######## soc_mem_bus ########
### src/rtl/soc_mem_bus.sv
// soc_mem_bus
// Data-side memory bus for the pipelined-CPU test SoC. Each CPU data access
// is decoded to the data RAM (with RAM_WAIT stall cycles), to the 256-byte
// peripheral page at MMIO_BASE, or to unmapped space (reads 0, writes dropped).
//
// Request/stall handshake: a request is present whenever cpu_we | cpu_re is
// high. While cpu_stall is 1 the CPU must hold cpu_addr/cpu_wdata/cpu_we/
// cpu_re stable. The access completes in the first cycle it is presented
// with cpu_stall = 0; load data on cpu_rdata is valid only in that cycle.
// A request with both cpu_we and cpu_re high is a store.
//
// Ports:
//   clk, rst          clock, synchronous active-high reset
//   cpu_addr          byte address from the CPU MEM stage
//   cpu_wdata         store data
//   cpu_we, cpu_re    store / load request
//   cpu_rdata         load data (0 when no load or unmapped)
//   cpu_stall         holds the MEM stage during RAM wait states
//   ram_addr          RAM word address = cpu_addr[RAM_AW+1:2]
//   ram_we            one-cycle RAM write strobe
//   ram_wdata         RAM write data = cpu_wdata
//   ram_rdata         RAM read data (RAM clocked on ~clk)
//   gpio_out          N_OUT GPIO registers, register k at [32k+31:32k]
//   gpio_in           asynchronous input port (2-flop synchronised)
//   irq               timer interrupt level = pending & enable
//
// Peripheral page offsets: 0x00+4k gpio_out[k], 0x40 gpio_in, 0x44 cycle
// counter (any write clears), 0x48 compare, 0x4C {pending(W1C), enable}.
module soc_mem_bus #(
  parameter int          RAM_AW    = 10,
  parameter int          RAM_WAIT  = 0,
  parameter int          N_OUT     = 2,
  parameter logic [31:0] MMIO_BASE = 32'hF000_0000
) (
  input  logic                  clk,
  input  logic                  rst,
  input  logic [31:0]           cpu_addr,
  input  logic [31:0]           cpu_wdata,
  input  logic                  cpu_we,
  input  logic                  cpu_re,
  output logic [31:0]           cpu_rdata,
  output logic                  cpu_stall,
  output logic [RAM_AW-1:0]     ram_addr,
  output logic                  ram_we,
  output logic [31:0]           ram_wdata,
  input  logic [31:0]           ram_rdata,
  output logic [32*N_OUT-1:0]   gpio_out,
  input  logic [31:0]           gpio_in,
  output logic                  irq
);

  // First byte address past the RAM; 33 bits so RAM_AW = 30 still fits.
  localparam logic [32:0] RAM_LIMIT = 33'(1) << (RAM_AW + 2);
  localparam logic [2:0]  WAIT_INIT = 3'((RAM_WAIT > 0) ? (RAM_WAIT - 1) : 0);

  typedef enum logic {ST_IDLE, ST_WAIT} state_t;

  // RAM access FSM (r_state is the observable FSM state)
  state_t      r_state;
  state_t      w_state_nxt;
  logic [2:0]  r_cnt;
  logic [2:0]  w_cnt_nxt;
  logic        w_stall;
  logic        w_done;

  // Peripheral registers
  logic [31:0] r_gpio [N_OUT];
  logic [31:0] r_sync1;
  logic [31:0] r_sync2;
  logic [31:0] r_tick;
  logic [31:0] r_cmp;
  logic        r_en;
  logic        r_pend;

  // Decode
  logic        w_is_mmio;
  logic        w_is_ram;
  logic        w_rd;
  logic        w_ram_req;
  logic        w_mmio_wr;
  logic [7:0]  w_off;
  logic        w_match;
  logic [31:0] w_mmio_rdata;

  assign w_is_mmio = (cpu_addr[31:8] == MMIO_BASE[31:8]);
  assign w_is_ram  = !w_is_mmio && ({1'b0, cpu_addr} < RAM_LIMIT);
  assign w_rd      = cpu_re & ~cpu_we;
  assign w_ram_req = (cpu_we | cpu_re) & w_is_ram;
  assign w_mmio_wr = cpu_we & w_is_mmio;
  assign w_off     = cpu_addr[7:0];
  // Match uses the counter value before this edge.
  assign w_match   = (r_tick == r_cmp);

  // ---------------- RAM FSM ----------------
  always_ff @(posedge clk) begin
    if (rst) begin
      r_state <= ST_IDLE;
      r_cnt   <= 3'd0;
    end else begin
      r_state <= w_state_nxt;
      r_cnt   <= w_cnt_nxt;
    end
  end

  always_comb begin
    w_state_nxt = r_state;
    w_cnt_nxt   = r_cnt;
    w_stall     = 1'b0;
    w_done      = 1'b0;
    case (r_state)
      ST_IDLE: begin
        if (w_ram_req) begin
          if (RAM_WAIT == 0) begin
            w_done = 1'b1;
          end else begin
            w_stall     = 1'b1;
            w_cnt_nxt   = WAIT_INIT;
            w_state_nxt = ST_WAIT;
          end
        end
      end
      ST_WAIT: begin
        if (r_cnt != 3'd0) begin
          w_stall   = 1'b1;
          w_cnt_nxt = r_cnt - 3'd1;
        end else begin
          w_done      = w_ram_req;
          w_state_nxt = ST_IDLE;
        end
      end
      default: w_state_nxt = ST_IDLE;
    endcase
  end

  assign cpu_stall = w_stall;
  // A store caught by reset in its completion cycle is dropped.
  assign ram_we    = w_done & cpu_we & ~rst;
  assign ram_addr  = cpu_addr[RAM_AW+1:2];
  assign ram_wdata = cpu_wdata;

  // ---------------- Peripheral page ----------------
  always_ff @(posedge clk) begin
    if (rst) begin
      for (int k = 0; k < N_OUT; k++) r_gpio[k] <= 32'd0;
    end else begin
      for (int k = 0; k < N_OUT; k++) begin
        if (w_mmio_wr && (w_off == 8'(4 * k))) r_gpio[k] <= cpu_wdata;
      end
    end
  end

  always_ff @(posedge clk) begin
    if (rst) begin
      r_sync1 <= 32'd0;
      r_sync2 <= 32'd0;
      r_tick  <= 32'd0;
      r_cmp   <= 32'hFFFF_FFFF;
      r_en    <= 1'b0;
      r_pend  <= 1'b0;
    end else begin
      r_sync1 <= gpio_in;
      r_sync2 <= r_sync1;
      r_tick  <= (w_mmio_wr && (w_off == 8'h44)) ? 32'd0 : r_tick + 32'd1;
      if (w_mmio_wr && (w_off == 8'h48)) r_cmp <= cpu_wdata;
      if (w_mmio_wr && (w_off == 8'h4C)) r_en <= cpu_wdata[0];
      // A new match beats a simultaneous write-1-to-clear.
      if (w_match) r_pend <= 1'b1;
      else if (w_mmio_wr && (w_off == 8'h4C) && cpu_wdata[1]) r_pend <= 1'b0;
    end
  end

  always_comb begin
    w_mmio_rdata = 32'd0;
    for (int k = 0; k < N_OUT; k++) begin
      if (w_off == 8'(4 * k)) w_mmio_rdata = r_gpio[k];
    end
    case (w_off)
      8'h40:   w_mmio_rdata = r_sync2;
      8'h44:   w_mmio_rdata = r_tick;
      8'h48:   w_mmio_rdata = r_cmp;
      8'h4C:   w_mmio_rdata = {30'd0, r_pend, r_en};
      default: ;
    endcase
  end

  always_comb begin
    cpu_rdata = 32'd0;
    if (w_rd) begin
      if (w_is_mmio) cpu_rdata = w_mmio_rdata;
      else if (w_is_ram && w_done) cpu_rdata = ram_rdata;
    end
  end

  for (genvar g = 0; g < N_OUT; g++) begin : g_gpio_out
    assign gpio_out[32*g +: 32] = r_gpio[g];
  end

  assign irq = r_pend & r_en;

endmodule

### config.mk
export PLATFORM = sky130hd
export DESIGN_NAME = soc_mem_bus
export DESIGN_NICKNAME = d
export VERILOG_FILES = /design/src/rtl/soc_mem_bus.sv
export SDC_FILE = /design/constraint.sdc
export NUM_CORES = 1
export LEC_CHECK = 0
export ABC_AREA = 1
export CORE_ASPECT_RATIO = 1.75
export CORE_MARGIN = 1.5
export CORE_UTILIZATION = 52
export CTS_BUF_LIST = sky130_fd_sc_hd__clkbuf_16
export DETAILED_ROUTE_END_ITERATION = 10
export PLACE_DENSITY_LB_ADDON = 0.1
export RECOVER_POWER = 100
export SETUP_SLACK_MARGIN = 0.05
export SLEW_MARGIN = 20
export SYNTH_ARGS = -nofsm -noshare
export SYNTH_HDL_FRONTEND = slang
export SYNTH_SLANG_ARGS = --single-unit
export TNS_END_PERCENT = 5
### constraint.sdc
create_clock -name clk -period 3.6 [get_ports clk]
set_input_delay 0.54 -clock clk [delete_from_list [all_inputs] [get_ports clk]]
set_output_delay 0.54 -clock clk [all_outputs]
set_load 0.005 [all_outputs]
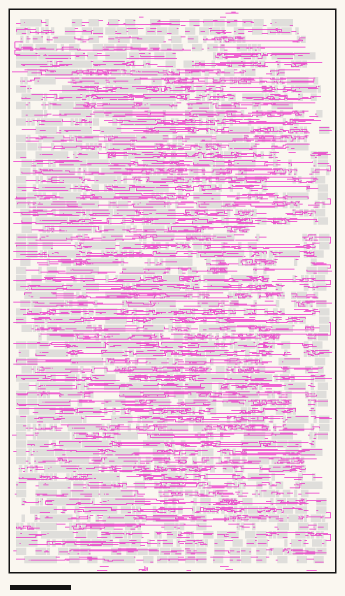
(soc_mem_bus/layer_met1.png)
The bar under the picture is 20 um long.
longest straight run: 45.1 um
wire length on this layer: 12800 um
nets with wire on the layer: 1554
main direction: horizontal

==> flow_summary.ini <==
; generated from flow reports
[outcome]
status = finished with violations
violations = max-capacitance violations, max-slew violations

[run]
drv_cap = 3

[logic_synthesis]
ys.flop_type = dfxtp_1

[pwr]
maxPowerGroup = registers
p_seq_share_pct = 51.5
seq_power_uw = 2410

[sta]
period_used_pct = 94.6
slew_viol_final = 99

[worst_setup_path]
timing.reg2reg.setup_slack_ps = 1350
crit_slowest_cell = clkdlybuf4s50_1
cp-startpoint = cpu_addr[2]

[clocking]
cts_hold_buf = 0
cts_root_buffer = clkbuf_16

[grt]
antenna_found_initial = 1

[die]
num_rows = 66

[route]
drtIter0Drc = 706
-- metrics by stage --
stage,cells,instance area [sq um],hold WS [ps],worst slack (ps)
2_1_floorplan,1366,9850,388,1130
3_3_place_gp,1805,12600,390,217
3_5_place_dp,1805,12600,393,194
4_1_cts,1837,13200,394,196
5_1_grt,1838,13100,411,37.6
6_report,1838,13100,405,193
-- logic make-up after synthesis --
group,Yosys count,share of synthesized area (%)
fa+ha+maj,3,0.381
compound gates,86,4.72
xor+xnor,42,3.73
simple gates,752,31.7
flops,198,46.7
buf+inv,285,12.7
-- routing by layer --
metal  vias to the layer above  routed length (um)  global-route usage, %  share of wire, %
li1                       4657                   -                      -                 -
met1                      4362               12800                   41.0                39
met2                       452               16100                   54.2                49
met3                        85                2230                   5.07               6.8
met4                         0                1670                   18.0               5.1
met5                         -                   0                      0                 0
-- flip-flops by register name (all words and copies together), names as in the netlist --
name / count
r_tick: 32
r_sync1: 32
r_en: 1
r_sync2: 32
r_gpio: 64
r_cmp: 32
r_state: 1
r_cnt: 3
r_pend: 1
-- tightest hold or removal path: stages, from the launching register on --
cell and delay [ps]:
dfxtp_1 300, inv_1 40, nor2_1 30

######## pipeline_selftest_ctrl ########
==> pipeline_selftest_ctrl/layer_met1.png <==
The bar under the picture is 50 um long.
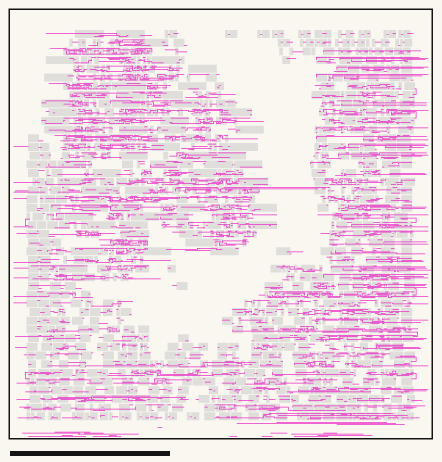
==> pipeline_selftest_ctrl/layer_met2.png <==
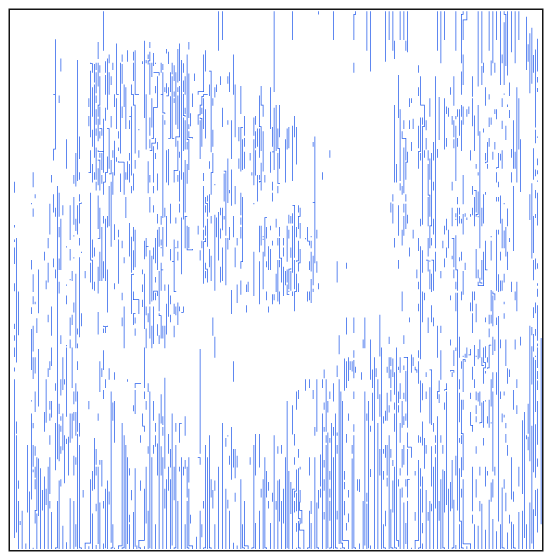
$ cat src/rtl/pipeline_selftest_pkg.sv
// Shared types and defaults for the pipeline self-test controller.
// Latency/backpressure: n/a (package only).
package pipeline_selftest_pkg;

  localparam int IDX_W   = 3;
  localparam int CNT_W   = 4;
  localparam int WDOG_W  = 16;
  localparam int DLY_W   = 8;

  localparam logic [63:0]       DEF_START_PC   = 64'h0;
  localparam int                DEF_RST_CYCLES = 5;
  localparam int                DEF_WB_DELAY   = 4;
  localparam int                DEF_NUM_CHECKS = 2;
  localparam logic [WDOG_W-1:0] DEF_WDOG_MAX   = 16'h7FFF;

  typedef enum logic [2:0] {
    ST_HOLD,
    ST_WAIT,
    ST_DRAIN,
    ST_CHECK,
    ST_DONE,
    ST_TOUT
  } state_e;

  typedef struct packed {
    logic             all_passed;
    logic             fail_vld;
    logic [IDX_W-1:0] first_fail_idx;
    logic [CNT_W-1:0] pass_cnt;
  } result_t;

  function automatic logic wdog_active(input state_e s);
    return (s == ST_WAIT) || (s == ST_DRAIN) || (s == ST_CHECK);
  endfunction

endpackage

$ cat src/rtl/pipeline_selftest_watchdog.sv
// Hang watchdog: 16-bit cycle counter with enable and synchronous clear.
// Latency: expire is combinational on the cycle that is the WDOG_MAX-th counted one.
// Backpressure: none.
module selftest_watchdog
  import pipeline_selftest_pkg::*;
#(
  parameter logic [WDOG_W-1:0] WDOG_MAX = DEF_WDOG_MAX
) (
  input  logic Clk,
  input  logic Rst,
  input  logic en,
  input  logic clr,
  output logic expire
);

  logic [WDOG_W-1:0] cnt_q, cnt_d, cnt_inc;

  // The current enabled cycle is counted, so the running count is cnt_q + 1.
  assign cnt_inc = cnt_q + 16'd1;
  assign expire  = en && (cnt_inc == WDOG_MAX);

  always_comb begin
    cnt_d = cnt_q;
    if (clr) begin
      cnt_d = '0;
    end else if (en) begin
      cnt_d = cnt_inc;
    end
  end

  always_ff @(posedge Clk or posedge Rst) begin
    if (Rst) begin
      cnt_q <= '0;
    end else begin
      cnt_q <= cnt_d;
    end
  end

endmodule

$ cat src/rtl/pipeline_selftest_ctrl.sv
// On-chip driver/checker for the pipeline: holds reset, waits for checkpoint PCs, compares dMemOut.
// Latency: WB_DELAY drain cycles + 1 compare cycle per checkpoint; outputs decoded from registers.
// Backpressure: none; the pipeline free-runs and the watchdog bounds the sequence.
module pipeline_selftest_ctrl
  import pipeline_selftest_pkg::*;
#(
  parameter logic [63:0]       START_PC   = DEF_START_PC,
  parameter int                RST_CYCLES = DEF_RST_CYCLES,
  parameter int                WB_DELAY   = DEF_WB_DELAY,
  parameter int                NUM_CHECKS = DEF_NUM_CHECKS,
  parameter logic [WDOG_W-1:0] WDOG_MAX   = DEF_WDOG_MAX
) (
  input  logic              Clk,
  input  logic              Rst,
  input  logic [63:0]       FetchedPC,
  input  logic [63:0]       dMemOut,
  output logic [IDX_W-1:0]  CkptIdx,
  input  logic [63:0]       CkptPC,
  input  logic [63:0]       CkptExp,
  output logic              PipeRst,
  output logic [63:0]       startPC,
  output logic              Done,
  output logic              AllPassed,
  output logic [CNT_W-1:0]  PassCount,
  output logic              FailValid,
  output logic [IDX_W-1:0]  FirstFailIdx,
  output logic              Timeout
);

  localparam logic [DLY_W-1:0] HOLD_LAST = DLY_W'(RST_CYCLES - 1);
  localparam logic [DLY_W-1:0] DRAIN_LD  = DLY_W'(WB_DELAY);
  localparam logic [IDX_W-1:0] LAST_IDX  = IDX_W'(NUM_CHECKS - 1);
  localparam logic [CNT_W-1:0] NUM_CNT   = CNT_W'(NUM_CHECKS);

  state_e           state_q, state_d;
  logic [DLY_W-1:0] hold_cnt_q, hold_cnt_d;
  logic [DLY_W-1:0] drain_cnt_q, drain_cnt_d;
  logic [IDX_W-1:0] idx_q, idx_d;
  result_t          res_q, res_d;
  logic             wdog_expire;
  logic             ckpt_hit;
  logic             data_match;

  selftest_watchdog #(
    .WDOG_MAX (WDOG_MAX)
  ) u_wdog (
    .Clk    (Clk),
    .Rst    (Rst),
    .en     (wdog_active(state_q)),
    .clr    (state_q == ST_HOLD),
    .expire (wdog_expire)
  );

  assign ckpt_hit   = (FetchedPC >= CkptPC);
  assign data_match = (dMemOut == CkptExp);

  always_comb begin
    state_d     = state_q;
    hold_cnt_d  = hold_cnt_q;
    drain_cnt_d = drain_cnt_q;
    idx_d       = idx_q;
    res_d       = res_q;

    case (state_q)
      ST_HOLD: begin
        if (hold_cnt_q == HOLD_LAST) begin
          state_d    = ST_WAIT;
          hold_cnt_d = '0;
        end else begin
          hold_cnt_d = hold_cnt_q + 8'd1;
        end
      end
      ST_WAIT: begin
        if (ckpt_hit) begin
          state_d     = ST_DRAIN;
          drain_cnt_d = DRAIN_LD;
        end
      end
      ST_DRAIN: begin
        if (drain_cnt_q == 8'd1) begin
          state_d = ST_CHECK;
        end else begin
          drain_cnt_d = drain_cnt_q - 8'd1;
        end
      end
      ST_CHECK: begin
        if (data_match) begin
          if (res_q.pass_cnt < NUM_CNT) begin
            res_d.pass_cnt = res_q.pass_cnt + 4'd1;
          end
        end else if (!res_q.fail_vld) begin
          res_d.fail_vld       = 1'b1;
          res_d.first_fail_idx = idx_q;
        end
        if (idx_q == LAST_IDX) begin
          state_d          = ST_DONE;
          // Latched on entry so AllPassed is a plain register in DONE.
          res_d.all_passed = (res_d.pass_cnt == NUM_CNT) && !res_d.fail_vld;
        end else begin
          idx_d   = idx_q + 3'd1;
          state_d = ST_WAIT;
        end
      end
      default: ;
    endcase

    // Expiry wins over everything, discarding a compare made in the same cycle.
    if (wdog_expire) begin
      state_d     = ST_TOUT;
      drain_cnt_d = drain_cnt_q;
      idx_d       = idx_q;
      res_d       = res_q;
    end
  end

  always_ff @(posedge Clk or posedge Rst) begin
    if (Rst) begin
      state_q     <= ST_HOLD;
      hold_cnt_q  <= '0;
      drain_cnt_q <= '0;
      idx_q       <= '0;
      res_q       <= '0;
    end else begin
      state_q     <= state_d;
      hold_cnt_q  <= hold_cnt_d;
      drain_cnt_q <= drain_cnt_d;
      idx_q       <= idx_d;
      res_q       <= res_d;
    end
  end

  assign CkptIdx      = idx_q;
  assign PipeRst      = (state_q == ST_HOLD);
  assign startPC      = START_PC;
  assign Done         = (state_q == ST_DONE) || (state_q == ST_TOUT);
  assign Timeout      = (state_q == ST_TOUT);
  assign AllPassed    = (state_q == ST_DONE) && res_q.all_passed;
  assign PassCount    = res_q.pass_cnt;
  assign FailValid    = res_q.fail_vld;
  assign FirstFailIdx = res_q.first_fail_idx;

endmodule

$ cat config.mk
export PLATFORM = sky130hd
export DESIGN_NAME = pipeline_selftest_ctrl
export DESIGN_NICKNAME = d
export VERILOG_FILES = /design/src/rtl/pipeline_selftest_pkg.sv /design/src/rtl/pipeline_selftest_watchdog.sv /design/src/rtl/pipeline_selftest_ctrl.sv
export SDC_FILE = /design/constraint.sdc
export NUM_CORES = 1
export LEC_CHECK = 0
export ABC_AREA = 1
export CAP_MARGIN = 20
export CORE_AREA = 5 5 127 129
export CTS_CLUSTER_DIAMETER = 150
export CTS_CLUSTER_SIZE = 40
export DETAILED_ROUTE_END_ITERATION = 8
export DIE_AREA = 0 0 132 134
export GPL_TIMING_DRIVEN = 0
export PLACE_DENSITY = 0.81
export RECOVER_POWER = 100
export SYNTH_ARGS = -nofsm -noshare
export SYNTH_HDL_FRONTEND = slang
export SYNTH_HIERARCHICAL = 1
export SYNTH_SLANG_ARGS = --single-unit
$ cat constraint.sdc
create_clock -name Clk -period 4.45 [get_ports Clk]
set_input_delay 0.89 -clock Clk [delete_from_list [all_inputs] [get_ports Clk]]
set_output_delay 0.89 -clock Clk [all_outputs]
set_load 0.03 [all_outputs]
==> flow_summary.ini <==
; generated from flow reports
[logic_synthesis]
ys_seq_share_pct = 20.1
synthTopCellsByCount = nand2_1, inv_1, nor2_1, ha_1, buf_4
synth_cells = 841
synth_stat.cells = 841
syn_area_sq_mm = 0.00586
top_area_cell = dfrtp_1
syn_area_per_cell_sq_um = 6.97
area_leaders = dfrtp_1, ha_1, nand2_1, xor2_1, buf_4
synth-xor-area-share_pct = 11.5
synth-edff-count = 0
top_area_share_pct = 20.1

[clocking]
cts_root_buffer = clkbuf_16
cts_buffer_depth = 2
clk_pin_slew_worst_paths_ps = 60
cts_htree_levels = 2
cts_tree = built

[die]
die_height_um = 134
fp_util_pct = 39.3
ios = 337
die_w_um = 132

[pwr]
maxPowerGroup = combinational logic
p_total_uw = 2150
p_seq_share_pct = 27.3
power_switching_uw = 851
p_comb_share_pct = 52.7
ir_worst_vdd_v = 0.000260

[worst_setup_path]
crit_type = register to primary output
reg2reg_to = drain_cnt_q[2]
r2r-start = u_wdog/cnt_q[1]
crit_cells = 4
crit_path_frequent_cell = nor2_1
timing.reg2reg.setup_slack_ps = 1660
reg2reg_depth = 18
worstPathRequired_ps = 3560
critPathMaxStageDelay_ps = 830

[finish]
reg.largest.list = u_wdog/cnt_q x16, drain_cnt_q x8, hold_cnt_q x8
buf_share_pct = 35.6
fin_area_sq_mm = 0.00919
n_all_inverters = 138
synthToLayoutAreaGrowth_pct = 56.8
drive_above_1_share_pct = 9.62
non_clock_buffer_count = 347
regArea_sq_mm = 0.00118
clkCellAreaFrac_pct = 1.89

[route]
firstDrtPassIters = 4
ant_nets = 0
top_layer = met4
m1WireLength_um = 7350
via_per_inst = 4.42

[sta]
max_freq_mhz = 301
skew_ps = 5.94
worstMarginPinSlew_ps = 1240
rsz0062_at_grt = no
setup_slack_ps = 1130
whs_ps = 472

[outcome]
status = completed

[min_path]
holdCritPathClass = register to register

[grt]
grt_util_all_layers_pct = 19.6
grtUsageMet3_pct = 5.21
Notes on pipeline_selftest_ctrl/layer_met1.png above:
longest straight run: 49.7 um
wire length on this layer: 7350 um
main direction: horizontal

Notes on pipeline_selftest_ctrl/layer_met2.png above:
wire length on this layer: 8960 um
main direction: vertical
longest straight run: 67.7 um
nets with wire on the layer: 1192
share of all routed wire: 50%
vias post-DR: 6068
drt total wl: 18000 um
met2 GRT Util: 35.5%

-- worst register-to-register path: stages (launching register included) --
cell        delay (ps)
dfrtp_1            430
ha_1               240
nand2_2            100
nor2_4             160
nand2_2             80
nor2_2              70
nand2_1             60
nand2_2             60
nand2_1             60
nor2_1             120
nand2_1             80
nor2_2              90
inv_1              120
nand2_2            120
nor2_4              50
nand2_1            210
clkinvlp_2         380
nand2_1            150
o21ai_0             90
-- cells by family after synthesis --
| family | Yosys count |
|---|---|
| AND/OR/NAND/NOR | 354 |
| buffers and inverters | 212 |
| AND-OR/OR-AND | 77 |
| XOR/XNOR | 77 |
| adder cells (fa/ha/maj) | 73 |
| flip-flops | 47 |
| other | 1 |
-- layout by cell type, fill, tap and decap left out, drive strengths merged, types with 2 or more instances in the layout --
cell type and count:
o22ai 9, clkdlybuf4s50 253, buf 71, nand4 16
clkbuf 10, conb 64, nor2 106, nand3 28
xnor2 15, dfrtp 47, clkinv 2, nor3 12
nand3b 3, and3 2, a21oi 27, o21ai 30
dlygate4sd3 19, o21a 2, ha 73, inv 136
o21bai 2, nand2 185, xor2 62, a21o 2

######## hoene_rgb_manchester_led_flat ########
==> hoene_rgb_manchester_led_flat/layer_met1.png <==
The bar under the picture is 20 um long.
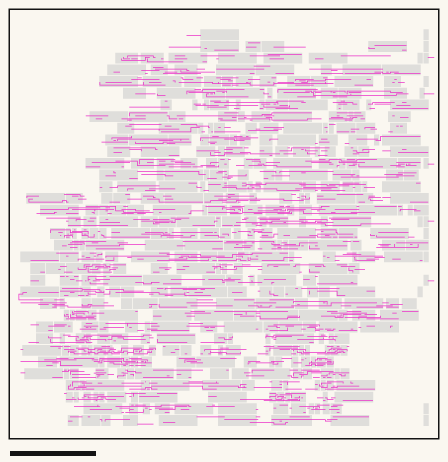
==> hoene_rgb_manchester_led_flat/layer_met2.png <==
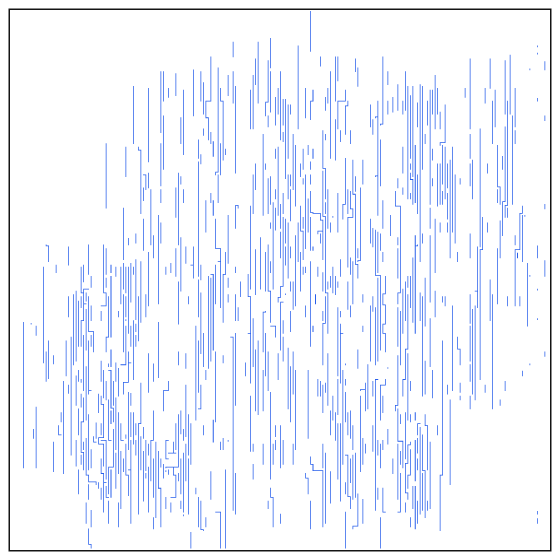
==> hoene_rgb_manchester_led_flat/layer_met3.png <==
The bar under the picture is 20 um long.
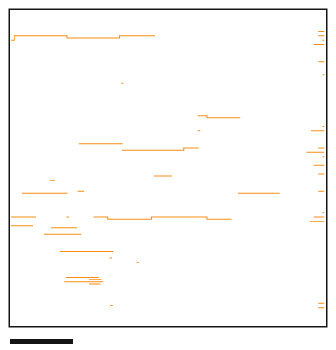
[config.mk]
export PLATFORM = sky130hd
export DESIGN_NAME = hoene_rgb_manchester_led_flat
export DESIGN_NICKNAME = d
export VERILOG_FILES = /design/src/rtl/hoene_rgb_manchester_led_if.sv /design/src/rtl/hoene_rgb_manchester_led.sv /design/src/flat_wrapper.sv
export SDC_FILE = /design/constraint.sdc
export NUM_CORES = 1
export LEC_CHECK = 0
export CORE_MARGIN = 2
export CORE_UTILIZATION = 60
export CTS_BUF_LIST = sky130_fd_sc_hd__clkbuf_4
export DETAILED_ROUTE_END_ITERATION = 7
export PLACE_DENSITY = 0.88
export SLEW_MARGIN = 0
export SYNTH_ARGS = -nofsm -noshare
export SYNTH_HDL_FRONTEND = slang
export SYNTH_SLANG_ARGS = --single-unit
[constraint.sdc]
create_clock -name clk -period 5.8 [get_ports clk]
set_clock_uncertainty 0.2 [all_clocks]
set_input_delay 1.16 -clock clk [delete_from_list [all_inputs] [get_ports clk]]
set_output_delay 1.16 -clock clk [all_outputs]
set_load 0.02 [all_outputs]
[src/rtl/hoene_rgb_manchester_led_if.sv]
// rtl/hoene_rgb_manchester_led_if.sv - harness pin bundle for the Manchester RGB LED block
//
// Groups the standard tt_um pin set (everything except clk/rst_n).
//   ena     : harness enable
//   ui_in   : dedicated inputs ([0] in0, [1] in1, [2] testmode)
//   uo_out  : dedicated outputs (PWM, decoder status, selection, frame toggle)
//   uio_in  : bidirectional pins, input side
//   uio_out : bidirectional pins, output side
//   uio_oe  : bidirectional pins, output enables
// master = harness side, slave = design side.
interface hoene_rgb_manchester_led_if;
  logic       ena;
  logic [7:0] ui_in;
  logic [7:0] uo_out;
  logic [7:0] uio_in;
  logic [7:0] uio_out;
  logic [7:0] uio_oe;

  modport master (
    output ena, ui_in, uio_in,
    input  uo_out, uio_out, uio_oe
  );

  modport slave (
    input  ena, ui_in, uio_in,
    output uo_out, uio_out, uio_oe
  );
endinterface

[src/rtl/hoene_rgb_manchester_led.sv]
// rtl/hoene_rgb_manchester_led.sv - Manchester serial RGB command to three PWM LED outputs
//
// Datapath: input selector -> glitch filter -> Manchester decoder -> 30-bit frame
// shift register -> RGB PWM generator.
// Ports:
//   clk   : system clock
//   rst_n : asynchronous active-low reset
//   bus   : tt_um pin bundle (slave side)
//           ui_in[0] in0, ui_in[1] in1, ui_in[2] testmode
//           uo_out[0..2] red/green/blue PWM, [3] data, [4] bit strobe,
//           [5] decode error, [6] in0selected, [7] frame-latched toggle
//           uio_out / uio_oe tied to 0; ena, uio_in ignored
module hoene_rgb_manchester_led #(
  parameter int HALF_BIT    = 8,
  parameter int SEL_TIMEOUT = 255,
  parameter int PWM_BITS    = 10
) (
  input  logic                       clk,
  input  logic                       rst_n,
  hoene_rgb_manchester_led_if.slave  bus
);

  localparam int IDLE_W     = $clog2(SEL_TIMEOUT + 1);
  localparam int FRAME_BITS = 3 * PWM_BITS;
  localparam int BC_W       = $clog2(FRAME_BITS + 1);

  localparam logic [IDLE_W-1:0] IDLE_MAX  = IDLE_W'(SEL_TIMEOUT);
  localparam logic [BC_W-1:0]   FRAME_CNT = BC_W'(FRAME_BITS);
  localparam logic [5:0]        PW_MAX    = 6'd63;
  localparam logic [5:0]        SHORT_MIN = 6'(HALF_BIT / 2);
  localparam logic [5:0]        LONG_MIN  = 6'((3 * HALF_BIT) / 2);
  localparam logic [5:0]        LONG_MAX  = 6'((5 * HALF_BIT) / 2);

  // ------------------------------------------------------------------
  // Input synchronizers and selector
  // ------------------------------------------------------------------
  logic [1:0]        in0_sync_q, in1_sync_q;
  logic              in0_prev_q, in1_prev_q;
  logic              in0_sel_q, in0_sel_d;
  logic [IDLE_W-1:0] idle_q, idle_d;

  logic in0_s, in1_s, in0_edge, in1_edge, sel_edge, oth_edge, sel_in, testmode;

  assign testmode = bus.ui_in[2];
  assign in0_s    = in0_sync_q[1];
  assign in1_s    = in1_sync_q[1];
  assign in0_edge = in0_s ^ in0_prev_q;
  assign in1_edge = in1_s ^ in1_prev_q;
  assign sel_edge = in0_sel_q ? in0_edge : in1_edge;
  assign oth_edge = in0_sel_q ? in1_edge : in0_edge;
  assign sel_in   = in0_sel_q ? in0_s : in1_s;

  always_comb begin
    in0_sel_d = in0_sel_q;
    idle_d    = idle_q;
    if (testmode) begin
      in0_sel_d = 1'b1;
    end else if (idle_q == IDLE_MAX && oth_edge) begin
      in0_sel_d = ~in0_sel_q;
    end
    // Any activity on the selected line, or a change of selection, restarts the idle count.
    if (sel_edge || (in0_sel_d != in0_sel_q)) begin
      idle_d = '0;
    end else if (idle_q != IDLE_MAX) begin
      idle_d = idle_q + IDLE_W'(1);
    end
  end

  always_ff @(posedge clk or negedge rst_n) begin
    if (!rst_n) begin
      in0_sync_q <= '0;
      in1_sync_q <= '0;
      in0_prev_q <= 1'b0;
      in1_prev_q <= 1'b0;
      in0_sel_q  <= 1'b1;
      idle_q     <= '0;
    end else begin
      in0_sync_q <= {in0_sync_q[0], bus.ui_in[0]};
      in1_sync_q <= {in1_sync_q[0], bus.ui_in[1]};
      in0_prev_q <= in0_s;
      in1_prev_q <= in1_s;
      in0_sel_q  <= in0_sel_d;
      idle_q     <= idle_d;
    end
  end

  // ------------------------------------------------------------------
  // Glitch filter: 2-bit up/down counter with hysteresis on the extremes
  // ------------------------------------------------------------------
  logic [1:0] flt_cnt_q, flt_cnt_d;
  logic       flt_q, flt_d, flt_prev_q, flt_edge;

  always_comb begin
    flt_cnt_d = flt_cnt_q;
    if (sel_in && flt_cnt_q != 2'd3) begin
      flt_cnt_d = flt_cnt_q + 2'd1;
    end else if (!sel_in && flt_cnt_q != 2'd0) begin
      flt_cnt_d = flt_cnt_q - 2'd1;
    end
    flt_d = flt_q;
    if (flt_cnt_d == 2'd3) begin
      flt_d = 1'b1;
    end else if (flt_cnt_d == 2'd0) begin
      flt_d = 1'b0;
    end
  end

  assign flt_edge = flt_q ^ flt_prev_q;

  // ------------------------------------------------------------------
  // Manchester decoder
  // ------------------------------------------------------------------
  // DEC_MID  : synced, last edge was a mid-bit edge
  // DEC_BOUND: synced, last edge was a bit-boundary edge
  typedef enum logic [1:0] {
    DEC_HUNT  = 2'd0,
    DEC_MID   = 2'd1,
    DEC_BOUND = 2'd2
  } dec_state_e;

  dec_state_e dec_state_q, dec_state_d;
  logic [5:0] pw_cnt_q, pw_cnt_d;
  logic       is_short, is_long;
  logic       bit_stb, err_d, frame_clr, data_d;
  logic       data_q, stb_q, err_q;

  // pw_cnt_q at an edge equals the number of clocks since the previous edge.
  assign is_short = (pw_cnt_q >= SHORT_MIN) && (pw_cnt_q < LONG_MIN);
  assign is_long  = (pw_cnt_q >= LONG_MIN) && (pw_cnt_q <= LONG_MAX);

  always_comb begin
    dec_state_d = dec_state_q;
    pw_cnt_d    = pw_cnt_q;
    bit_stb     = 1'b0;
    err_d       = 1'b0;
    frame_clr   = 1'b0;
    data_d      = data_q;
    if (flt_edge) begin
      pw_cnt_d = 6'd1;
      unique case (dec_state_q)
        DEC_HUNT: begin
          // Entering sync only fixes the phase; the edge itself emits no bit.
          if (is_long) dec_state_d = DEC_MID;
        end
        DEC_MID: begin
          if (is_long) begin
            bit_stb = 1'b1;
          end else if (is_short) begin
            dec_state_d = DEC_BOUND;
          end else begin
            err_d       = 1'b1;
            frame_clr   = 1'b1;
            dec_state_d = DEC_HUNT;
          end
        end
        DEC_BOUND: begin
          if (is_long || is_short) begin
            bit_stb     = 1'b1;
            dec_state_d = DEC_MID;
          end else begin
            err_d       = 1'b1;
            frame_clr   = 1'b1;
            dec_state_d = DEC_HUNT;
          end
        end
        default: dec_state_d = DEC_HUNT;
      endcase
    end else if (pw_cnt_q == PW_MAX) begin
      // Line idle: lose sync quietly and abandon any partial frame.
      dec_state_d = DEC_HUNT;
      frame_clr   = 1'b1;
    end else begin
      pw_cnt_d = pw_cnt_q + 6'd1;
    end
    if (bit_stb) data_d = flt_q;
  end

  // ------------------------------------------------------------------
  // Frame shift register and colour duty registers
  // ------------------------------------------------------------------
  logic [FRAME_BITS-1:0] shift_q, shift_d;
  logic [BC_W-1:0]       bit_cnt_q, bit_cnt_d;
  logic [PWM_BITS-1:0]   red_q, red_d, grn_q, grn_d, blu_q, blu_d;
  logic                  frame_tgl_q, frame_tgl_d;

  always_comb begin
    shift_d     = shift_q;
    bit_cnt_d   = bit_cnt_q;
    red_d       = red_q;
    grn_d       = grn_q;
    blu_d       = blu_q;
    frame_tgl_d = frame_tgl_q;
    if (frame_clr) begin
      bit_cnt_d = '0;
    end else if (bit_stb && bit_cnt_q != FRAME_CNT) begin
      shift_d   = {shift_q[FRAME_BITS-2:0], flt_q};
      bit_cnt_d = bit_cnt_q + BC_W'(1);
      if (bit_cnt_d == FRAME_CNT) begin
        red_d       = shift_d[FRAME_BITS-1 -: PWM_BITS];
        grn_d       = shift_d[2*PWM_BITS-1 -: PWM_BITS];
        blu_d       = shift_d[PWM_BITS-1:0];
        frame_tgl_d = ~frame_tgl_q;
      end
    end
  end

  // ------------------------------------------------------------------
  // PWM generator
  // ------------------------------------------------------------------
  logic [PWM_BITS-1:0] pwm_cnt_q;
  logic                pwm_r_q, pwm_g_q, pwm_b_q;

  always_ff @(posedge clk or negedge rst_n) begin
    if (!rst_n) begin
      flt_cnt_q   <= '0;
      flt_q       <= 1'b0;
      flt_prev_q  <= 1'b0;
      dec_state_q <= DEC_HUNT;
      pw_cnt_q    <= '0;
      data_q      <= 1'b0;
      stb_q       <= 1'b0;
      err_q       <= 1'b0;
      shift_q     <= '0;
      bit_cnt_q   <= '0;
      red_q       <= '0;
      grn_q       <= '0;
      blu_q       <= '0;
      frame_tgl_q <= 1'b0;
      pwm_cnt_q   <= '0;
      pwm_r_q     <= 1'b0;
      pwm_g_q     <= 1'b0;
      pwm_b_q     <= 1'b0;
    end else begin
      flt_cnt_q   <= flt_cnt_d;
      flt_q       <= flt_d;
      flt_prev_q  <= flt_q;
      dec_state_q <= dec_state_d;
      pw_cnt_q    <= pw_cnt_d;
      data_q      <= data_d;
      stb_q       <= bit_stb;
      err_q       <= err_d;
      shift_q     <= shift_d;
      bit_cnt_q   <= bit_cnt_d;
      red_q       <= red_d;
      grn_q       <= grn_d;
      blu_q       <= blu_d;
      frame_tgl_q <= frame_tgl_d;
      pwm_cnt_q   <= pwm_cnt_q + PWM_BITS'(1);
      pwm_r_q     <= (pwm_cnt_q < red_q);
      pwm_g_q     <= (pwm_cnt_q < grn_q);
      pwm_b_q     <= (pwm_cnt_q < blu_q);
    end
  end

  assign bus.uo_out  = {frame_tgl_q, in0_sel_q, err_q, stb_q, data_q, pwm_b_q, pwm_g_q, pwm_r_q};
  assign bus.uio_out = 8'h00;
  assign bus.uio_oe  = 8'h00;

  logic unused_pins;
  assign unused_pins = &{1'b0, bus.ena, bus.uio_in, bus.ui_in[7:3]};

endmodule

[src/flat_wrapper.sv]
// flat-port wrapper written by rule: the top's interface ports become plain ports
module hoene_rgb_manchester_led_flat 
#(
  parameter int HALF_BIT    = 8,
  parameter int SEL_TIMEOUT = 255,
  parameter int PWM_BITS    = 10
)
  (clk, rst_n, bus_ena, bus_ui_in, bus_uio_in, bus_uo_out, bus_uio_out, bus_uio_oe);
  hoene_rgb_manchester_led_if bus_i ();
  input  logic clk;
  input  logic rst_n;
  input wire logic [$bits(bus_i.ena)-1:0] bus_ena;
  input wire logic [$bits(bus_i.ui_in)-1:0] bus_ui_in;
  input wire logic [$bits(bus_i.uio_in)-1:0] bus_uio_in;
  output wire logic [$bits(bus_i.uo_out)-1:0] bus_uo_out;
  output wire logic [$bits(bus_i.uio_out)-1:0] bus_uio_out;
  output wire logic [$bits(bus_i.uio_oe)-1:0] bus_uio_oe;
  assign bus_i.ena = bus_ena;
  assign bus_i.ui_in = bus_ui_in;
  assign bus_i.uio_in = bus_uio_in;
  assign bus_uo_out = bus_i.uo_out;
  assign bus_uio_out = bus_i.uio_out;
  assign bus_uio_oe = bus_i.uio_oe;
  hoene_rgb_manchester_led #(.HALF_BIT(HALF_BIT), .SEL_TIMEOUT(SEL_TIMEOUT), .PWM_BITS(PWM_BITS)) u_core (.clk(clk), .rst_n(rst_n), .bus(bus_i));
endmodule
==> flow_summary.ini <==
; generated from flow reports
[outcome]
status = completed

[finish]
fillers = 658
seq-cell-share_pct = 47.7
drive_above_1_share_pct = 19.0
non_clock_buffer_count = 14

[logic_synthesis]
synth_warnings = 0
ys_seq_share_pct = 49.3
synth_flops = 108
ys.flop_type = dfrtp_1
synth_cells = 447
top_area_cell = dfrtp_1
synthArstFlopShare_pct = 100
synth_stat.cells = 447

[worst_setup_path]
crit_arrival_ps = 1670
worst-path-max-fanout = 6
timing.reg2reg.setup_slack_ps = 3210
worstPathRequired_ps = 4440

[sta]
rsz0062_at_grt = no
setup_viol = 0
finalSetupTns_ps = 0
slew_viol_final = 0
worstMarginPinSlew_ps = 801
setup_slack_ps = 2770

[min_path]
holdCritPathClass = register to register

[pwr]
pg_comb_uw = 243
swShare_pct = 30.2
power_density_mw_per_mm2 = 250
clockPowerShare_pct = 23.4
seq_power_uw = 842
p_comb_share_pct = 17.2
p_seq_share_pct = 59.4
ir_worst_vdd_v = 0.000180

[grt]
grt_max_degree = 66
antenna_found_initial = 0
grtUsageMet3_pct = 4.92

[run]
warning_count = 47
drv_cap = 0

[placed_design]
io_buffers = 12
placed_cell_area_sq_mm = 0.00555
placed_cells = 550

[clocking]
cts_root_buffer = clkbuf_4
cts_tree = built
cts_buffer_depth = 2
clk_pin_slew_worst_paths_ps = 160
clock_latency_ps = 460
cts_htree_levels = 3

[die]
tap_cells = 108
die_height_um = 99.6
die-area_sq_mm = 0.00992
fp_util_pct = 62.3
design.core.area_sq_mm = 0.00881

[route]
top_layer = met4
m1WireLength_um = 3830
wl_met2_um = 4340
drcViolationCount = 0
via_per_inst = 5.61
wl_met3_um = 297
firstDrtPassIters = 4
ant_nets = 0
## Picture notes: hoene_rgb_manchester_led_flat/layer_met1.png
share of all routed wire: 45%
main direction: horizontal
wire length on this layer: 3830 um
longest straight run: 19.8 um
drt total wl: 8600 um
GR Util met1: 24.3%
vias post-DR: 3174

## Picture notes: hoene_rgb_manchester_led_flat/layer_met2.png
share of all routed wire: 50%
wire length on this layer: 4340 um
longest straight run: 32.6 um
met2 GRT Util: 31.5%

## Picture notes: hoene_rgb_manchester_led_flat/layer_met3.png
nets with wire on the layer: 34
main direction: horizontal
share of all routed wire: 3.5%
wire length on this layer: 298 um

-- flip-flops by register name, indices dropped and copies added (netlist names), 5 cells and up --
name and count:
u_core.bit_cnt_q 5, u_core.blu_q 10, u_core.grn_q 10, u_core.idle_q 8, u_core.pw_cnt_q 6, u_core.pwm_cnt_q 10, u_core.red_q 10, u_core.shift_q 29
-- synth_stat cells (2+ instances only) --
cell and number:
and3_1 6, o21ai_0 12, a21oi_1 5, nor2_1 20, dfrtp_1 107, buf_2 4
a221o_1 2, xnor2_1 12, a22o_1 3, xor2_1 8, nand2_1 13, and4_1 4
mux2_4 25, mux2_2 38, buf_4 24, o21a_1 3, nor2b_1 6, mux2i_1 3
a31oi_1 6, inv_1 38, o2bb2ai_1 2, ha_1 41, nand2b_1 4, buf_6 5
a211oi_1 9, nor3_1 6, nand3_1 13, mux2_1 2, a21o_1 11
-- kinds of logic (layout without fill, tap and decap cells) --
logic type	Yosys count	in the layout	share of synthesized area (%)
compound gates	56	56	7.21
xor+xnor	21	21	3.49
fa+ha+maj	41	41	9.35
buf+inv	72	68	7.35
flops	108	108	49.3
mux	68	68	15.6
other cells	1	16	0.0684
simple gates	80	80	7.62

######## branch_cmp_serial_flat ########
==> branch_cmp_serial_flat/layer_met1.png <==
The bar under the picture is 20 um long.
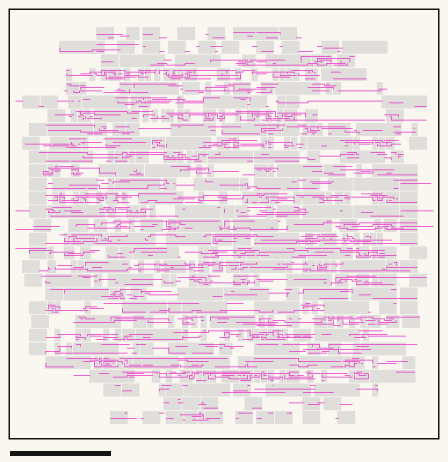
### config.mk
export PLATFORM = sky130hd
export DESIGN_NAME = branch_cmp_serial_flat
export DESIGN_NICKNAME = d
export VERILOG_FILES = /design/src/rtl/branch_cmp_serial_if.sv /design/src/rtl/branch_cmp_serial.sv /design/src/flat_wrapper.sv
export SDC_FILE = /design/constraint.sdc
export NUM_CORES = 1
export LEC_CHECK = 0
export CORE_MARGIN = 2
export CORE_UTILIZATION = 52
export CTS_BUF_LIST = sky130_fd_sc_hd__clkbuf_4
export DETAILED_ROUTE_END_ITERATION = 16
export PLACE_DENSITY = 0.82
export SKIP_LAST_GASP = 1
export SYNTH_ARGS = -nofsm -noshare
export SYNTH_HDL_FRONTEND = slang
export SYNTH_SLANG_ARGS = --single-unit
### constraint.sdc
create_clock -name i_clk -period 2.8 [get_ports i_clk]
set_clock_uncertainty 0.1 [all_clocks]
set_input_delay 0.7 -clock i_clk [delete_from_list [all_inputs] [get_ports i_clk]]
set_output_delay 0.7 -clock i_clk [all_outputs]
set_load 0.03 [all_outputs]
### src/rtl/branch_cmp_serial_if.sv
// Request/response bundle for branch_cmp_serial.
// Request side:  i_valid/o_ready handshake carrying i_rs1, i_rs2, i_funct3.
// Response side: o_valid/i_ready handshake carrying o_equal, o_less, o_taken,
//                o_illegal.
// slave  : comparator view (consumes requests, produces results).
// master : requester/consumer view.
interface branch_cmp_serial_if #(
  parameter int XLEN = 32
);
  logic            i_valid;
  logic            o_ready;
  logic [XLEN-1:0] i_rs1;
  logic [XLEN-1:0] i_rs2;
  logic [2:0]      i_funct3;
  logic            o_valid;
  logic            i_ready;
  logic            o_equal;
  logic            o_less;
  logic            o_taken;
  logic            o_illegal;

  modport slave (
    input  i_valid, i_rs1, i_rs2, i_funct3, i_ready,
    output o_ready, o_valid, o_equal, o_less, o_taken, o_illegal
  );

  modport master (
    output i_valid, i_rs1, i_rs2, i_funct3, i_ready,
    input  o_ready, o_valid, o_equal, o_less, o_taken, o_illegal
  );
endinterface

### src/rtl/branch_cmp_serial.sv
// Multi-cycle RV32I branch comparator.
// Compares DIGIT bits per cycle, LSB-first; a differing higher digit overrides
// the verdict of lower digits. Resolves BEQ/BNE/BLT/BGE/BLTU/BGEU.
// Ports:
//   i_clk   : clock, rising edge
//   i_rst_n : asynchronous active-low reset
//   bus     : branch_cmp_serial_if.slave (request and response handshakes)
module branch_cmp_serial #(
  parameter int XLEN  = 32,
  parameter int DIGIT = 4
) (
  input  logic               i_clk,
  input  logic               i_rst_n,
  branch_cmp_serial_if.slave bus
);
  localparam int NDIG = XLEN / DIGIT;
  localparam int CW   = (NDIG > 1) ? $clog2(NDIG) : 1;
  localparam logic [CW-1:0] LAST = CW'(NDIG - 1);

  generate
    if (XLEN % DIGIT != 0) begin : g_bad_digit
      $error("branch_cmp_serial: XLEN must be a multiple of DIGIT");
    end
  endgenerate

  typedef enum logic [1:0] {IDLE, RUN, DONE} state_t;

  state_t          state, state_n;
  logic [XLEN-1:0] a_q, b_q;
  logic [2:0]      f3_q;
  logic [CW-1:0]   cnt;
  logic            eq_q, lt_q;
  logic            equal_q, less_q, taken_q, illegal_q;

  logic             ready, valid, accept, last;
  logic [DIGIT-1:0] a_dig, b_dig;
  logic             eq_n, lt_n, taken_n;

  // State register
  always_ff @(posedge i_clk or negedge i_rst_n) begin
    if (!i_rst_n) state <= IDLE;
    else          state <= state_n;
  end

  // Next state and handshake outputs
  always_comb begin
    state_n = state;
    ready   = 1'b0;
    valid   = 1'b0;
    accept  = 1'b0;
    case (state)
      IDLE: begin
        ready  = 1'b1;
        accept = bus.i_valid;
        if (bus.i_valid) state_n = RUN;
      end
      RUN: begin
        if (last) state_n = DONE;
      end
      DONE: begin
        valid = 1'b1;
        if (bus.i_ready) state_n = IDLE;
      end
      default: state_n = IDLE;
    endcase
  end

  // Operands shift right by one digit per RUN cycle, so the digit under test is
  // always the low digit and the final digit's top bit is the original sign bit.
  always_comb begin
    last  = (cnt == LAST);
    a_dig = a_q[DIGIT-1:0];
    b_dig = b_q[DIGIT-1:0];
    eq_n  = eq_q;
    lt_n  = lt_q;
    if (a_dig != b_dig) begin
      eq_n = 1'b0;
      lt_n = (a_dig < b_dig);
    end
    // Signed mode: differing sign bits decide the result outright.
    if (last && !f3_q[1] && (a_dig[DIGIT-1] != b_dig[DIGIT-1]))
      lt_n = a_dig[DIGIT-1];
    case (f3_q)
      3'b000:          taken_n = eq_n;
      3'b001:          taken_n = !eq_n;
      3'b100, 3'b110:  taken_n = lt_n;
      3'b101, 3'b111:  taken_n = !lt_n;
      default:         taken_n = 1'b0;
    endcase
  end

  // Datapath; result registers load on the last digit so they hold through
  // DONE and the following IDLE.
  always_ff @(posedge i_clk or negedge i_rst_n) begin
    if (!i_rst_n) begin
      a_q       <= '0;
      b_q       <= '0;
      f3_q      <= '0;
      cnt       <= '0;
      eq_q      <= 1'b0;
      lt_q      <= 1'b0;
      equal_q   <= 1'b0;
      less_q    <= 1'b0;
      taken_q   <= 1'b0;
      illegal_q <= 1'b0;
    end else if (accept) begin
      a_q  <= bus.i_rs1;
      b_q  <= bus.i_rs2;
      f3_q <= bus.i_funct3;
      cnt  <= '0;
      eq_q <= 1'b1;
      lt_q <= 1'b0;
    end else if (state == RUN) begin
      a_q  <= a_q >> DIGIT;
      b_q  <= b_q >> DIGIT;
      cnt  <= cnt + 1'b1;
      eq_q <= eq_n;
      lt_q <= lt_n;
      if (last) begin
        equal_q   <= eq_n;
        less_q    <= lt_n;
        taken_q   <= taken_n;
        illegal_q <= (f3_q[2:1] == 2'b01);
      end
    end
  end

  assign bus.o_ready   = ready;
  assign bus.o_valid   = valid;
  assign bus.o_equal   = equal_q;
  assign bus.o_less    = less_q;
  assign bus.o_taken   = taken_q;
  assign bus.o_illegal = illegal_q;
endmodule
### src/flat_wrapper.sv
// flat-port wrapper written by rule: the top's interface ports become plain ports
module branch_cmp_serial_flat 
#(
  parameter int XLEN  = 32,
  parameter int DIGIT = 4
)
  (i_clk, i_rst_n, bus_i_valid, bus_i_rs1, bus_i_rs2, bus_i_funct3, bus_i_ready, bus_o_ready, bus_o_valid, bus_o_equal, bus_o_less, bus_o_taken, bus_o_illegal);
  branch_cmp_serial_if #(.XLEN(XLEN)) bus_i ();
  input  logic i_clk;
  input  logic i_rst_n;
  input wire logic [$bits(bus_i.i_valid)-1:0] bus_i_valid;
  input wire logic [$bits(bus_i.i_rs1)-1:0] bus_i_rs1;
  input wire logic [$bits(bus_i.i_rs2)-1:0] bus_i_rs2;
  input wire logic [$bits(bus_i.i_funct3)-1:0] bus_i_funct3;
  input wire logic [$bits(bus_i.i_ready)-1:0] bus_i_ready;
  output wire logic [$bits(bus_i.o_ready)-1:0] bus_o_ready;
  output wire logic [$bits(bus_i.o_valid)-1:0] bus_o_valid;
  output wire logic [$bits(bus_i.o_equal)-1:0] bus_o_equal;
  output wire logic [$bits(bus_i.o_less)-1:0] bus_o_less;
  output wire logic [$bits(bus_i.o_taken)-1:0] bus_o_taken;
  output wire logic [$bits(bus_i.o_illegal)-1:0] bus_o_illegal;
  assign bus_i.i_valid = bus_i_valid;
  assign bus_i.i_rs1 = bus_i_rs1;
  assign bus_i.i_rs2 = bus_i_rs2;
  assign bus_i.i_funct3 = bus_i_funct3;
  assign bus_i.i_ready = bus_i_ready;
  assign bus_o_ready = bus_i.o_ready;
  assign bus_o_valid = bus_i.o_valid;
  assign bus_o_equal = bus_i.o_equal;
  assign bus_o_less = bus_i.o_less;
  assign bus_o_taken = bus_i.o_taken;
  assign bus_o_illegal = bus_i.o_illegal;
  branch_cmp_serial #(.XLEN(XLEN), .DIGIT(DIGIT)) u_core (.i_clk(i_clk), .i_rst_n(i_rst_n), .bus(bus_i));
endmodule
==> flow_summary.ini <==
; generated from flow reports
[worst_setup_path]
crit_family = buffers and inverters
cp-startpoint = u_core.state[0]
crit_type = register to primary output
reg2reg_to = u_core.bus.o_taken

[finish]
comb_cells = 250
largestClassByArea = flip-flops and latches
utilization_pct = 68.2

[logic_synthesis]
syn_area_per_cell_sq_um = 9.59
synthArstFlopShare_pct = 100
top_area_share_pct = 57.4
synth_cells = 355
synth.net_count = 432

[placed_design]
gp_congestion = 0.789

[clocking]
cts_setup_buffers = 0
clock_latency_ps = 400

[outcome]
status = completed

[pwr]
power_switching_uw = 1720
total_leakage_power_uw = 0.00207

[die]
die_height_um = 84.9
## Picture notes: branch_cmp_serial_flat/layer_met1.png
nets with wire on the layer: 436
wire length on this layer: 3320 um
drt total wl: 7440 um
vias post-DR: 2780
GR Util met1: 31.1%

cells by family after synthesis:
| group | Yosys count | synth area share (%) |
|---|---|---|
| and+or+nand+nor | 172 | 21.0 |
| muxes | 1 | 0.294 |
| adders and majority gates | 6 | 2.21 |
| DFF | 78 | 57.4 |
| buffers and inverters | 27 | 3.31 |
| AOI/OAI and AO/OA | 71 | 15.8 |
power groups by stage:
stage | logic [uW] | clock network, uW | registers (uW)
5_1_grt | 2110 | 610 | 1990
2_1_floorplan | 1370 | 0 | 1900
4_1_cts | 1870 | 563 | 1930
3_3_place_gp | 1800 | 0 | 1930
6_report | 1860 | 549 | 1930
3_5_place_dp | 1860 | 0 | 1950
worst min path at each step:
stage | endpoint | slack [ps] | cells past startpoint
global placement | u_core.a_q[7] | 360 | 2
finish | u_core.b_q[13] | 140 | 1
floorplan | u_core.a_q[0] | 300 | 0
CTS | u_core.b_q[13] | 140 | 1
global route | u_core.b_q[14] | 160 | 1
detailed placement | u_core.a_q[15] | 360 | 2
per-stage QoR:
step / hold WS (ps) / worst slack (ps)
2_1_floorplan: 304 / 823
4_1_cts: 143 / 265
3_3_place_gp: 358 / 197
3_5_place_dp: 363 / 159
6_report: 135 / 280
5_1_grt: 162 / 208

######## bcd_display_scan_flat ########
==> bcd_display_scan_flat/layer_met2.png <==
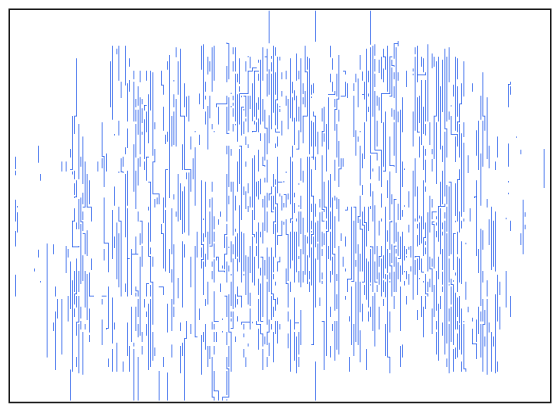
==> bcd_display_scan_flat/layer_met1.png <==
The bar under the picture is 20 um long.
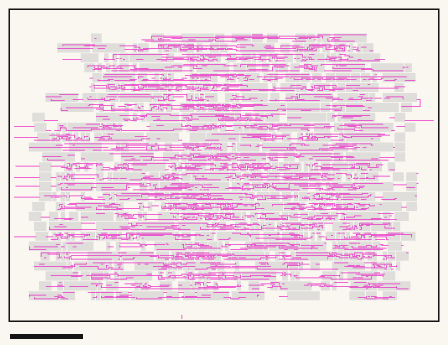
### src/rtl/bcd_display_pkg.sv
// Shared constants and types for the multiplexed BCD seven-segment display driver.
// Glyphs are active-low {g,f,e,d,c,b,a} for a common-anode display.
package bcd_display_pkg;

   localparam int NUM_DIGITS = 4;

   localparam logic [6:0] SEG_BLANK = 7'b1111111;
   localparam logic [6:0] SEG_DASH  = 7'b0111111;

   localparam logic [6:0] SEG_DIGIT [0:9] = '{
      7'b1000000,  // 0
      7'b1111001,  // 1
      7'b0100100,  // 2
      7'b0110000,  // 3
      7'b0011001,  // 4
      7'b0010010,  // 5
      7'b0000010,  // 6
      7'b1111000,  // 7
      7'b0000000,  // 8
      7'b0010000   // 9
   };

   // One full display image: four packed BCD digits plus their decimal points.
   typedef struct packed {
      logic [4*NUM_DIGITS-1:0] digits;
      logic [NUM_DIGITS-1:0]   dp;
   } disp_word_t;

endpackage

### src/rtl/bcd_display_scan_if.sv
// Data/control bundle between a BCD value source and the display scanner.
// master drives the value and controls; slave (the scanner) drives the display pins.
interface bcd_display_scan_if;
   logic        enable;
   logic        update;
   logic [15:0] digits_in;
   logic [3:0]  dp_in;
   logic        blank_lz;
   logic [3:0]  an;
   logic [6:0]  seg;
   logic        dp_n;
   logic        frame_start;

   modport master (
      output enable, update, digits_in, dp_in, blank_lz,
      input  an, seg, dp_n, frame_start
   );

   modport slave (
      input  enable, update, digits_in, dp_in, blank_lz,
      output an, seg, dp_n, frame_start
   );
endinterface

### src/rtl/bcd_to_sevenseg.sv
// Combinational BCD to active-low seven-segment decode; non-decimal codes show a dash.
module bcd_to_sevenseg
   import bcd_display_pkg::*;
(
   input  logic [3:0] bcd,
   input  logic       blank,
   output logic [6:0] seg
);

   always_comb begin
      seg = SEG_DASH;
      if (blank) begin
         seg = SEG_BLANK;
      end else if (bcd <= 4'd9) begin
         seg = SEG_DIGIT[bcd];
      end
   end

endmodule

### src/rtl/bcd_display_scan.sv
// Time-multiplexed 4-digit common-anode display scanner with frame-synchronous
// value update, inter-digit blanking and leading-zero suppression.
module bcd_display_scan
   import bcd_display_pkg::*;
#(
   parameter int unsigned CLK_DIV = 100000,
   parameter int unsigned BLANK   = 16
) (
   input  logic clock,
   input  logic reset_n,
   bcd_display_scan_if.slave bus
);

   localparam int PW = $clog2(CLK_DIV);
   localparam logic [PW-1:0] PRESC_LAST = PW'(CLK_DIV - 1);
   localparam logic [PW-1:0] BLANK_END  = PW'(BLANK);

   logic [PW-1:0] presc_reg;
   logic [1:0]    index_reg;
   disp_word_t    staging_reg;
   disp_word_t    shadow_reg;
   logic          pending_reg;
   logic          started_reg;

   logic [3:0]    an_reg;
   logic [6:0]    seg_reg;
   logic          dp_n_reg;
   logic          frame_start_reg;

   logic          tick;
   logic          wrap;
   disp_word_t    input_word;
   logic [NUM_DIGITS-1:0] lz_blank;
   logic [6:0]    dec_seg [NUM_DIGITS];
   logic [6:0]    seg_next;

   assign tick       = bus.enable && (presc_reg == PRESC_LAST);
   assign wrap       = tick && (index_reg == 2'd3);
   assign input_word = '{digits: bus.digits_in, dp: bus.dp_in};

   // A digit blanks only when it is zero and everything above it is blanked too,
   // so the chain starts at the MSD; digit 0 always shows.
   generate
      for (genvar gi = 0; gi < NUM_DIGITS; gi++) begin : g_digit
         logic [3:0] digit;
         assign digit = shadow_reg.digits[4*gi +: 4];

         if (gi == 0) begin : g_lsd
            assign lz_blank[gi] = 1'b0;
         end else if (gi == NUM_DIGITS - 1) begin : g_msd
            assign lz_blank[gi] = bus.blank_lz && (digit == 4'd0);
         end else begin : g_mid
            assign lz_blank[gi] = lz_blank[gi+1] && (digit == 4'd0);
         end

         bcd_to_sevenseg u_dec (
            .bcd   (digit),
            .blank (lz_blank[gi]),
            .seg   (dec_seg[gi])
         );
      end
   endgenerate

   assign seg_next = dec_seg[index_reg];

   always_ff @(posedge clock or negedge reset_n) begin
      if (!reset_n) begin
         presc_reg       <= '0;
         index_reg       <= 2'd0;
         staging_reg     <= '0;
         shadow_reg      <= '0;
         pending_reg     <= 1'b0;
         started_reg     <= 1'b0;
         an_reg          <= 4'b1111;
         seg_reg         <= SEG_BLANK;
         dp_n_reg        <= 1'b1;
         frame_start_reg <= 1'b0;
      end else begin
         if (bus.enable) begin
            presc_reg <= tick ? '0 : presc_reg + 1'b1;
         end
         if (tick) begin
            index_reg <= index_reg + 2'd1;
         end

         if (bus.update) begin
            staging_reg <= input_word;
         end
         // Shadow only changes at the frame boundary so a rippling carry never tears.
         if (wrap) begin
            pending_reg <= 1'b0;
            if (bus.update) begin
               shadow_reg <= input_word;
            end else if (pending_reg) begin
               shadow_reg <= staging_reg;
            end
         end else if (bus.update) begin
            pending_reg <= 1'b1;
         end

         started_reg <= started_reg | bus.enable;

         if (!bus.enable) begin
            an_reg   <= 4'b1111;
            seg_reg  <= SEG_BLANK;
            dp_n_reg <= 1'b1;
         end else begin
            an_reg   <= (presc_reg < BLANK_END) ? 4'b1111 : ~(4'b0001 << index_reg);
            seg_reg  <= seg_next;
            dp_n_reg <= ~shadow_reg.dp[index_reg];
         end
         frame_start_reg <= wrap | (bus.enable & ~started_reg);
      end
   end

   assign bus.an          = an_reg;
   assign bus.seg         = seg_reg;
   assign bus.dp_n        = dp_n_reg;
   assign bus.frame_start = frame_start_reg;

endmodule

### src/flat_wrapper.sv
// flat-port wrapper written by rule: the top's interface ports become plain ports
module bcd_display_scan_flat import bcd_display_pkg::*;
#(
   parameter int unsigned CLK_DIV = 100000,
   parameter int unsigned BLANK   = 16
)
  (clock, reset_n, bus_enable, bus_update, bus_digits_in, bus_dp_in, bus_blank_lz, bus_an, bus_seg, bus_dp_n, bus_frame_start);
  bcd_display_scan_if bus_i ();
  input  logic clock;
  input  logic reset_n;
  input wire logic [$bits(bus_i.enable)-1:0] bus_enable;
  input wire logic [$bits(bus_i.update)-1:0] bus_update;
  input wire logic [$bits(bus_i.digits_in)-1:0] bus_digits_in;
  input wire logic [$bits(bus_i.dp_in)-1:0] bus_dp_in;
  input wire logic [$bits(bus_i.blank_lz)-1:0] bus_blank_lz;
  output wire logic [$bits(bus_i.an)-1:0] bus_an;
  output wire logic [$bits(bus_i.seg)-1:0] bus_seg;
  output wire logic [$bits(bus_i.dp_n)-1:0] bus_dp_n;
  output wire logic [$bits(bus_i.frame_start)-1:0] bus_frame_start;
  assign bus_i.enable = bus_enable;
  assign bus_i.update = bus_update;
  assign bus_i.digits_in = bus_digits_in;
  assign bus_i.dp_in = bus_dp_in;
  assign bus_i.blank_lz = bus_blank_lz;
  assign bus_an = bus_i.an;
  assign bus_seg = bus_i.seg;
  assign bus_dp_n = bus_i.dp_n;
  assign bus_frame_start = bus_i.frame_start;
  bcd_display_scan #(.CLK_DIV(CLK_DIV), .BLANK(BLANK)) u_core (.clock(clock), .reset_n(reset_n), .bus(bus_i));
endmodule
### config.mk
export PLATFORM = sky130hd
export DESIGN_NAME = bcd_display_scan_flat
export DESIGN_NICKNAME = d
export VERILOG_FILES = /design/src/rtl/bcd_display_pkg.sv /design/src/rtl/bcd_display_scan_if.sv /design/src/rtl/bcd_to_sevenseg.sv /design/src/rtl/bcd_display_scan.sv /design/src/flat_wrapper.sv
export SDC_FILE = /design/constraint.sdc
export NUM_CORES = 1
export LEC_CHECK = 0
export ABC_AREA = 1
export CORE_ASPECT_RATIO = 0.7
export CORE_MARGIN = 5
export CORE_UTILIZATION = 52
export DETAILED_ROUTE_END_ITERATION = 8
export PLACE_DENSITY = 0.76
export SLEW_MARGIN = 0
export SYNTH_ARGS = -nofsm -noshare
export SYNTH_HDL_FRONTEND = slang
export SYNTH_SLANG_ARGS = --single-unit
### constraint.sdc
create_clock -name clock -period 1.45 [get_ports clock]
set_input_delay 0.2175 -clock clock [delete_from_list [all_inputs] [get_ports clock]]
set_output_delay 0.2175 -clock clock [all_outputs]
set_load 0.01 [all_outputs]
==> flow_summary.ini <==
; generated from flow reports
[outcome]
status = finished with violations
violations = negative setup slack

[worst_setup_path]
cp-startpoint = u_core.presc_reg[0]
crit_cells = 9
crit_path_end_kind = register
crit_family = simple AND/OR/NAND/NOR gates
crit_slowest_cell = dfrtp_1
crit_type = register to register
worstPathRequired_ps = 1680

[route]
drcViolationCount = 0
via_per_inst = 5.52
ant_nets = 0
drtIter0Drc = 444
firstDrtPassIters = 5

[clocking]
cts_buffer_depth = 2
cts_tree = built
cts_setup_buffers = 5
cts_resized = 43
clk_pin_slew_worst_paths_ps = 60
cts_root_buffer = clkbuf_16

[pwr]
p_comb_share_pct = 18.7
p_seq_share_pct = 40.7
p_total_uw = 5670
power_switching_uw = 1540

[logic_synthesis]
synthMuxAreaShare_pct = 0
top_cell = nand2_1
synth_stat.cells = 540
ys.flop_type = dfrtp_1
area_leaders = dfrtp_1, nand2_1, dfstp_2, ha_1, nand3_1
synthAdderAreaFrac_pct = 7.45
synth_chip_area_sq_mm = 0.00420
syn_area_per_cell_sq_um = 7.78
synth.distinct_cells = 32
synthTopLogicFamily = simple AND/OR/NAND/NOR gates
top_area_share_pct = 36.9
top_area_cell = dfrtp_1
synthTopCellsByCount = nand2_1, dfrtp_1, nand3_1, inv_1, nor2_1
synth_flops = 74
synth_cells = 540
synthAoiAreaFrac_pct = 4.02
synth.net_count = 590

[sta]
setup_viol = 36
period_used_pct = 110
worstMarginPinSlew_ps = 610
setup_slack_ps = -151
slew_headroom_pct = 59.3
whs_ps = 303
hold_viol_final = 0

[die]
die_w_um = 117
die_height_um = 85.2
fp_util_pct = 53.3
design.core.area_sq_mm = 0.00787

[placed_design]
placed_cells = 736
placed_cell_area_sq_mm = 0.00520
io_buffers = 37
dp_slack_ps = -402

[grt]
grt_util_all_layers_pct = 24.2
antenna_found_initial = 0
grtUsageMet3_pct = 4.33

[finish]
drive_above_1_share_pct = 31.7
final_cell_mix = nand2_1, buf_4, dfrtp_1
mostFrequentLayoutCell = nand2_1
fin_area_sq_mm = 0.00605
fillers = 551
final_nets = 716
largest_reg_flops = 20

[min_path]
holdCritPathClass = primary input to async pin

[run]
drv_cap = 0
## Picture notes: bcd_display_scan_flat/layer_met2.png
nets with wire on the layer: 580
wire length on this layer: 5410 um
main direction: vertical
drt total wl: 12300 um
met2 GRT Util: 34.0%
vias post-DR: 4264

## Picture notes: bcd_display_scan_flat/layer_met1.png
wire length on this layer: 5760 um
main direction: horizontal
share of all routed wire: 47%
longest straight run: 33.1 um
nets with wire on the layer: 644

layer usage:
metal  wire [um]  vias up
met5           0        -
met4         150        0
met2        5410      202
met1        5760     2019
met3         986       17
li1            -     2026
how the worst min path moves through the flow:
stage          depth (start not counted)                     end  startpoint
2_1_floorplan                          0  u_core.bus.frame_start     reset_n
6_report                               2  u_core.staging_reg[18]     reset_n
3_3_place_gp                           1   u_core.staging_reg[8]     reset_n
4_1_cts                                2    u_core.presc_reg[12]  bus_enable
5_1_grt                                2  u_core.staging_reg[19]     reset_n
3_5_place_dp                           1  u_core.staging_reg[18]     reset_n
power by group through the flow:
stage	registers [uW]	clock network [uW]	logic [uW]
2_1_floorplan	2340	0	369
3_3_place_gp	2320	0	842
3_5_place_dp	2330	0	853
4_1_cts	2300	2330	895
5_1_grt	2320	2430	1160
6_report	2310	2300	1060
final cells by class:
type | instances | area, sq um | area share (%)
tap | 101 | 126 | 2.09
clock buffer | 13 | 260 | 4.30
clock inverter | 3 | 46.3 | 0.765
multi-input combinational | 403 | 2420 | 40.0
sequential | 74 | 1870 | 30.9
inverter | 49 | 195 | 3.23
timing repair buffer | 129 | 1130 | 18.7

######## if_stage ########
## src/rtl/if_stage.sv

```systemverilog
// Instruction-fetch stage of the 5-stage RV32I pipeline.
// Owns the fetch PC, addresses the combinational instruction memory and
// loads the IF/ID pipeline register for decode.
//
// Control inputs are level-sampled on each rising edge. Priority is
// redirect > (stall & flush) > stall > flush > normal fetch. There is no
// valid/ready handshake here; stall is the only back-pressure.
module if_stage #(
  parameter logic [31:0] RESET_PC = 32'h0000_0000,
  parameter logic [31:0] NOP_INST = 32'h0000_0013
) (
  input  logic        clk,
  input  logic        rst,
  output logic [6:0]  im_addr,
  input  logic [31:0] im_dout,
  input  logic        stall,
  input  logic        flush,
  input  logic        redirect,
  input  logic [31:0] redirect_pc,
  output logic [31:0] pc,
  output logic [31:0] if_id_pc,
  output logic [31:0] if_id_pc4,
  output logic [31:0] if_id_inst,
  output logic        if_id_valid,
  output logic        misalign_err,
  output logic [31:0] fetch_cnt
);

  logic [31:0] pc_plus4;
  logic [31:0] pc_d;
  logic [31:0] if_id_pc_d;
  logic [31:0] if_id_pc4_d;
  logic [31:0] if_id_inst_d;
  logic        if_id_valid_d;
  logic        misalign_err_d;
  logic [31:0] fetch_cnt_d;

  // Word address straight from the PC register; fetch aliases every 512 bytes.
  assign im_addr  = pc[8:2];
  assign pc_plus4 = pc + 32'd4;

  // Next-state selection in priority order; defaults hold everything.
  always_comb begin
    pc_d           = pc;
    if_id_pc_d     = if_id_pc;
    if_id_pc4_d    = if_id_pc4;
    if_id_inst_d   = if_id_inst;
    if_id_valid_d  = if_id_valid;
    misalign_err_d = misalign_err;
    fetch_cnt_d    = fetch_cnt;

    if (redirect) begin
      // Target low bits are dropped so pc[1:0] stays zero; the error is sticky.
      pc_d          = {redirect_pc[31:2], 2'b00};
      if_id_pc_d    = 32'd0;
      if_id_pc4_d   = 32'd0;
      if_id_inst_d  = NOP_INST;
      if_id_valid_d = 1'b0;
      if (redirect_pc[1:0] != 2'b00) begin
        misalign_err_d = 1'b1;
      end
    end else if (stall && flush) begin
      if_id_pc_d    = 32'd0;
      if_id_pc4_d   = 32'd0;
      if_id_inst_d  = NOP_INST;
      if_id_valid_d = 1'b0;
    end else if (stall) begin
      // Hold PC and IF/ID; defaults already cover this.
      pc_d = pc;
    end else if (flush) begin
      pc_d          = pc_plus4;
      if_id_pc_d    = 32'd0;
      if_id_pc4_d   = 32'd0;
      if_id_inst_d  = NOP_INST;
      if_id_valid_d = 1'b0;
    end else begin
      pc_d          = pc_plus4;
      if_id_pc_d    = pc;
      if_id_pc4_d   = pc_plus4;
      if_id_inst_d  = im_dout;
      if_id_valid_d = 1'b1;
      if (fetch_cnt != 32'hFFFF_FFFF) begin
        fetch_cnt_d = fetch_cnt + 32'd1;
      end
    end
  end

  // State registers with asynchronous reset.
  always_ff @(posedge clk or posedge rst) begin
    if (rst) begin
      pc           <= RESET_PC;
      if_id_pc     <= 32'd0;
      if_id_pc4    <= 32'd0;
      if_id_inst   <= NOP_INST;
      if_id_valid  <= 1'b0;
      misalign_err <= 1'b0;
      fetch_cnt    <= 32'd0;
    end else begin
      pc           <= pc_d;
      if_id_pc     <= if_id_pc_d;
      if_id_pc4    <= if_id_pc4_d;
      if_id_inst   <= if_id_inst_d;
      if_id_valid  <= if_id_valid_d;
      misalign_err <= misalign_err_d;
      fetch_cnt    <= fetch_cnt_d;
    end
  end

endmodule

```

## config.mk

```make
export PLATFORM = sky130hd
export DESIGN_NAME = if_stage
export DESIGN_NICKNAME = d
export VERILOG_FILES = /design/src/rtl/if_stage.sv
export SDC_FILE = /design/constraint.sdc
export NUM_CORES = 1
export LEC_CHECK = 0
export ABC_CLOCK_PERIOD_IN_PS = 7000
export CAP_MARGIN = 40
export CORE_ASPECT_RATIO = 0.7
export CORE_MARGIN = 2
export CORE_UTILIZATION = 25
export DETAILED_ROUTE_END_ITERATION = 16
export DONT_BUFFER_PORTS = 1
export HOLD_SLACK_MARGIN = 0.1
export PLACE_DENSITY = 0.42
export SLEW_MARGIN = 0
export SYNTH_ARGS = -nofsm -noshare
export SYNTH_HDL_FRONTEND = slang
export SYNTH_SLANG_ARGS = --single-unit
```

## constraint.sdc

```tcl
create_clock -name clk -period 7 [get_ports clk]
set_input_delay 1.4 -clock clk [delete_from_list [all_inputs] [get_ports clk]]
set_output_delay 1.4 -clock clk [all_outputs]
set_load 0.005 [all_outputs]
```

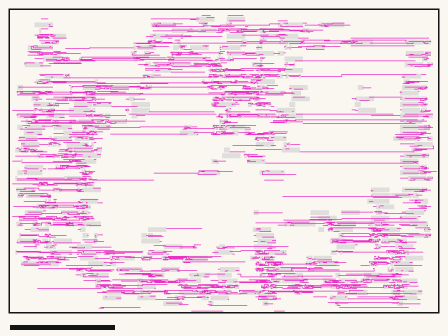
(if_stage/layer_met1.png)
The bar under the picture is 50 um long.
share of all routed wire: 46%
longest straight run: 72.7 um
drt total wl: 21400 um
vias post-DR: 4978
GR Util met1: 19.0%

==> flow_summary.ini <==
; generated from flow reports
[pwr]
clockPowerShare_pct = 45.7
p_comb_share_pct = 5.9
p_int_uw = 1590
power_switching_uw = 580
p_seq_share_pct = 48.4

[logic_synthesis]
synth_cells = 663
syn_area_per_cell_sq_um = 10.6
synth.distinct_cells = 41
yosys.area_share.simple_pct = 16.3
synth_warnings = 0
synth-xor-area-share_pct = 10.8

[placed_design]
dp_hpwl_um = 14600

[sta]
whs_ps = 494
setup_slack_ps = 4110
min_period_ps = 2890
worstMarginPinSlew_ps = 775
finalSetupTns_ps = 0

[worst_setup_path]
crit_type = primary input to register
r2r-start = pc[2]
start_kind = primary input
path_cells = nor3_2 > buf_4 > nand3b_1 > nor4_1 > xor2_1

[grt]
busiest_layer = met2
grtUsageMet3_pct = 6.65
grt_max_degree = 65

[die]
die_w_um = 205
die_height_um = 144
fp_util_pct = 25.4

[min_path]
holdCritPathClass = register to register
holdCritStartpoint = misalign_err

[route]
drcViolationCount = 0
m1WireLength_um = 9770
ant_nets = 0

[outcome]
status = completed

[clocking]
cts_resized = 0
clock_latency_ps = 430
cts_htree_levels = 4
cts_hold_buf = 0

[finish]
fin_area_sq_mm = 0.00797
fillers = 2885

[run]
warning_count = 26
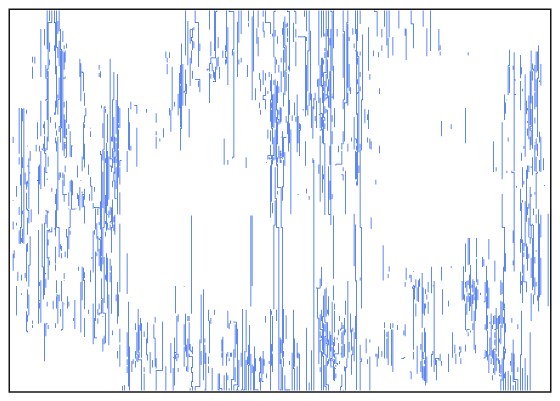
(if_stage/layer_met2.png)
main direction: vertical
wire length on this layer: 9250 um
share of all routed wire: 43%
longest straight run: 87.2 um
nets with wire on the layer: 557

==> cell families (layout without fill, tap and decap cells) <==
group                    after synthesis  after routing
AND/OR/NAND/NOR                      226            226
flip-flops                           157            157
AND-OR/OR-AND                        124            124
XOR/XNOR                              87             87
buffers and inverters                 64             47
adder cells (fa/ha/maj)                2              2
multiplexers                           2              2
other                                  1              2
==> critical path, delay by kind of cell <==
kind	cells	cell delay, ps
xor+xnor	1	190
simple gates	3	980
buf+inv	1	640
==> registers in the layout (all words and copies together), names as in the netlist <==
register / cells
pc: 30
misalign_err: 1
if_id_valid: 1
if_id_pc4: 30
if_id_pc: 31
if_id_inst: 32
fetch_cnt: 32
==> layout make-up <==
class / instances / area (sq um) / share of cell area (%)
multi-input combinational: 443 / 2830 / 35.5
clock buffer: 18 / 439 / 5.51
clock inverter: 14 / 184 / 2.31
tap: 371 / 464 / 5.83
sequential: 157 / 3930 / 49.4
timing repair buffer: 8 / 90.1 / 1.13
inverter: 7 / 31.3 / 0.393
==> power by group through the flow <==
stage	clock, uW	combinational [uW]	sequential [uW]
finish	990	129	1050
detailed placement	0	131	1070
global placement	0	125	1070
global route	1070	148	1060
CTS	1020	132	1050
floorplan	0	130	1020

######## traffic_light_monitor ########
**src/rtl/traffic_pkg.sv**
```systemverilog
// rtl/traffic_pkg.sv - shared lamp encodings, fault codes, phase indices and phase helpers
package traffic_pkg;

  localparam logic [2:0] GREEN  = 3'b001;
  localparam logic [2:0] YELLOW = 3'b010;
  localparam logic [2:0] RED    = 3'b100;

  localparam int DEF_GREEN_CYC  = 7;
  localparam int DEF_YELLOW_CYC = 2;
  localparam int DEF_ALLRED_CYC = 2;

  localparam logic [2:0] PH_G_A  = 3'd0;
  localparam logic [2:0] PH_Y_A  = 3'd1;
  localparam logic [2:0] PH_R_1  = 3'd2;
  localparam logic [2:0] PH_G_B  = 3'd3;
  localparam logic [2:0] PH_Y_B  = 3'd4;
  localparam logic [2:0] PH_R_2  = 3'd5;
  localparam logic [2:0] PH_SYNC = 3'd6;

  typedef enum logic [2:0] {
    FC_NONE     = 3'd0,
    FC_ENCODING = 3'd1,
    FC_CONFLICT = 3'd2,
    FC_SEQUENCE = 3'd3,
    FC_TIMING   = 3'd4
  } fault_code_e;

  typedef enum logic [2:0] {
    ST_SYNC, ST_G_A, ST_Y_A, ST_R_1, ST_G_B, ST_Y_B, ST_R_2, ST_FAULT
  } state_e;

  // Expected {light_A, light_B} for each tracking state.
  function automatic logic [5:0] phase_lamps(input state_e s);
    case (s)
      ST_G_A:  return {GREEN, RED};
      ST_Y_A:  return {YELLOW, RED};
      ST_G_B:  return {RED, GREEN};
      ST_Y_B:  return {RED, YELLOW};
      default: return {RED, RED};
    endcase
  endfunction

  function automatic state_e next_phase(input state_e s);
    case (s)
      ST_G_A:  return ST_Y_A;
      ST_Y_A:  return ST_R_1;
      ST_R_1:  return ST_G_B;
      ST_G_B:  return ST_Y_B;
      ST_Y_B:  return ST_R_2;
      default: return ST_G_A;
    endcase
  endfunction

  function automatic logic [2:0] phase_index(input state_e s);
    case (s)
      ST_G_A:  return PH_G_A;
      ST_Y_A:  return PH_Y_A;
      ST_R_1:  return PH_R_1;
      ST_G_B:  return PH_G_B;
      ST_Y_B:  return PH_Y_B;
      ST_R_2:  return PH_R_2;
      default: return PH_SYNC;
    endcase
  endfunction

  function automatic logic is_onehot(input logic [2:0] v);
    return (v == GREEN) || (v == YELLOW) || (v == RED);
  endfunction

endpackage

```
**src/rtl/tl_dwell_counter.sv**
```systemverilog
// rtl/tl_dwell_counter.sv - 4-bit saturating dwell counter with equal/greater-than-N compares
module tl_dwell_counter (
  input  logic       clk,
  input  logic       reset,
  input  logic       load_i,
  input  logic [3:0] load_val_i,
  input  logic       inc_i,
  input  logic [3:0] n_i,
  output logic [3:0] count_o,
  output logic       eq_o,
  output logic       gt_o
);

  logic [3:0] count_q;

  always_ff @(posedge clk or posedge reset) begin
    if (reset) begin
      count_q <= 4'd0;
    end else if (load_i) begin
      count_q <= load_val_i;
    end else if (inc_i && (count_q != 4'hF)) begin
      count_q <= count_q + 4'd1;
    end
  end

  assign count_o = count_q;
  assign eq_o    = (count_q == n_i);
  assign gt_o    = (count_q > n_i);

endmodule

```
**src/rtl/traffic_light_monitor.sv**
```systemverilog
// rtl/traffic_light_monitor.sv - two-road traffic light sequence/timing monitor with sticky fault report
module traffic_light_monitor
  import traffic_pkg::*;
#(
  parameter int GREEN_CYC  = DEF_GREEN_CYC,
  parameter int YELLOW_CYC = DEF_YELLOW_CYC,
  parameter int ALLRED_CYC = DEF_ALLRED_CYC
) (
  input  logic       clk,
  input  logic       reset,
  input  logic [2:0] light_A,
  input  logic [2:0] light_B,
  input  logic       clear,
  output logic       fault,
  output logic [2:0] fault_code,
  output logic [2:0] fault_phase,
  output logic       locked,
  output logic [7:0] cycle_cnt
);

  localparam logic [3:0] GREEN_N  = 4'(GREEN_CYC);
  localparam logic [3:0] YELLOW_N = 4'(YELLOW_CYC);
  localparam logic [3:0] ALLRED_N = 4'(ALLRED_CYC);

  state_e      state_q, state_d;
  logic        fault_q, fault_d;
  logic [2:0]  code_q, code_d;
  logic [2:0]  phase_q, phase_d;
  logic        locked_q, locked_d;
  logic [7:0]  cyc_q, cyc_d;
  logic        first_q, first_d;
  fault_code_e det;

  logic        dw_load, dw_inc, dw_eq, dw_gt;
  logic [3:0]  dw_load_val, dw_n, dw_count;
  logic [5:0]  lamps;

  tl_dwell_counter u_dwell (
    .clk        (clk),
    .reset      (reset),
    .load_i     (dw_load),
    .load_val_i (dw_load_val),
    .inc_i      (dw_inc),
    .n_i        (dw_n),
    .count_o    (dw_count),
    .eq_o       (dw_eq),
    .gt_o       (dw_gt)
  );

  always_ff @(posedge clk or posedge reset) begin
    if (reset) begin
      state_q  <= ST_SYNC;
      fault_q  <= 1'b0;
      code_q   <= 3'd0;
      phase_q  <= 3'd0;
      locked_q <= 1'b0;
      cyc_q    <= 8'd0;
      first_q  <= 1'b0;
    end else begin
      state_q  <= state_d;
      fault_q  <= fault_d;
      code_q   <= code_d;
      phase_q  <= phase_d;
      locked_q <= locked_d;
      cyc_q    <= cyc_d;
      first_q  <= first_d;
    end
  end

  always_comb begin
    case (state_q)
      ST_G_A, ST_G_B: dw_n = GREEN_N;
      ST_Y_A, ST_Y_B: dw_n = YELLOW_N;
      ST_R_1, ST_R_2: dw_n = ALLRED_N;
      default:        dw_n = 4'd0;
    endcase
  end

  always_comb begin
    state_d     = state_q;
    fault_d     = fault_q;
    code_d      = code_q;
    phase_d     = phase_q;
    cyc_d       = cyc_q;
    first_d     = first_q;
    dw_load     = 1'b0;
    dw_load_val = 4'd0;
    dw_inc      = 1'b0;
    det         = FC_NONE;
    lamps       = {light_A, light_B};

    if (state_q == ST_FAULT) begin
      if (clear) begin
        state_d = ST_SYNC;
        fault_d = 1'b0;
        code_d  = 3'd0;
        phase_d = 3'd0;
      end
    end else begin
      if (!is_onehot(light_A) || !is_onehot(light_B)) begin
        det = FC_ENCODING;
      end else if ((light_A != RED) && (light_B != RED)) begin
        det = FC_CONFLICT;
      end else if (state_q == ST_SYNC) begin
        if (lamps == phase_lamps(ST_G_A)) begin
          state_d     = ST_G_A;
          dw_load     = 1'b1;
          dw_load_val = 4'd1;
          first_d     = 1'b1;
        end
      end else if (lamps == phase_lamps(state_q)) begin
        if (dw_eq || dw_gt) det = FC_TIMING;
        else                dw_inc = 1'b1;
      end else if (lamps == phase_lamps(next_phase(state_q))) begin
        // The phase entered from SYNC was caught mid-way, so only its upper bound is meaningful.
        if (!first_q && !dw_eq && !dw_gt) begin
          det = FC_TIMING;
        end else begin
          state_d     = next_phase(state_q);
          dw_load     = 1'b1;
          dw_load_val = 4'd1;
          first_d     = 1'b0;
          if (state_q == ST_R_2) cyc_d = cyc_q + 8'd1;
        end
      end else begin
        det = FC_SEQUENCE;
      end

      if (det != FC_NONE) begin
        state_d     = ST_FAULT;
        fault_d     = 1'b1;
        code_d      = det;
        phase_d     = phase_index(state_q);
        dw_load     = 1'b1;
        dw_load_val = 4'd0;
        first_d     = 1'b0;
      end
    end

    locked_d = (state_d != ST_SYNC) && (state_d != ST_FAULT);
  end

  assign fault       = fault_q;
  assign fault_code  = code_q;
  assign fault_phase = phase_q;
  assign locked      = locked_q;
  assign cycle_cnt   = cyc_q;

endmodule
```
**config.mk**
```make
export PLATFORM = sky130hd
export DESIGN_NAME = traffic_light_monitor
export DESIGN_NICKNAME = d
export VERILOG_FILES = /design/src/rtl/traffic_pkg.sv /design/src/rtl/tl_dwell_counter.sv /design/src/rtl/traffic_light_monitor.sv
export SDC_FILE = /design/constraint.sdc
export NUM_CORES = 1
export LEC_CHECK = 0
export CORE_AREA = 2 2 66 68
export CTS_BUF_LIST = sky130_fd_sc_hd__clkbuf_2
export DETAILED_ROUTE_END_ITERATION = 10
export DIE_AREA = 0 0 68 70
export PLACE_DENSITY = 0.69
export SLEW_MARGIN = 10
export SYNTH_ARGS = -nofsm -noshare
export SYNTH_HDL_FRONTEND = slang
export SYNTH_SLANG_ARGS = --single-unit
```
**constraint.sdc**
```tcl
create_clock -name clk -period 3.05 [get_ports clk]
set_input_delay 0.61 -clock clk [delete_from_list [all_inputs] [get_ports clk]]
set_output_delay 0.61 -clock clk [all_outputs]
set_load 0.02 [all_outputs]
```
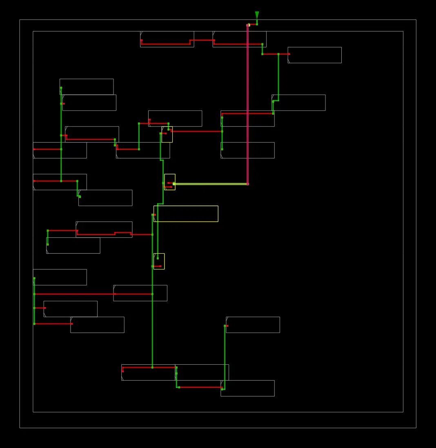
(traffic_light_monitor/clocks.png)
# clock sinks: 24
P_clk: 215 uW
Post-Route Skew: 3.50 ps

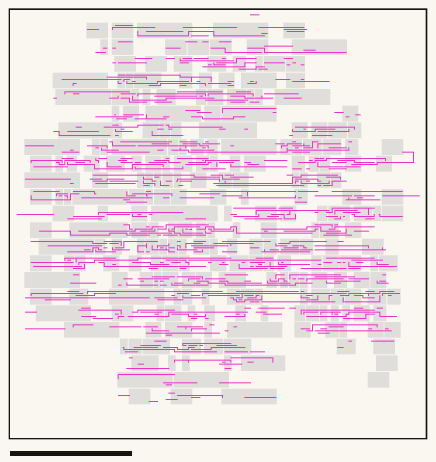
(traffic_light_monitor/layer_met1.png)
The bar under the picture is 20 um long.
wire length on this layer: 2210 um
share of all routed wire: 50%

==> flow_summary.ini <==
; generated from flow reports
[outcome]
status = completed

[sta]
min_period_ps = 2870
whs_ps = 499

[logic_synthesis]
syn_area_sq_mm = 0.00176
top_cell = nand2_1
synth-edff-count = 0
synthMuxAreaShare_pct = 0.570
synthTopLogicFamily = simple AND/OR/NAND/NOR gates
yosys.area_share.simple_pct = 27.3
synthAoiAreaFrac_pct = 21.2
synth_chip_area_sq_mm = 0.00176

[clocking]
cts_resized = 1
cts_hold_buf = 0
cts_buffer_depth = 2

[finish]
fin_area_sq_mm = 0.00225
antennaDiodeCount = 0
fillers = 398

[worst_setup_path]
reg2reg_depth = 12
crit_path_end_kind = register
crit_type = register to register
crit_arrival_ps = 3130

[die]
design.core.area_sq_mm = 0.00414
num_rows = 24

[route]
via_per_inst = 5.52
wl_met3_um = 164

[grt]
grt.overflow.total = 0
grt_pass1_vias = 1580

[pwr]
p_int_uw = 761
total_leakage_power_uw = 0.000990

[run]
warning_count = 26
-- worst min-delay path by stage --
| stage | from | endpoint | slack (ps) | depth (start not counted) |
|---|---|---|---|---|
| floorplan | first_q | first_q | 480 | 2 |
| global placement | fault | fault | 470 | 2 |
| detailed placement | fault | fault | 470 | 2 |
| CTS | cycle_cnt[7] | cycle_cnt[7] | 500 | 1 |
| global route | cycle_cnt[7] | cycle_cnt[7] | 520 | 1 |
| finish | cycle_cnt[7] | cycle_cnt[7] | 500 | 1 |
-- power by group through the flow --
stage                     clock network (uW)  registers (uW)  logic, uW
after floorplan                            0             445        336
after global placement                     0             407        592
after detailed placement                   0             407        591
after CTS                                222             401        604
after global routing                     234             408        680
final                                    215             401        625
-- per-layer routing --
| metal | vias up | GRT usage, % |
|---|---|---|
| li1 | 840 | - |
| met1 | 799 | 29.9 |
| met2 | 36 | 29.1 |
| met3 | 4 | 1.29 |
| met4 | 0 | 6.44 |
| met5 | - | 0 |
-- final cells by class --
class | instances | area share (%)
multi-input cells | 166 | 47.7
repair buffers | 49 | 19.1
well taps | 52 | 2.90
clock inverters | 1 | 1.34
flip-flops and latches | 24 | 26.8
inverters | 9 | 1.50
clock buffers | 3 | 0.669

######## con_link_scheduler ########
File: config.mk
export PLATFORM = sky130hd
export DESIGN_NAME = con_link_scheduler
export DESIGN_NICKNAME = d
export VERILOG_FILES = /design/src/rtl/conv_link_pkg.sv /design/src/rtl/con_link_scheduler_result_fifo.sv /design/src/rtl/con_link_scheduler.sv
export SDC_FILE = /design/constraint.sdc
export NUM_CORES = 1
export LEC_CHECK = 0
export ABC_AREA = 1
export CAP_MARGIN = 10
export CORE_MARGIN = 4
export CORE_UTILIZATION = 53
export DETAILED_ROUTE_END_ITERATION = 10
export GPL_TIMING_DRIVEN = 0
export MAX_ROUTING_LAYER = met4
export PLACE_DENSITY = 0.81
export SLEW_MARGIN = 40
export SYNTH_ARGS = -nofsm -noshare
export SYNTH_HDL_FRONTEND = slang
export SYNTH_SLANG_ARGS = --single-unit
File: constraint.sdc
create_clock -name clk -period 6.5 [get_ports clk]
set_input_delay 0.65 -clock clk [delete_from_list [all_inputs] [get_ports clk]]
set_output_delay 0.65 -clock clk [all_outputs]
set_load 0.01 [all_outputs]
File: src/rtl/conv_link_pkg.sv
// Shared types for the cons link scheduler: FSM state encoding and the result record
// that travels through the outbound FIFO.
package conv_link_pkg;

    localparam int RES_DATA_W = 16;
    localparam int COORD_W    = 32;

    typedef enum logic [2:0] {
        IDLE,
        LOAD,
        TURN_OUT,
        DRAIN,
        TURN_IN
    } link_state_t;

    typedef struct packed {
        logic [RES_DATA_W-1:0] data;
        logic [COORD_W-1:0]    x;
        logic [COORD_W-1:0]    y;
        logic [COORD_W-1:0]    ch;
    } result_t;

endpackage

File: src/rtl/con_link_scheduler_result_fifo.sv
// Synchronous result FIFO with a registered full flag; the head entry is always visible on dout.
module result_fifo
    import conv_link_pkg::*;
#(
    parameter int DEPTH   = 8,
    parameter int LEVEL_W = $clog2(DEPTH) + 1
) (
    input  logic               clk,
    input  logic               rst_in,
    input  logic               push,
    input  logic               pop,
    input  result_t            din,
    output result_t            dout,
    output logic               full,
    output logic               empty,
    output logic [LEVEL_W-1:0] level
);

    localparam int PTR_W = $clog2(DEPTH);

    result_t            mem [DEPTH];
    logic [PTR_W-1:0]   wr_ptr;
    logic [PTR_W-1:0]   rd_ptr;
    logic [LEVEL_W-1:0] level_next;
    logic               push_ok;
    logic               pop_ok;

    // A full FIFO refuses pushes even while popping, so full alone gates the write.
    assign push_ok = push & !full;
    assign pop_ok  = pop & !empty;
    assign empty   = (level == '0);
    assign dout    = mem[rd_ptr];

    always_comb begin
        level_next = level;
        case ({push_ok, pop_ok})
            2'b10:   level_next = level + 1'b1;
            2'b01:   level_next = level - 1'b1;
            default: level_next = level;
        endcase
    end

    always_ff @(posedge clk) begin
        if (rst_in) begin
            wr_ptr <= '0;
            rd_ptr <= '0;
            level  <= '0;
            full   <= 1'b0;
        end else begin
            if (push_ok) wr_ptr <= wr_ptr + 1'b1;
            if (pop_ok)  rd_ptr <= rd_ptr + 1'b1;
            level <= level_next;
            full  <= (level_next == LEVEL_W'(DEPTH));
        end
    end

    always_ff @(posedge clk) begin
        if (push_ok) mem[wr_ptr] <= din;
    end

endmodule

File: src/rtl/con_link_scheduler.sv
// Time-shares the half-duplex cons link between inbound load bursts and outbound results,
// inserting one turnaround cycle on each direction change.
module con_link_scheduler
    import conv_link_pkg::*;
#(
    parameter int DATA_WIDTH  = 16,
    parameter int FIFO_DEPTH  = 8,
    parameter int HIGH_WATER  = 6,
    parameter int DRAIN_BURST = 4
) (
    input  logic                        clk,
    input  logic                        rst_in,
    input  logic                        ld_req,
    input  logic [7:0]                  ld_len,
    output logic                        ld_grant,
    output logic                        ld_done,
    output logic                        ld_word_valid,
    input  logic                        con_valid,
    output logic                        con_ready,
    input  logic                        res_valid,
    output logic                        res_ready,
    input  logic [DATA_WIDTH-1:0]       res_data,
    input  logic [31:0]                 res_x,
    input  logic [31:0]                 res_y,
    input  logic [31:0]                 res_ch,
    output logic                        out_valid,
    input  logic                        out_ready,
    output logic [DATA_WIDTH-1:0]       out_data,
    output logic [31:0]                 out_x,
    output logic [31:0]                 out_y,
    output logic [31:0]                 out_ch,
    output logic                        driving_cons,
    output logic [$clog2(FIFO_DEPTH):0] fifo_level
);

    localparam int LW = $clog2(FIFO_DEPTH) + 1;

    link_state_t   state;
    logic [7:0]    remaining;
    logic [7:0]    sent;
    logic          ld_done_q;
    result_t       din;
    result_t       head;
    logic          full;
    logic          empty;
    logic [LW-1:0] level;
    logic          push;
    logic          pop;
    logic          req_live;
    logic          at_high;
    logic          will_empty;
    logic          burst_met;

    assign din = '{data: res_data, x: res_x, y: res_y, ch: res_ch};

    result_fifo #(.DEPTH(FIFO_DEPTH), .LEVEL_W(LW)) u_fifo (
        .clk    (clk),
        .rst_in (rst_in),
        .push   (push),
        .pop    (pop),
        .din    (din),
        .dout   (head),
        .full   (full),
        .empty  (empty),
        .level  (level)
    );

    assign res_ready     = !full;
    assign push          = res_valid & !full;
    assign out_valid     = (state == DRAIN) & !empty;
    assign pop           = out_valid & out_ready;
    assign ld_grant      = (state == LOAD);
    assign con_ready     = (state == LOAD);
    assign ld_word_valid = con_valid & con_ready;
    assign driving_cons  = (state == TURN_OUT) | (state == DRAIN) | (state == TURN_IN);
    assign ld_done       = ld_done_q;
    assign fifo_level    = level;

    assign out_data = out_valid ? head.data : '0;
    assign out_x    = out_valid ? head.x    : '0;
    assign out_y    = out_valid ? head.y    : '0;
    assign out_ch   = out_valid ? head.ch   : '0;

    // The controller still holds ld_req during the ld_done cycle; it must not re-grant.
    assign req_live   = ld_req & !ld_done_q;
    assign at_high    = (level >= LW'(HIGH_WATER));
    assign will_empty = !push & (empty | ((level == LW'(1)) & pop));
    assign burst_met  = ({1'b0, sent} + 9'(pop)) >= 9'(DRAIN_BURST);

    always_ff @(posedge clk) begin
        if (rst_in) begin
            state     <= IDLE;
            remaining <= '0;
            sent      <= '0;
            ld_done_q <= 1'b0;
        end else begin
            ld_done_q <= 1'b0;
            case (state)
                IDLE: begin
                    if (at_high || (!empty && !req_live)) begin
                        state <= TURN_OUT;
                    end else if (req_live && (ld_len != 8'd0)) begin
                        state     <= LOAD;
                        remaining <= ld_len;
                    end
                end
                LOAD: begin
                    if (con_valid) begin
                        remaining <= remaining - 8'd1;
                        if (remaining == 8'd1) begin
                            state     <= IDLE;
                            ld_done_q <= 1'b1;
                        end
                    end
                end
                TURN_OUT: begin
                    sent  <= '0;
                    state <= DRAIN;
                end
                DRAIN: begin
                    if (pop && (sent != 8'hFF)) sent <= sent + 8'd1;
                    if (will_empty || (ld_req && burst_met && !at_high)) state <= TURN_IN;
                end
                TURN_IN: state <= IDLE;
                default: state <= IDLE;
            endcase
        end
    end

endmodule

==> flow_summary.ini <==
; generated from flow reports
[worst_setup_path]
worstPathRequired_ps = 5850
crit_family = buffers and inverters
path_cells = inv_2 > buf_2 > clkbuf_2 > o21ai_0 > a31oi_1 > clkdlybuf4s50_1

[route]
wl_per_cell_um = 21.9
ant_nets = 0

[logic_synthesis]
top_cell = edfxtp_1
synth_warnings = 0
synth_chip_area_sq_mm = 0.0369
synth.distinct_cells = 46
top_area_share_pct = 73.0
synthMuxAreaShare_pct = 0

[grt]
grt_max_degree = 23
grt_pass1_vias = 24300
grt_util_all_layers_pct = 25.5

[pwr]
swShare_pct = 22.1
p_int_uw = 9890
p_comb_share_pct = 7.3
power_density_mw_per_mm2 = 285
total_leakage_power_uw = 0.0148

[finish]
regArea_sq_mm = 0.0276
fillers = 4749
utilization_pct = 64.6
comb_area_sq_mm = 0.00810
fin_area_sq_mm = 0.0445
n_clock_buffer = 105
fin_cells = 4285
buf_share_pct = 10.4

[sta]
finalSetupTns_ps = 0
setup_viol = 0
min_period_ps = 4170
slew_viol_final = 0
whs_ps = 432
setup_slack_ps = 2330

[die]
fp_util_pct = 53.6
tap_cells = 931

[placed_design]
placed_cells = 4115
dp_hpwl_um = 61200

[clocking]
cts_sinks = 930
cts_resized = 0
cts_buffer_depth = 3

[outcome]
status = completed

[run]
drv_cap = 0
warning_count = 34

[min_path]
holdCritPathClass = primary input to register
## sequential cells by signal (all words and copies together), names as in the netlist, named ones only
signal	flops
u_fifo.level	4
u_fifo.mem	896
remaining	8
u_fifo.full	1
state	3
u_fifo.wr_ptr	3
ld_done	1
u_fifo.rd_ptr	3
sent	8
## metal layers
layer / vias up / global-route usage (%) / part of all wire (%)
li1: 11400 / - / -
met1: 12100 / 32.2 / 38
met2: 1299 / 41.9 / 49
met3: 186 / 4.71 / 9.4
met4: 0 / 9.14 / 3.0
met5: - / - / 0
## power groups by stage
stage                     clock network (uW)  registers (uW)  logic (uW)
after floorplan                            0            6960         484
after global placement                     0            6980         826
after detailed placement                   0            6940         913
after CTS                               4990            6810         923
after global routing                    5240            6820        1020
final                                   4950            6810         925
## worst register-to-register path, stage by stage, from the launching register on
cell and delay [ps]:
dfxtp_1 300, inv_1 70, nand2_1 180, inv_1 180, nand2_1 260, nor2_4 530
buf_8 240, buf_8 220, buf_8 250
## final timing paths
check | end | slack [ps] | cells past startpoint
worst max-delay path | out_x[31] | 2330 | 6
worst max register to register | u_fifo.mem[2][45] | 3960 | 8
worst min-delay path | sent[7] | 430 | 2
worst min register to register | u_fifo.wr_ptr[0] | 490 | 2
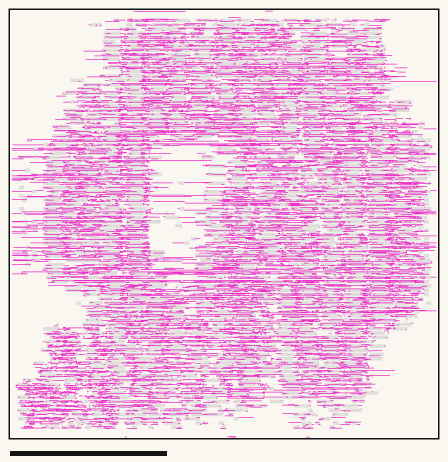
(con_link_scheduler/layer_met1.png)
The bar under the picture is 100 um long.
wire length on this layer: 35.9 mm
main direction: horizontal
nets with wire on the layer: 3253

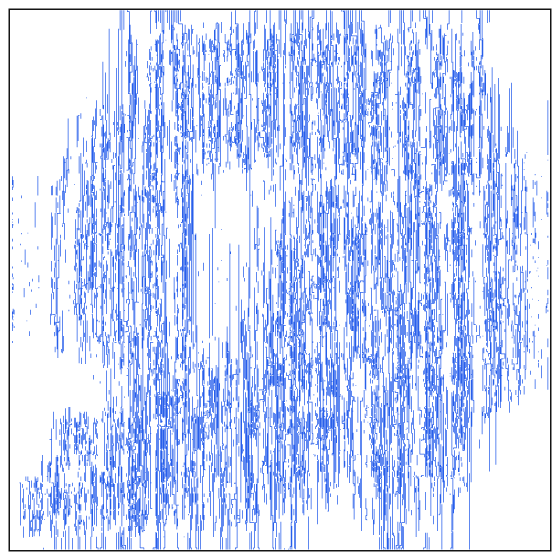
(con_link_scheduler/layer_met2.png)
longest straight run: 135 um
nets with wire on the layer: 2726
share of all routed wire: 49%
wire length on this layer: 46.4 mm
vias post-DR: 24900
met2 GRT Util: 41.9%
drt total wl: 94000 um

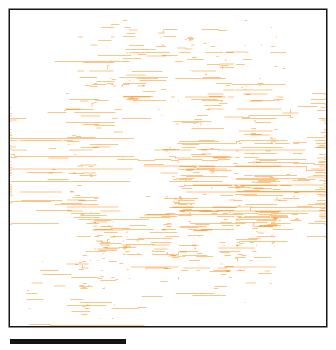
(con_link_scheduler/layer_met3.png)
The bar under the picture is 100 um long.
main direction: horizontal
share of all routed wire: 9.4%


######## trace_char_arbiter ########
==> trace_char_arbiter/layer_met1.png <==
The bar under the picture is 20 um long.
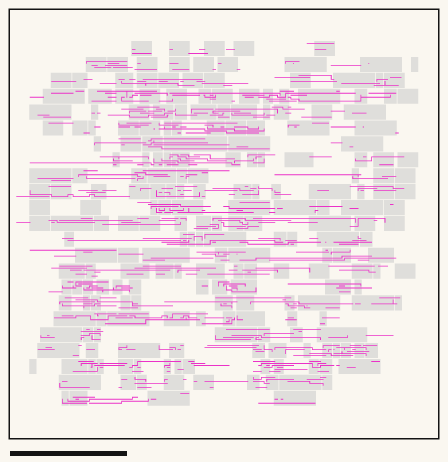
==> trace_char_arbiter/layer_met2.png <==
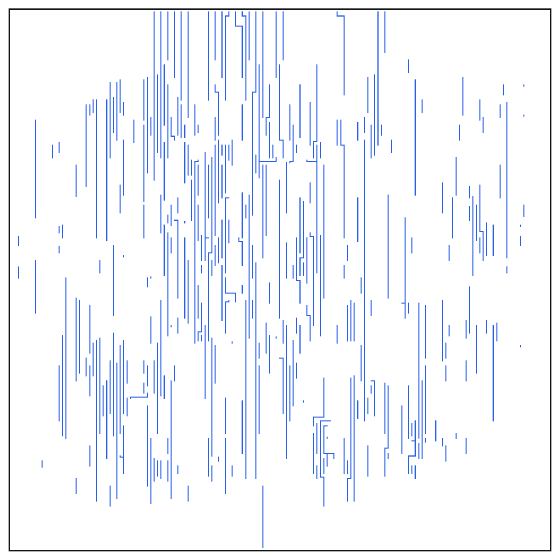
<file path="src/rtl/trace_char_arbiter_pkg.sv">
// Shared constants, state encoding and helpers for the trace character arbiter.
package trace_char_arbiter_pkg;

    localparam logic [7:0] CARET = 8'h5E;
    localparam logic [7:0] HASH  = 8'h23;
    localparam logic [7:0] NUL   = 8'h00;

    localparam logic [1:0] FMT_NONE = 2'b00;
    localparam logic [1:0] FMT_REG  = 2'b01;
    localparam logic [1:0] FMT_MEM  = 2'b10;

    typedef enum logic [1:0] {
        ST_IDLE  = 2'd0,
        ST_PASS  = 2'd1,
        ST_ABORT = 2'd2
    } state_t;

    // Owner index after id, wrapping at n producers.
    function automatic logic [1:0] next_id(input logic [1:0] id, input int n);
        return ((int'(id) + 1) >= n) ? 2'd0 : id + 2'd1;
    endfunction

    function automatic logic [15:0] sat_inc(input logic [15:0] v);
        return (v == 16'hFFFF) ? v : v + 16'd1;
    endfunction

endpackage

</file>
<file path="src/rtl/trace_char_arbiter_rr_pick.sv">
// Combinational round-robin picker: first request at or after i_ptr, wrapping.
module trace_char_arbiter_rr_pick #(
    parameter int N_REQ = 2
) (
    input  logic [N_REQ-1:0] i_req,
    input  logic [1:0]       i_ptr,
    output logic [N_REQ-1:0] o_grant,
    output logic [1:0]       o_idx,
    output logic             o_any
);

    // First pass scans ptr..N_REQ-1, second pass wraps to 0..ptr-1.
    always_comb begin
        o_grant = '0;
        o_idx   = 2'd0;
        o_any   = 1'b0;
        for (int n = 0; n < N_REQ; n++) begin
            if (!o_any && i_req[n] && (n >= int'(i_ptr))) begin
                o_any      = 1'b1;
                o_grant[n] = 1'b1;
                o_idx      = 2'(n);
            end
        end
        for (int n = 0; n < N_REQ; n++) begin
            if (!o_any && i_req[n] && (n < int'(i_ptr))) begin
                o_any      = 1'b1;
                o_grant[n] = 1'b1;
                o_idx      = 2'(n);
            end
        end
    end

endmodule

</file>
<file path="src/rtl/trace_char_arbiter.sv">
// Shares one trace format checker among N_REQ producers, one whole message at a time.
// Define RESULT_COUNT_EN to add per-producer reg/mem/bad verdict counters.
module trace_char_arbiter
    import trace_char_arbiter_pkg::*;
#(
    parameter int N_REQ   = 2,
    parameter int TIMEOUT = 63,
    parameter int MAX_LEN = 64
) (
    input  logic               clk,
    input  logic               reset,
    input  logic [N_REQ-1:0]   i_req_valid,
    input  logic [8*N_REQ-1:0] i_req_char,
    output logic [N_REQ-1:0]   o_req_ready,
    output logic [7:0]         o_out_char,
    output logic               o_out_valid,
    input  logic [1:0]         i_fmt_in,
    output logic [1:0]         o_grant_id,
    output logic               o_busy,
    output logic               o_res_valid,
    output logic [1:0]         o_res_id,
    output logic [1:0]         o_res_fmt,
    output logic               o_abort,
    output logic [1:0]         o_state
`ifdef RESULT_COUNT_EN
    ,
    output logic [16*N_REQ-1:0] o_reg_cnt,
    output logic [16*N_REQ-1:0] o_mem_cnt,
    output logic [16*N_REQ-1:0] o_bad_cnt
`endif
);

    localparam logic [6:0] IDLE_LIM = 7'(TIMEOUT - 1);
    localparam logic [6:0] LEN_LIM  = 7'(MAX_LEN);

    state_t     r_state;
    state_t     w_state_nxt;
    logic [1:0] r_rr_ptr;
    logic [1:0] r_grant_id;
    logic [6:0] r_idle_cnt;
    logic [6:0] r_len_cnt;
    logic [7:0] r_out_char;
    logic       r_out_valid;

    logic       r_p1_v;
    logic [1:0] r_p1_id;
    logic       r_p2_v;
    logic [1:0] r_p2_id;
    logic       r_res_valid;
    logic [1:0] r_res_id;
    logic [1:0] r_res_fmt;

    logic [N_REQ-1:0] w_caret;
    logic [N_REQ-1:0] w_pick_grant;
    logic [1:0]       w_pick_idx;
    logic             w_pick_any;
    logic [N_REQ-1:0] w_own_sel;
    logic             w_own_valid;
    logic [7:0]       w_own_char;
    logic [N_REQ-1:0] w_ready;
    logic             w_fwd;
    logic [7:0]       w_fwd_char;
    logic             w_start;
    logic             w_end;
    logic             w_stall;

    always_comb begin
        w_caret     = '0;
        w_own_sel   = '0;
        w_own_valid = 1'b0;
        w_own_char  = NUL;
        for (int n = 0; n < N_REQ; n++) begin
            w_caret[n] = i_req_valid[n] && (i_req_char[8*n +: 8] == CARET);
            if (r_grant_id == 2'(n)) begin
                w_own_sel[n] = 1'b1;
                w_own_valid  = i_req_valid[n];
                w_own_char   = i_req_char[8*n +: 8];
            end
        end
    end

    trace_char_arbiter_rr_pick #(.N_REQ(N_REQ)) u_rr_pick (
        .i_req   (w_caret),
        .i_ptr   (r_rr_ptr),
        .o_grant (w_pick_grant),
        .o_idx   (w_pick_idx),
        .o_any   (w_pick_any)
    );

    // Overlong is tested before acceptance so the offending character stays with its producer.
    always_comb begin
        w_state_nxt = r_state;
        w_ready     = '0;
        w_fwd       = 1'b0;
        w_fwd_char  = NUL;
        w_start     = 1'b0;
        w_end       = 1'b0;
        w_stall     = 1'b0;
        case (r_state)
            ST_IDLE: begin
                for (int n = 0; n < N_REQ; n++) begin
                    if (i_req_valid[n] && !w_caret[n]) begin
                        w_ready[n] = 1'b1;
                    end
                end
                if (w_pick_any) begin
                    w_ready     = w_ready | w_pick_grant;
                    w_fwd       = 1'b1;
                    w_fwd_char  = CARET;
                    w_start     = 1'b1;
                    w_state_nxt = ST_PASS;
                end
            end
            ST_PASS: begin
                if (w_own_valid && (r_len_cnt == LEN_LIM)) begin
                    w_state_nxt = ST_ABORT;
                end else if (w_own_valid) begin
                    w_ready    = w_own_sel;
                    w_fwd      = 1'b1;
                    w_fwd_char = w_own_char;
                    if (w_own_char == HASH) begin
                        w_end       = 1'b1;
                        w_state_nxt = ST_IDLE;
                    end
                end else if (r_idle_cnt == IDLE_LIM) begin
                    w_state_nxt = ST_ABORT;
                end else begin
                    w_stall = 1'b1;
                end
            end
            ST_ABORT: w_state_nxt = ST_IDLE;
            default:  w_state_nxt = ST_IDLE;
        endcase
    end

    always_ff @(posedge clk) begin
        if (reset) begin
            r_state     <= ST_IDLE;
            r_rr_ptr    <= 2'd0;
            r_grant_id  <= 2'd0;
            r_idle_cnt  <= 7'd0;
            r_len_cnt   <= 7'd0;
            r_out_char  <= NUL;
            r_out_valid <= 1'b0;
        end else begin
            r_state     <= w_state_nxt;
            r_out_char  <= w_fwd_char;
            r_out_valid <= w_fwd;
            if (w_start) begin
                r_grant_id <= w_pick_idx;
                r_len_cnt  <= 7'd1;
                r_idle_cnt <= 7'd0;
            end else if (w_fwd) begin
                r_len_cnt  <= r_len_cnt + 7'd1;
                r_idle_cnt <= 7'd0;
            end else if (w_stall) begin
                r_idle_cnt <= r_idle_cnt + 7'd1;
            end
            if (w_end || (r_state == ST_ABORT)) begin
                r_rr_ptr <= next_id(r_grant_id, N_REQ);
            end
        end
    end

    // Owner id rides two stages while the checker digests '#'; fmt_in is sampled on the third edge.
    always_ff @(posedge clk) begin
        if (reset) begin
            r_p1_v      <= 1'b0;
            r_p1_id     <= 2'd0;
            r_p2_v      <= 1'b0;
            r_p2_id     <= 2'd0;
            r_res_valid <= 1'b0;
            r_res_id    <= 2'd0;
            r_res_fmt   <= FMT_NONE;
        end else begin
            r_p1_v      <= w_end;
            r_p1_id     <= r_grant_id;
            r_p2_v      <= r_p1_v;
            r_p2_id     <= r_p1_id;
            r_res_valid <= r_p2_v;
            if (r_p2_v) begin
                r_res_id  <= r_p2_id;
                r_res_fmt <= i_fmt_in;
            end
        end
    end

    assign o_req_ready = reset ? '0 : w_ready;
    assign o_out_char  = r_out_char;
    assign o_out_valid = r_out_valid;
    assign o_grant_id  = r_grant_id;
    assign o_busy      = (r_state != ST_IDLE);
    assign o_res_valid = r_res_valid;
    assign o_res_id    = r_res_id;
    assign o_res_fmt   = r_res_fmt;
    assign o_abort     = (r_state == ST_ABORT);
    assign o_state     = r_state;

`ifdef RESULT_COUNT_EN
    logic [15:0] r_reg_cnt [N_REQ];
    logic [15:0] r_mem_cnt [N_REQ];
    logic [15:0] r_bad_cnt [N_REQ];

    // A verdict and an abort for the same producer cannot land in one cycle, so one bad increment suffices.
    always_ff @(posedge clk) begin
        if (reset) begin
            for (int n = 0; n < N_REQ; n++) begin
                r_reg_cnt[n] <= 16'd0;
                r_mem_cnt[n] <= 16'd0;
                r_bad_cnt[n] <= 16'd0;
            end
        end else begin
            for (int n = 0; n < N_REQ; n++) begin
                if (r_res_valid && (r_res_id == 2'(n)) && (r_res_fmt == FMT_REG)) begin
                    r_reg_cnt[n] <= sat_inc(r_reg_cnt[n]);
                end
                if (r_res_valid && (r_res_id == 2'(n)) && (r_res_fmt == FMT_MEM)) begin
                    r_mem_cnt[n] <= sat_inc(r_mem_cnt[n]);
                end
                if ((r_res_valid && (r_res_id == 2'(n)) && (r_res_fmt == FMT_NONE)) ||
                    ((r_state == ST_ABORT) && (r_grant_id == 2'(n)))) begin
                    r_bad_cnt[n] <= sat_inc(r_bad_cnt[n]);
                end
            end
        end
    end

    for (genvar g = 0; g < N_REQ; g++) begin : g_cnt_out
        assign o_reg_cnt[16*g +: 16] = r_reg_cnt[g];
        assign o_mem_cnt[16*g +: 16] = r_mem_cnt[g];
        assign o_bad_cnt[16*g +: 16] = r_bad_cnt[g];
    end
`endif

endmodule

</file>
<file path="config.mk">
export PLATFORM = sky130hd
export DESIGN_NAME = trace_char_arbiter
export DESIGN_NICKNAME = d
export VERILOG_FILES = /design/src/rtl/trace_char_arbiter_pkg.sv /design/src/rtl/trace_char_arbiter_rr_pick.sv /design/src/rtl/trace_char_arbiter.sv
export SDC_FILE = /design/constraint.sdc
export NUM_CORES = 1
export LEC_CHECK = 0
export ABC_CLOCK_PERIOD_IN_PS = 3700
export CAP_MARGIN = 25
export CELL_PAD_IN_SITES_DETAIL_PLACEMENT = 0
export CELL_PAD_IN_SITES_GLOBAL_PLACEMENT = 1
export CORE_MARGIN = 3
export CORE_UTILIZATION = 39
export DETAILED_ROUTE_END_ITERATION = 10
export GPL_ROUTABILITY_DRIVEN = 0
export PLACE_DENSITY_LB_ADDON = 0.08
export SETUP_SLACK_MARGIN = 0.5
export SLEW_MARGIN = 5
export SYNTH_ARGS = -nofsm -noshare
export SYNTH_HDL_FRONTEND = slang
export SYNTH_SLANG_ARGS = --single-unit
</file>
<file path="constraint.sdc">
create_clock -name clk -period 3.7 [get_ports clk]
set_input_delay 0.37 -clock clk [delete_from_list [all_inputs] [get_ports clk]]
set_output_delay 0.37 -clock clk [all_outputs]
set_load 0.02 [all_outputs]
</file>
==> flow_summary.ini <==
; generated from flow reports
[grt]
grt_pass1_vias = 1498
antenna_found_initial = 0

[logic_synthesis]
top_area_cell = dfxtp_1
ys.flop_type = dfxtp_1
ys_seq_share_pct = 39.7
synth_flops = 35
yosys.area_share.simple_pct = 25.6
synthArstFlopShare_pct = 0
synthTopLogicFamily = simple AND/OR/NAND/NOR gates
synth_chip_area_sq_mm = 0.00176
synth.distinct_cells = 49
synth-edff-count = 0

[worst_setup_path]
crit_arrival_ps = 2280
worstPathRequired_ps = 3330
crit_slowest_cell = clkdlybuf4s50_1
crit_path_end_kind = primary output
critical_path_buf_inv_count = 2
critPathMaxStageDelay_ps = 570

[route]
wl_per_cell_um = 15.4
via_per_inst = 5.46
via_count = 1557
firstDrtPassIters = 4
drcViolationCount = 0

[pwr]
pg_comb_uw = 59.0
p_comb_share_pct = 7.6
ir_worst_vdd_v = 0.000197
power_density_mw_per_mm2 = 338
seq_power_uw = 377
p_seq_share_pct = 48.4
p_total_uw = 780
maxPowerGroup = registers
swShare_pct = 21.9

[finish]
seq_cell_count = 35
clkCellAreaFrac_pct = 4.88
comb_cells = 144
n_all_inverters = 6
comb_area_share_pct = 42.9
final_nets = 260
mostFrequentLayoutCell = clkdlybuf4s50_1
largestClassByArea = logic gates
regArea_sq_um = 701
n_clock_buffer = 5
buf_share_pct = 18.1

[die]
design.core.area_sq_mm = 0.00417
die-area_sq_mm = 0.00536
fp_util_pct = 42.2
tap_cells = 50
num_rows = 23

[clocking]
cts_inserted_buffers = 5
cts_sinks = 35
cts_resized = 0
cts_buffer_depth = 2
cts_hold_buf = 0
cts_htree_levels = 2
clk_pin_slew_worst_paths_ps = 70
clock_latency_ps = 290

[placed_design]
dp_hpwl_um = 3350
dp_slack_ps = 1080

[sta]
finalSetupTns_ps = 0
max_freq_mhz = 377
slew_viol_final = 0
rsz0062_at_grt = no
setup_viol = 0
skew_ps = 6.31
hold_viol_final = 0
whs_ps = 445

[run]
drv_cap = 0

[min_path]
holdCritPathClass = register to register

[outcome]
status = completed
About trace_char_arbiter/layer_met1.png:
share of all routed wire: 44%
nets with wire on the layer: 232
main direction: horizontal
wire length on this layer: 1950 um

About trace_char_arbiter/layer_met2.png:
wire length on this layer: 2080 um
longest straight run: 38.1 um
main direction: vertical

worst paths after layout:
kind,start,endpoint,slack [ps],cells after the start
max,i_req_char[2],o_req_ready[1],1050,6
max reg2reg,o_grant_id[0],r_idle_cnt[1],1230,4
min,r_p1_v,r_p2_v,440,1
min reg2reg,r_p1_v,r_p2_v,440,1
layer usage:
metal,up-vias,track usage [%],routed length (um),part of all wire (%)
met4,0,4.92,57,1.3
met3,7,5.65,311,7.1
met5,-,0,0,0
li1,781,-,-,-
met1,731,22.8,1950,44
met2,38,27.9,2080,47
synthesized netlist by cell type (2+ instances only):
master and n:
xnor2_1 2, inv_1 6, nor4b_1 2, or3_1 7
o21a_1 7, a21oi_1 13, nor2b_1 8, mux2i_1 12
nand3_1 7, nand4b_1 2, buf_6 2, nand3b_1 2
a211oi_1 2, dfxtp_1 35, nor3_1 5, clkbuf_1 3
and2_1 2, nor2_1 16, a31oi_1 2, and4bb_2 2
nand4_1 4, and4b_1 2, ha_1 4, nand2_1 11
nand2b_1 3, o21ai_0 7, buf_4 2
worst register-to-register path: stages, from the launching register on:
cell,delay (ps)
dfxtp_1,940
mux2i_4,400
a211o_1,430
nand4b_1,360
a21oi_1,260

######## avsd_sar_adc_ctrl ########
--- src/rtl/avsd_sar_adc_ctrl.sv ---
// SAR ADC controller: track/hold acquisition, then MSB-first binary search on the
// resistor DAC using an external comparator; result delivered over valid/ack.
`timescale 1ns/1ps
module avsd_sar_adc_ctrl #(
  parameter int WIDTH         = 10,
  parameter int SAMPLE_CYCLES = 4,
  parameter int SETTLE_CYCLES = 1
) (
  input  logic             CLK,
  input  logic             reset,
  input  logic             start,
  input  logic             cmp_in,
  output logic             sample_en,
  output logic [WIDTH-1:0] dac_code,
  output logic             busy,
  output logic [WIDTH-1:0] result,
  output logic             result_valid,
  input  logic             result_ack,
  output logic             overrun
);
  localparam int IW = (WIDTH > 1) ? $clog2(WIDTH) : 1;
  localparam int SW = (SAMPLE_CYCLES > 1) ? $clog2(SAMPLE_CYCLES) : 1;
  localparam int TW = (SETTLE_CYCLES > 0) ? $clog2(SETTLE_CYCLES + 1) : 1;
  localparam logic [WIDTH-1:0] MSB = WIDTH'(1) << (WIDTH - 1);

  typedef enum logic [1:0] {IDLE, SAMPLE, CONVERT} state_t;

  state_t           state;
  logic [SW-1:0]    samp_cnt;
  logic [TW-1:0]    settle_cnt;
  logic [IW-1:0]    bit_idx;
  logic [WIDTH-1:0] code_next;

  // Decide the current bit from the comparator and raise the next trial bit.
  always_comb begin
    code_next = dac_code;
    for (int i = 0; i < WIDTH; i++) begin
      if (IW'(i) == bit_idx)          code_next[i] = cmp_in;
      else if (IW'(i + 1) == bit_idx) code_next[i] = 1'b1;
    end
  end

  always_ff @(posedge CLK) begin
    if (reset) begin
      state        <= IDLE;
      sample_en    <= 1'b0;
      dac_code     <= '0;
      busy         <= 1'b0;
      result       <= '0;
      result_valid <= 1'b0;
      overrun      <= 1'b0;
      samp_cnt     <= '0;
      settle_cnt   <= '0;
      bit_idx      <= '0;
    end else begin
      overrun <= 1'b0;
      // A completion later in this block overrides the ack clear.
      if (result_ack) result_valid <= 1'b0;
      case (state)
        IDLE: begin
          if (start) begin
            state     <= SAMPLE;
            sample_en <= 1'b1;
            busy      <= 1'b1;
            samp_cnt  <= SW'(SAMPLE_CYCLES - 1);
          end
        end
        SAMPLE: begin
          if (samp_cnt == '0) begin
            state      <= CONVERT;
            sample_en  <= 1'b0;
            dac_code   <= MSB;
            bit_idx    <= IW'(WIDTH - 1);
            settle_cnt <= TW'(SETTLE_CYCLES);
          end else begin
            samp_cnt <= samp_cnt - SW'(1);
          end
        end
        CONVERT: begin
          if (settle_cnt != '0) begin
            settle_cnt <= settle_cnt - TW'(1);
          end else if (bit_idx != '0) begin
            dac_code   <= code_next;
            bit_idx    <= bit_idx - IW'(1);
            settle_cnt <= TW'(SETTLE_CYCLES);
          end else begin
            result       <= code_next;
            result_valid <= 1'b1;
            overrun      <= result_valid & ~result_ack;
            dac_code     <= '0;
            busy         <= 1'b0;
            state        <= IDLE;
          end
        end
        default: state <= IDLE;
      endcase
    end
  end
endmodule

--- config.mk ---
export PLATFORM = sky130hd
export DESIGN_NAME = avsd_sar_adc_ctrl
export DESIGN_NICKNAME = d
export VERILOG_FILES = /design/src/rtl/avsd_sar_adc_ctrl.sv
export SDC_FILE = /design/constraint.sdc
export NUM_CORES = 1
export LEC_CHECK = 0
export CAP_MARGIN = 15
export CORE_MARGIN = 5
export CORE_UTILIZATION = 40
export DETAILED_ROUTE_END_ITERATION = 10
export PLACE_DENSITY = 0.66
export REMOVE_ABC_BUFFERS = 1
export SYNTH_ARGS = -nofsm -noshare
export SYNTH_HDL_FRONTEND = slang
export SYNTH_SLANG_ARGS = --single-unit
--- constraint.sdc ---
create_clock -name CLK -period 1.7 [get_ports CLK]
set_input_delay 0.425 -clock CLK [delete_from_list [all_inputs] [get_ports CLK]]
set_output_delay 0.425 -clock CLK [all_outputs]
set_load 0.1 [all_outputs]
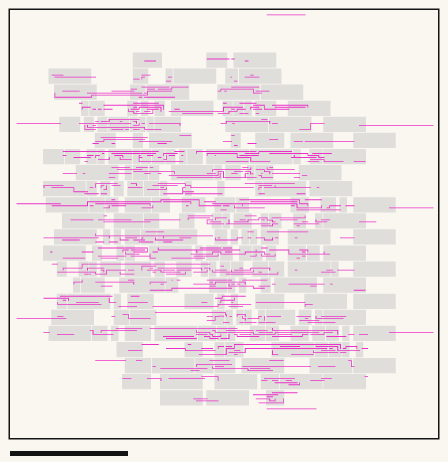
(avsd_sar_adc_ctrl/layer_met1.png)
The bar under the picture is 20 um long.
wire length on this layer: 1640 um
main direction: horizontal
longest straight run: 21.6 um
share of all routed wire: 42%
nets with wire on the layer: 205

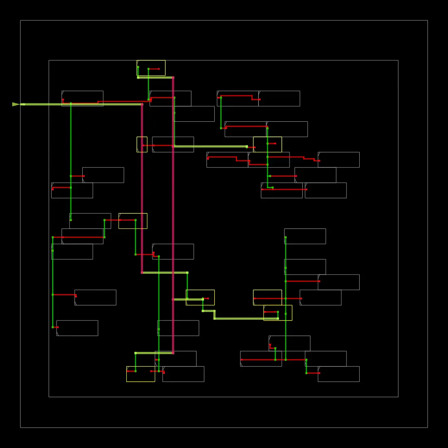
(avsd_sar_adc_ctrl/clocks.png)
Insertion Delay late pin: 290 ps
Seq cells: 33
Layout clock buffers: 7

==> flow_summary.ini <==
; generated from flow reports
[clocking]
cts_resized = 0
cts_tree = built
cts_setup_buffers = 0
cts_hold_buf = 0

[route]
m1WireLength_um = 1640
drcViolationCount = 0
firstDrtPassIters = 4
wl_per_cell_um = 14.6

[pwr]
total_leakage_power_uw = 0.000914
ir_worst_vdd_v = 0.000493
power_density_mw_per_mm2 = 847
clockPowerShare_pct = 32.9

[logic_synthesis]
synth_cells = 176
synthTopLogicFamily = simple AND/OR/NAND/NOR gates
synthAdderAreaFrac_pct = 4.82
syn_area_sq_mm = 0.00156

[grt]
busiest_layer = met2
grt_max_degree = 16

[placed_design]
io_buffers = 28
gp_congestion = 0.814

[sta]
skew_ps = 4.74
hold_viol_final = 0
slew_viol_final = 0
slew_headroom_pct = 72.4

[worst_setup_path]
crit_family = simple AND/OR/NAND/NOR gates
crit_arrival_ps = 1820

[die]
fp_util_pct = 41.9
die_w_um = 72.4

[run]
warning_count = 29

[outcome]
status = completed

[finish]
final_cell_mix = dfxtp_1, buf_12, nor2_1
==> worst paths after layout <==
kind / startpoint / to / slack, ps / cells after the start
setup reg to reg: bit_idx[0] / bit_idx[1] / 110 / 7
setup / recovery: bit_idx[0] / bit_idx[1] / 110 / 7
hold / removal: result[0] / result[0] / 500 / 2
hold reg to reg: result[0] / result[0] / 500 / 2
==> synth_stat cells (all sizes together) <==
library cell  number  area share, %
dfxtp             33             42
nor2              23            6.6
nand2             18            4.5
inv               11            2.7
a21oi             10            3.2
o22ai              9            3.6
nor3               7            2.3
o21ai              7            2.3
o2bb2ai            7            3.9
ha                 6            4.8
nand2b             5            2.0
buf                4            1.6
o32ai              4            2.3
a211oi             3            1.4
clkbuf             3           0.72
nand3              3           0.96
a31oi              2           0.80
mux2i              2            1.3
nor3b              2            2.0
nor4               2            2.2
a2bb2oi            1           0.56
a311oi             1           0.56
a32o               1           0.64
and2               1           0.56
and3               1           0.40
and3b              1           0.64
mux2               1           0.72
nand3b             1           0.48
nand4              1           0.40
nor2b              1           0.40
o21a               1           0.48
o21ba              1           0.64
o221a              1           0.72
o31ai              1           0.48
or3b               1           0.72


==> gallery <==
Met4 routing.
(a)
The bar under the picture is 20 um long.
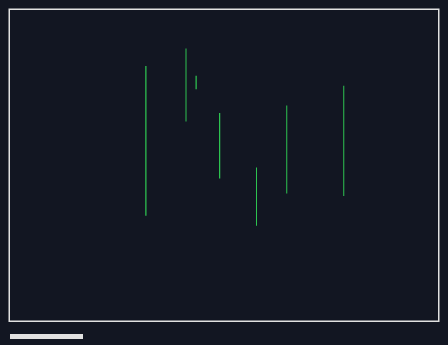
(b)
The bar under the picture is 20 um long.
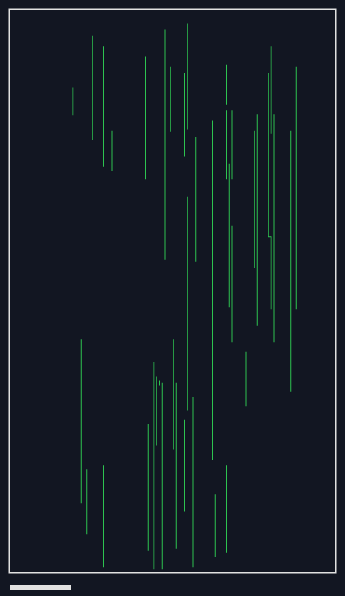
(c)
The bar under the picture is 50 um long.
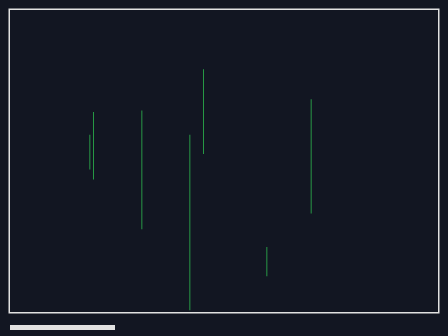
(d)
The bar under the picture is 20 um long.
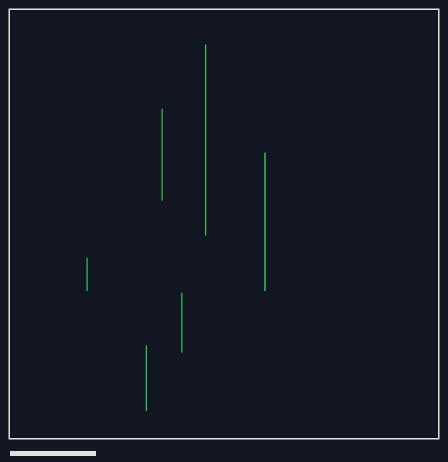
(e)
The bar under the picture is 50 um long.
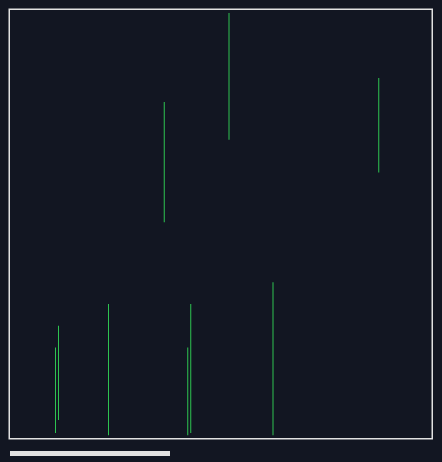
(f)
The bar under the picture is 100 um long.
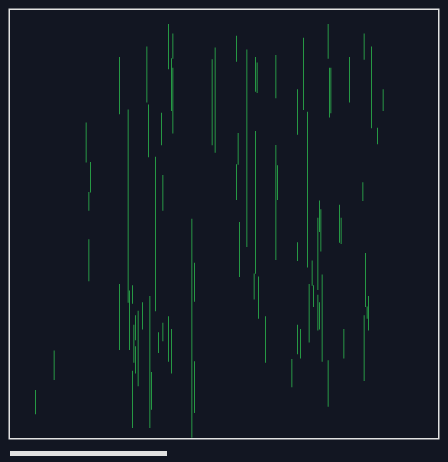
- largest die: (f)
(c): if_stage
(a): bcd_display_scan_flat
(b): soc_mem_bus
(f): con_link_scheduler
(e): pipeline_selftest_ctrl
(d): hoene_rgb_manchester_led_flat


==> layout pictures side by side <==
Metal 3.
picture 1
The bar under the picture is 20 um long.
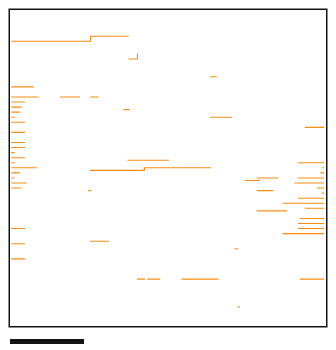
picture 2
The bar under the picture is 20 um long.
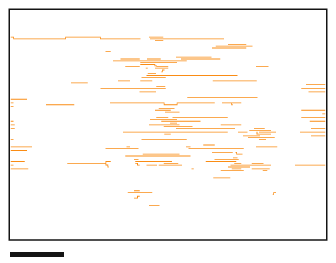
picture 3
The bar under the picture is 50 um long.
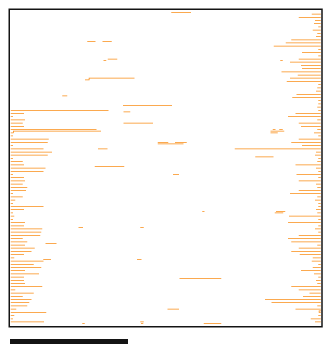
picture 4
The bar under the picture is 20 um long.
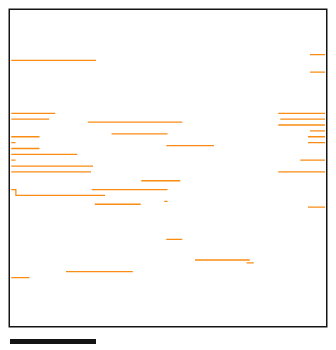
picture 5
The bar under the picture is 20 um long.
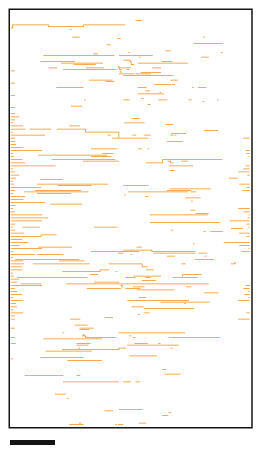
picture 6
The bar under the picture is 50 um long.
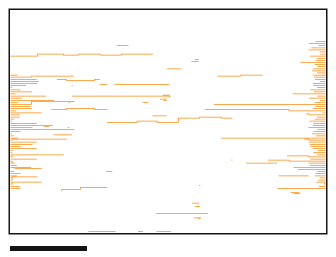
Picture 3 comes from pipeline_selftest_ctrl.
Picture 1 comes from branch_cmp_serial_flat.
Picture 6 comes from if_stage.
Picture 4 comes from trace_char_arbiter.
Picture 2 comes from bcd_display_scan_flat.
Picture 5 comes from soc_mem_bus.

Power and IR drop assume default switching activity.
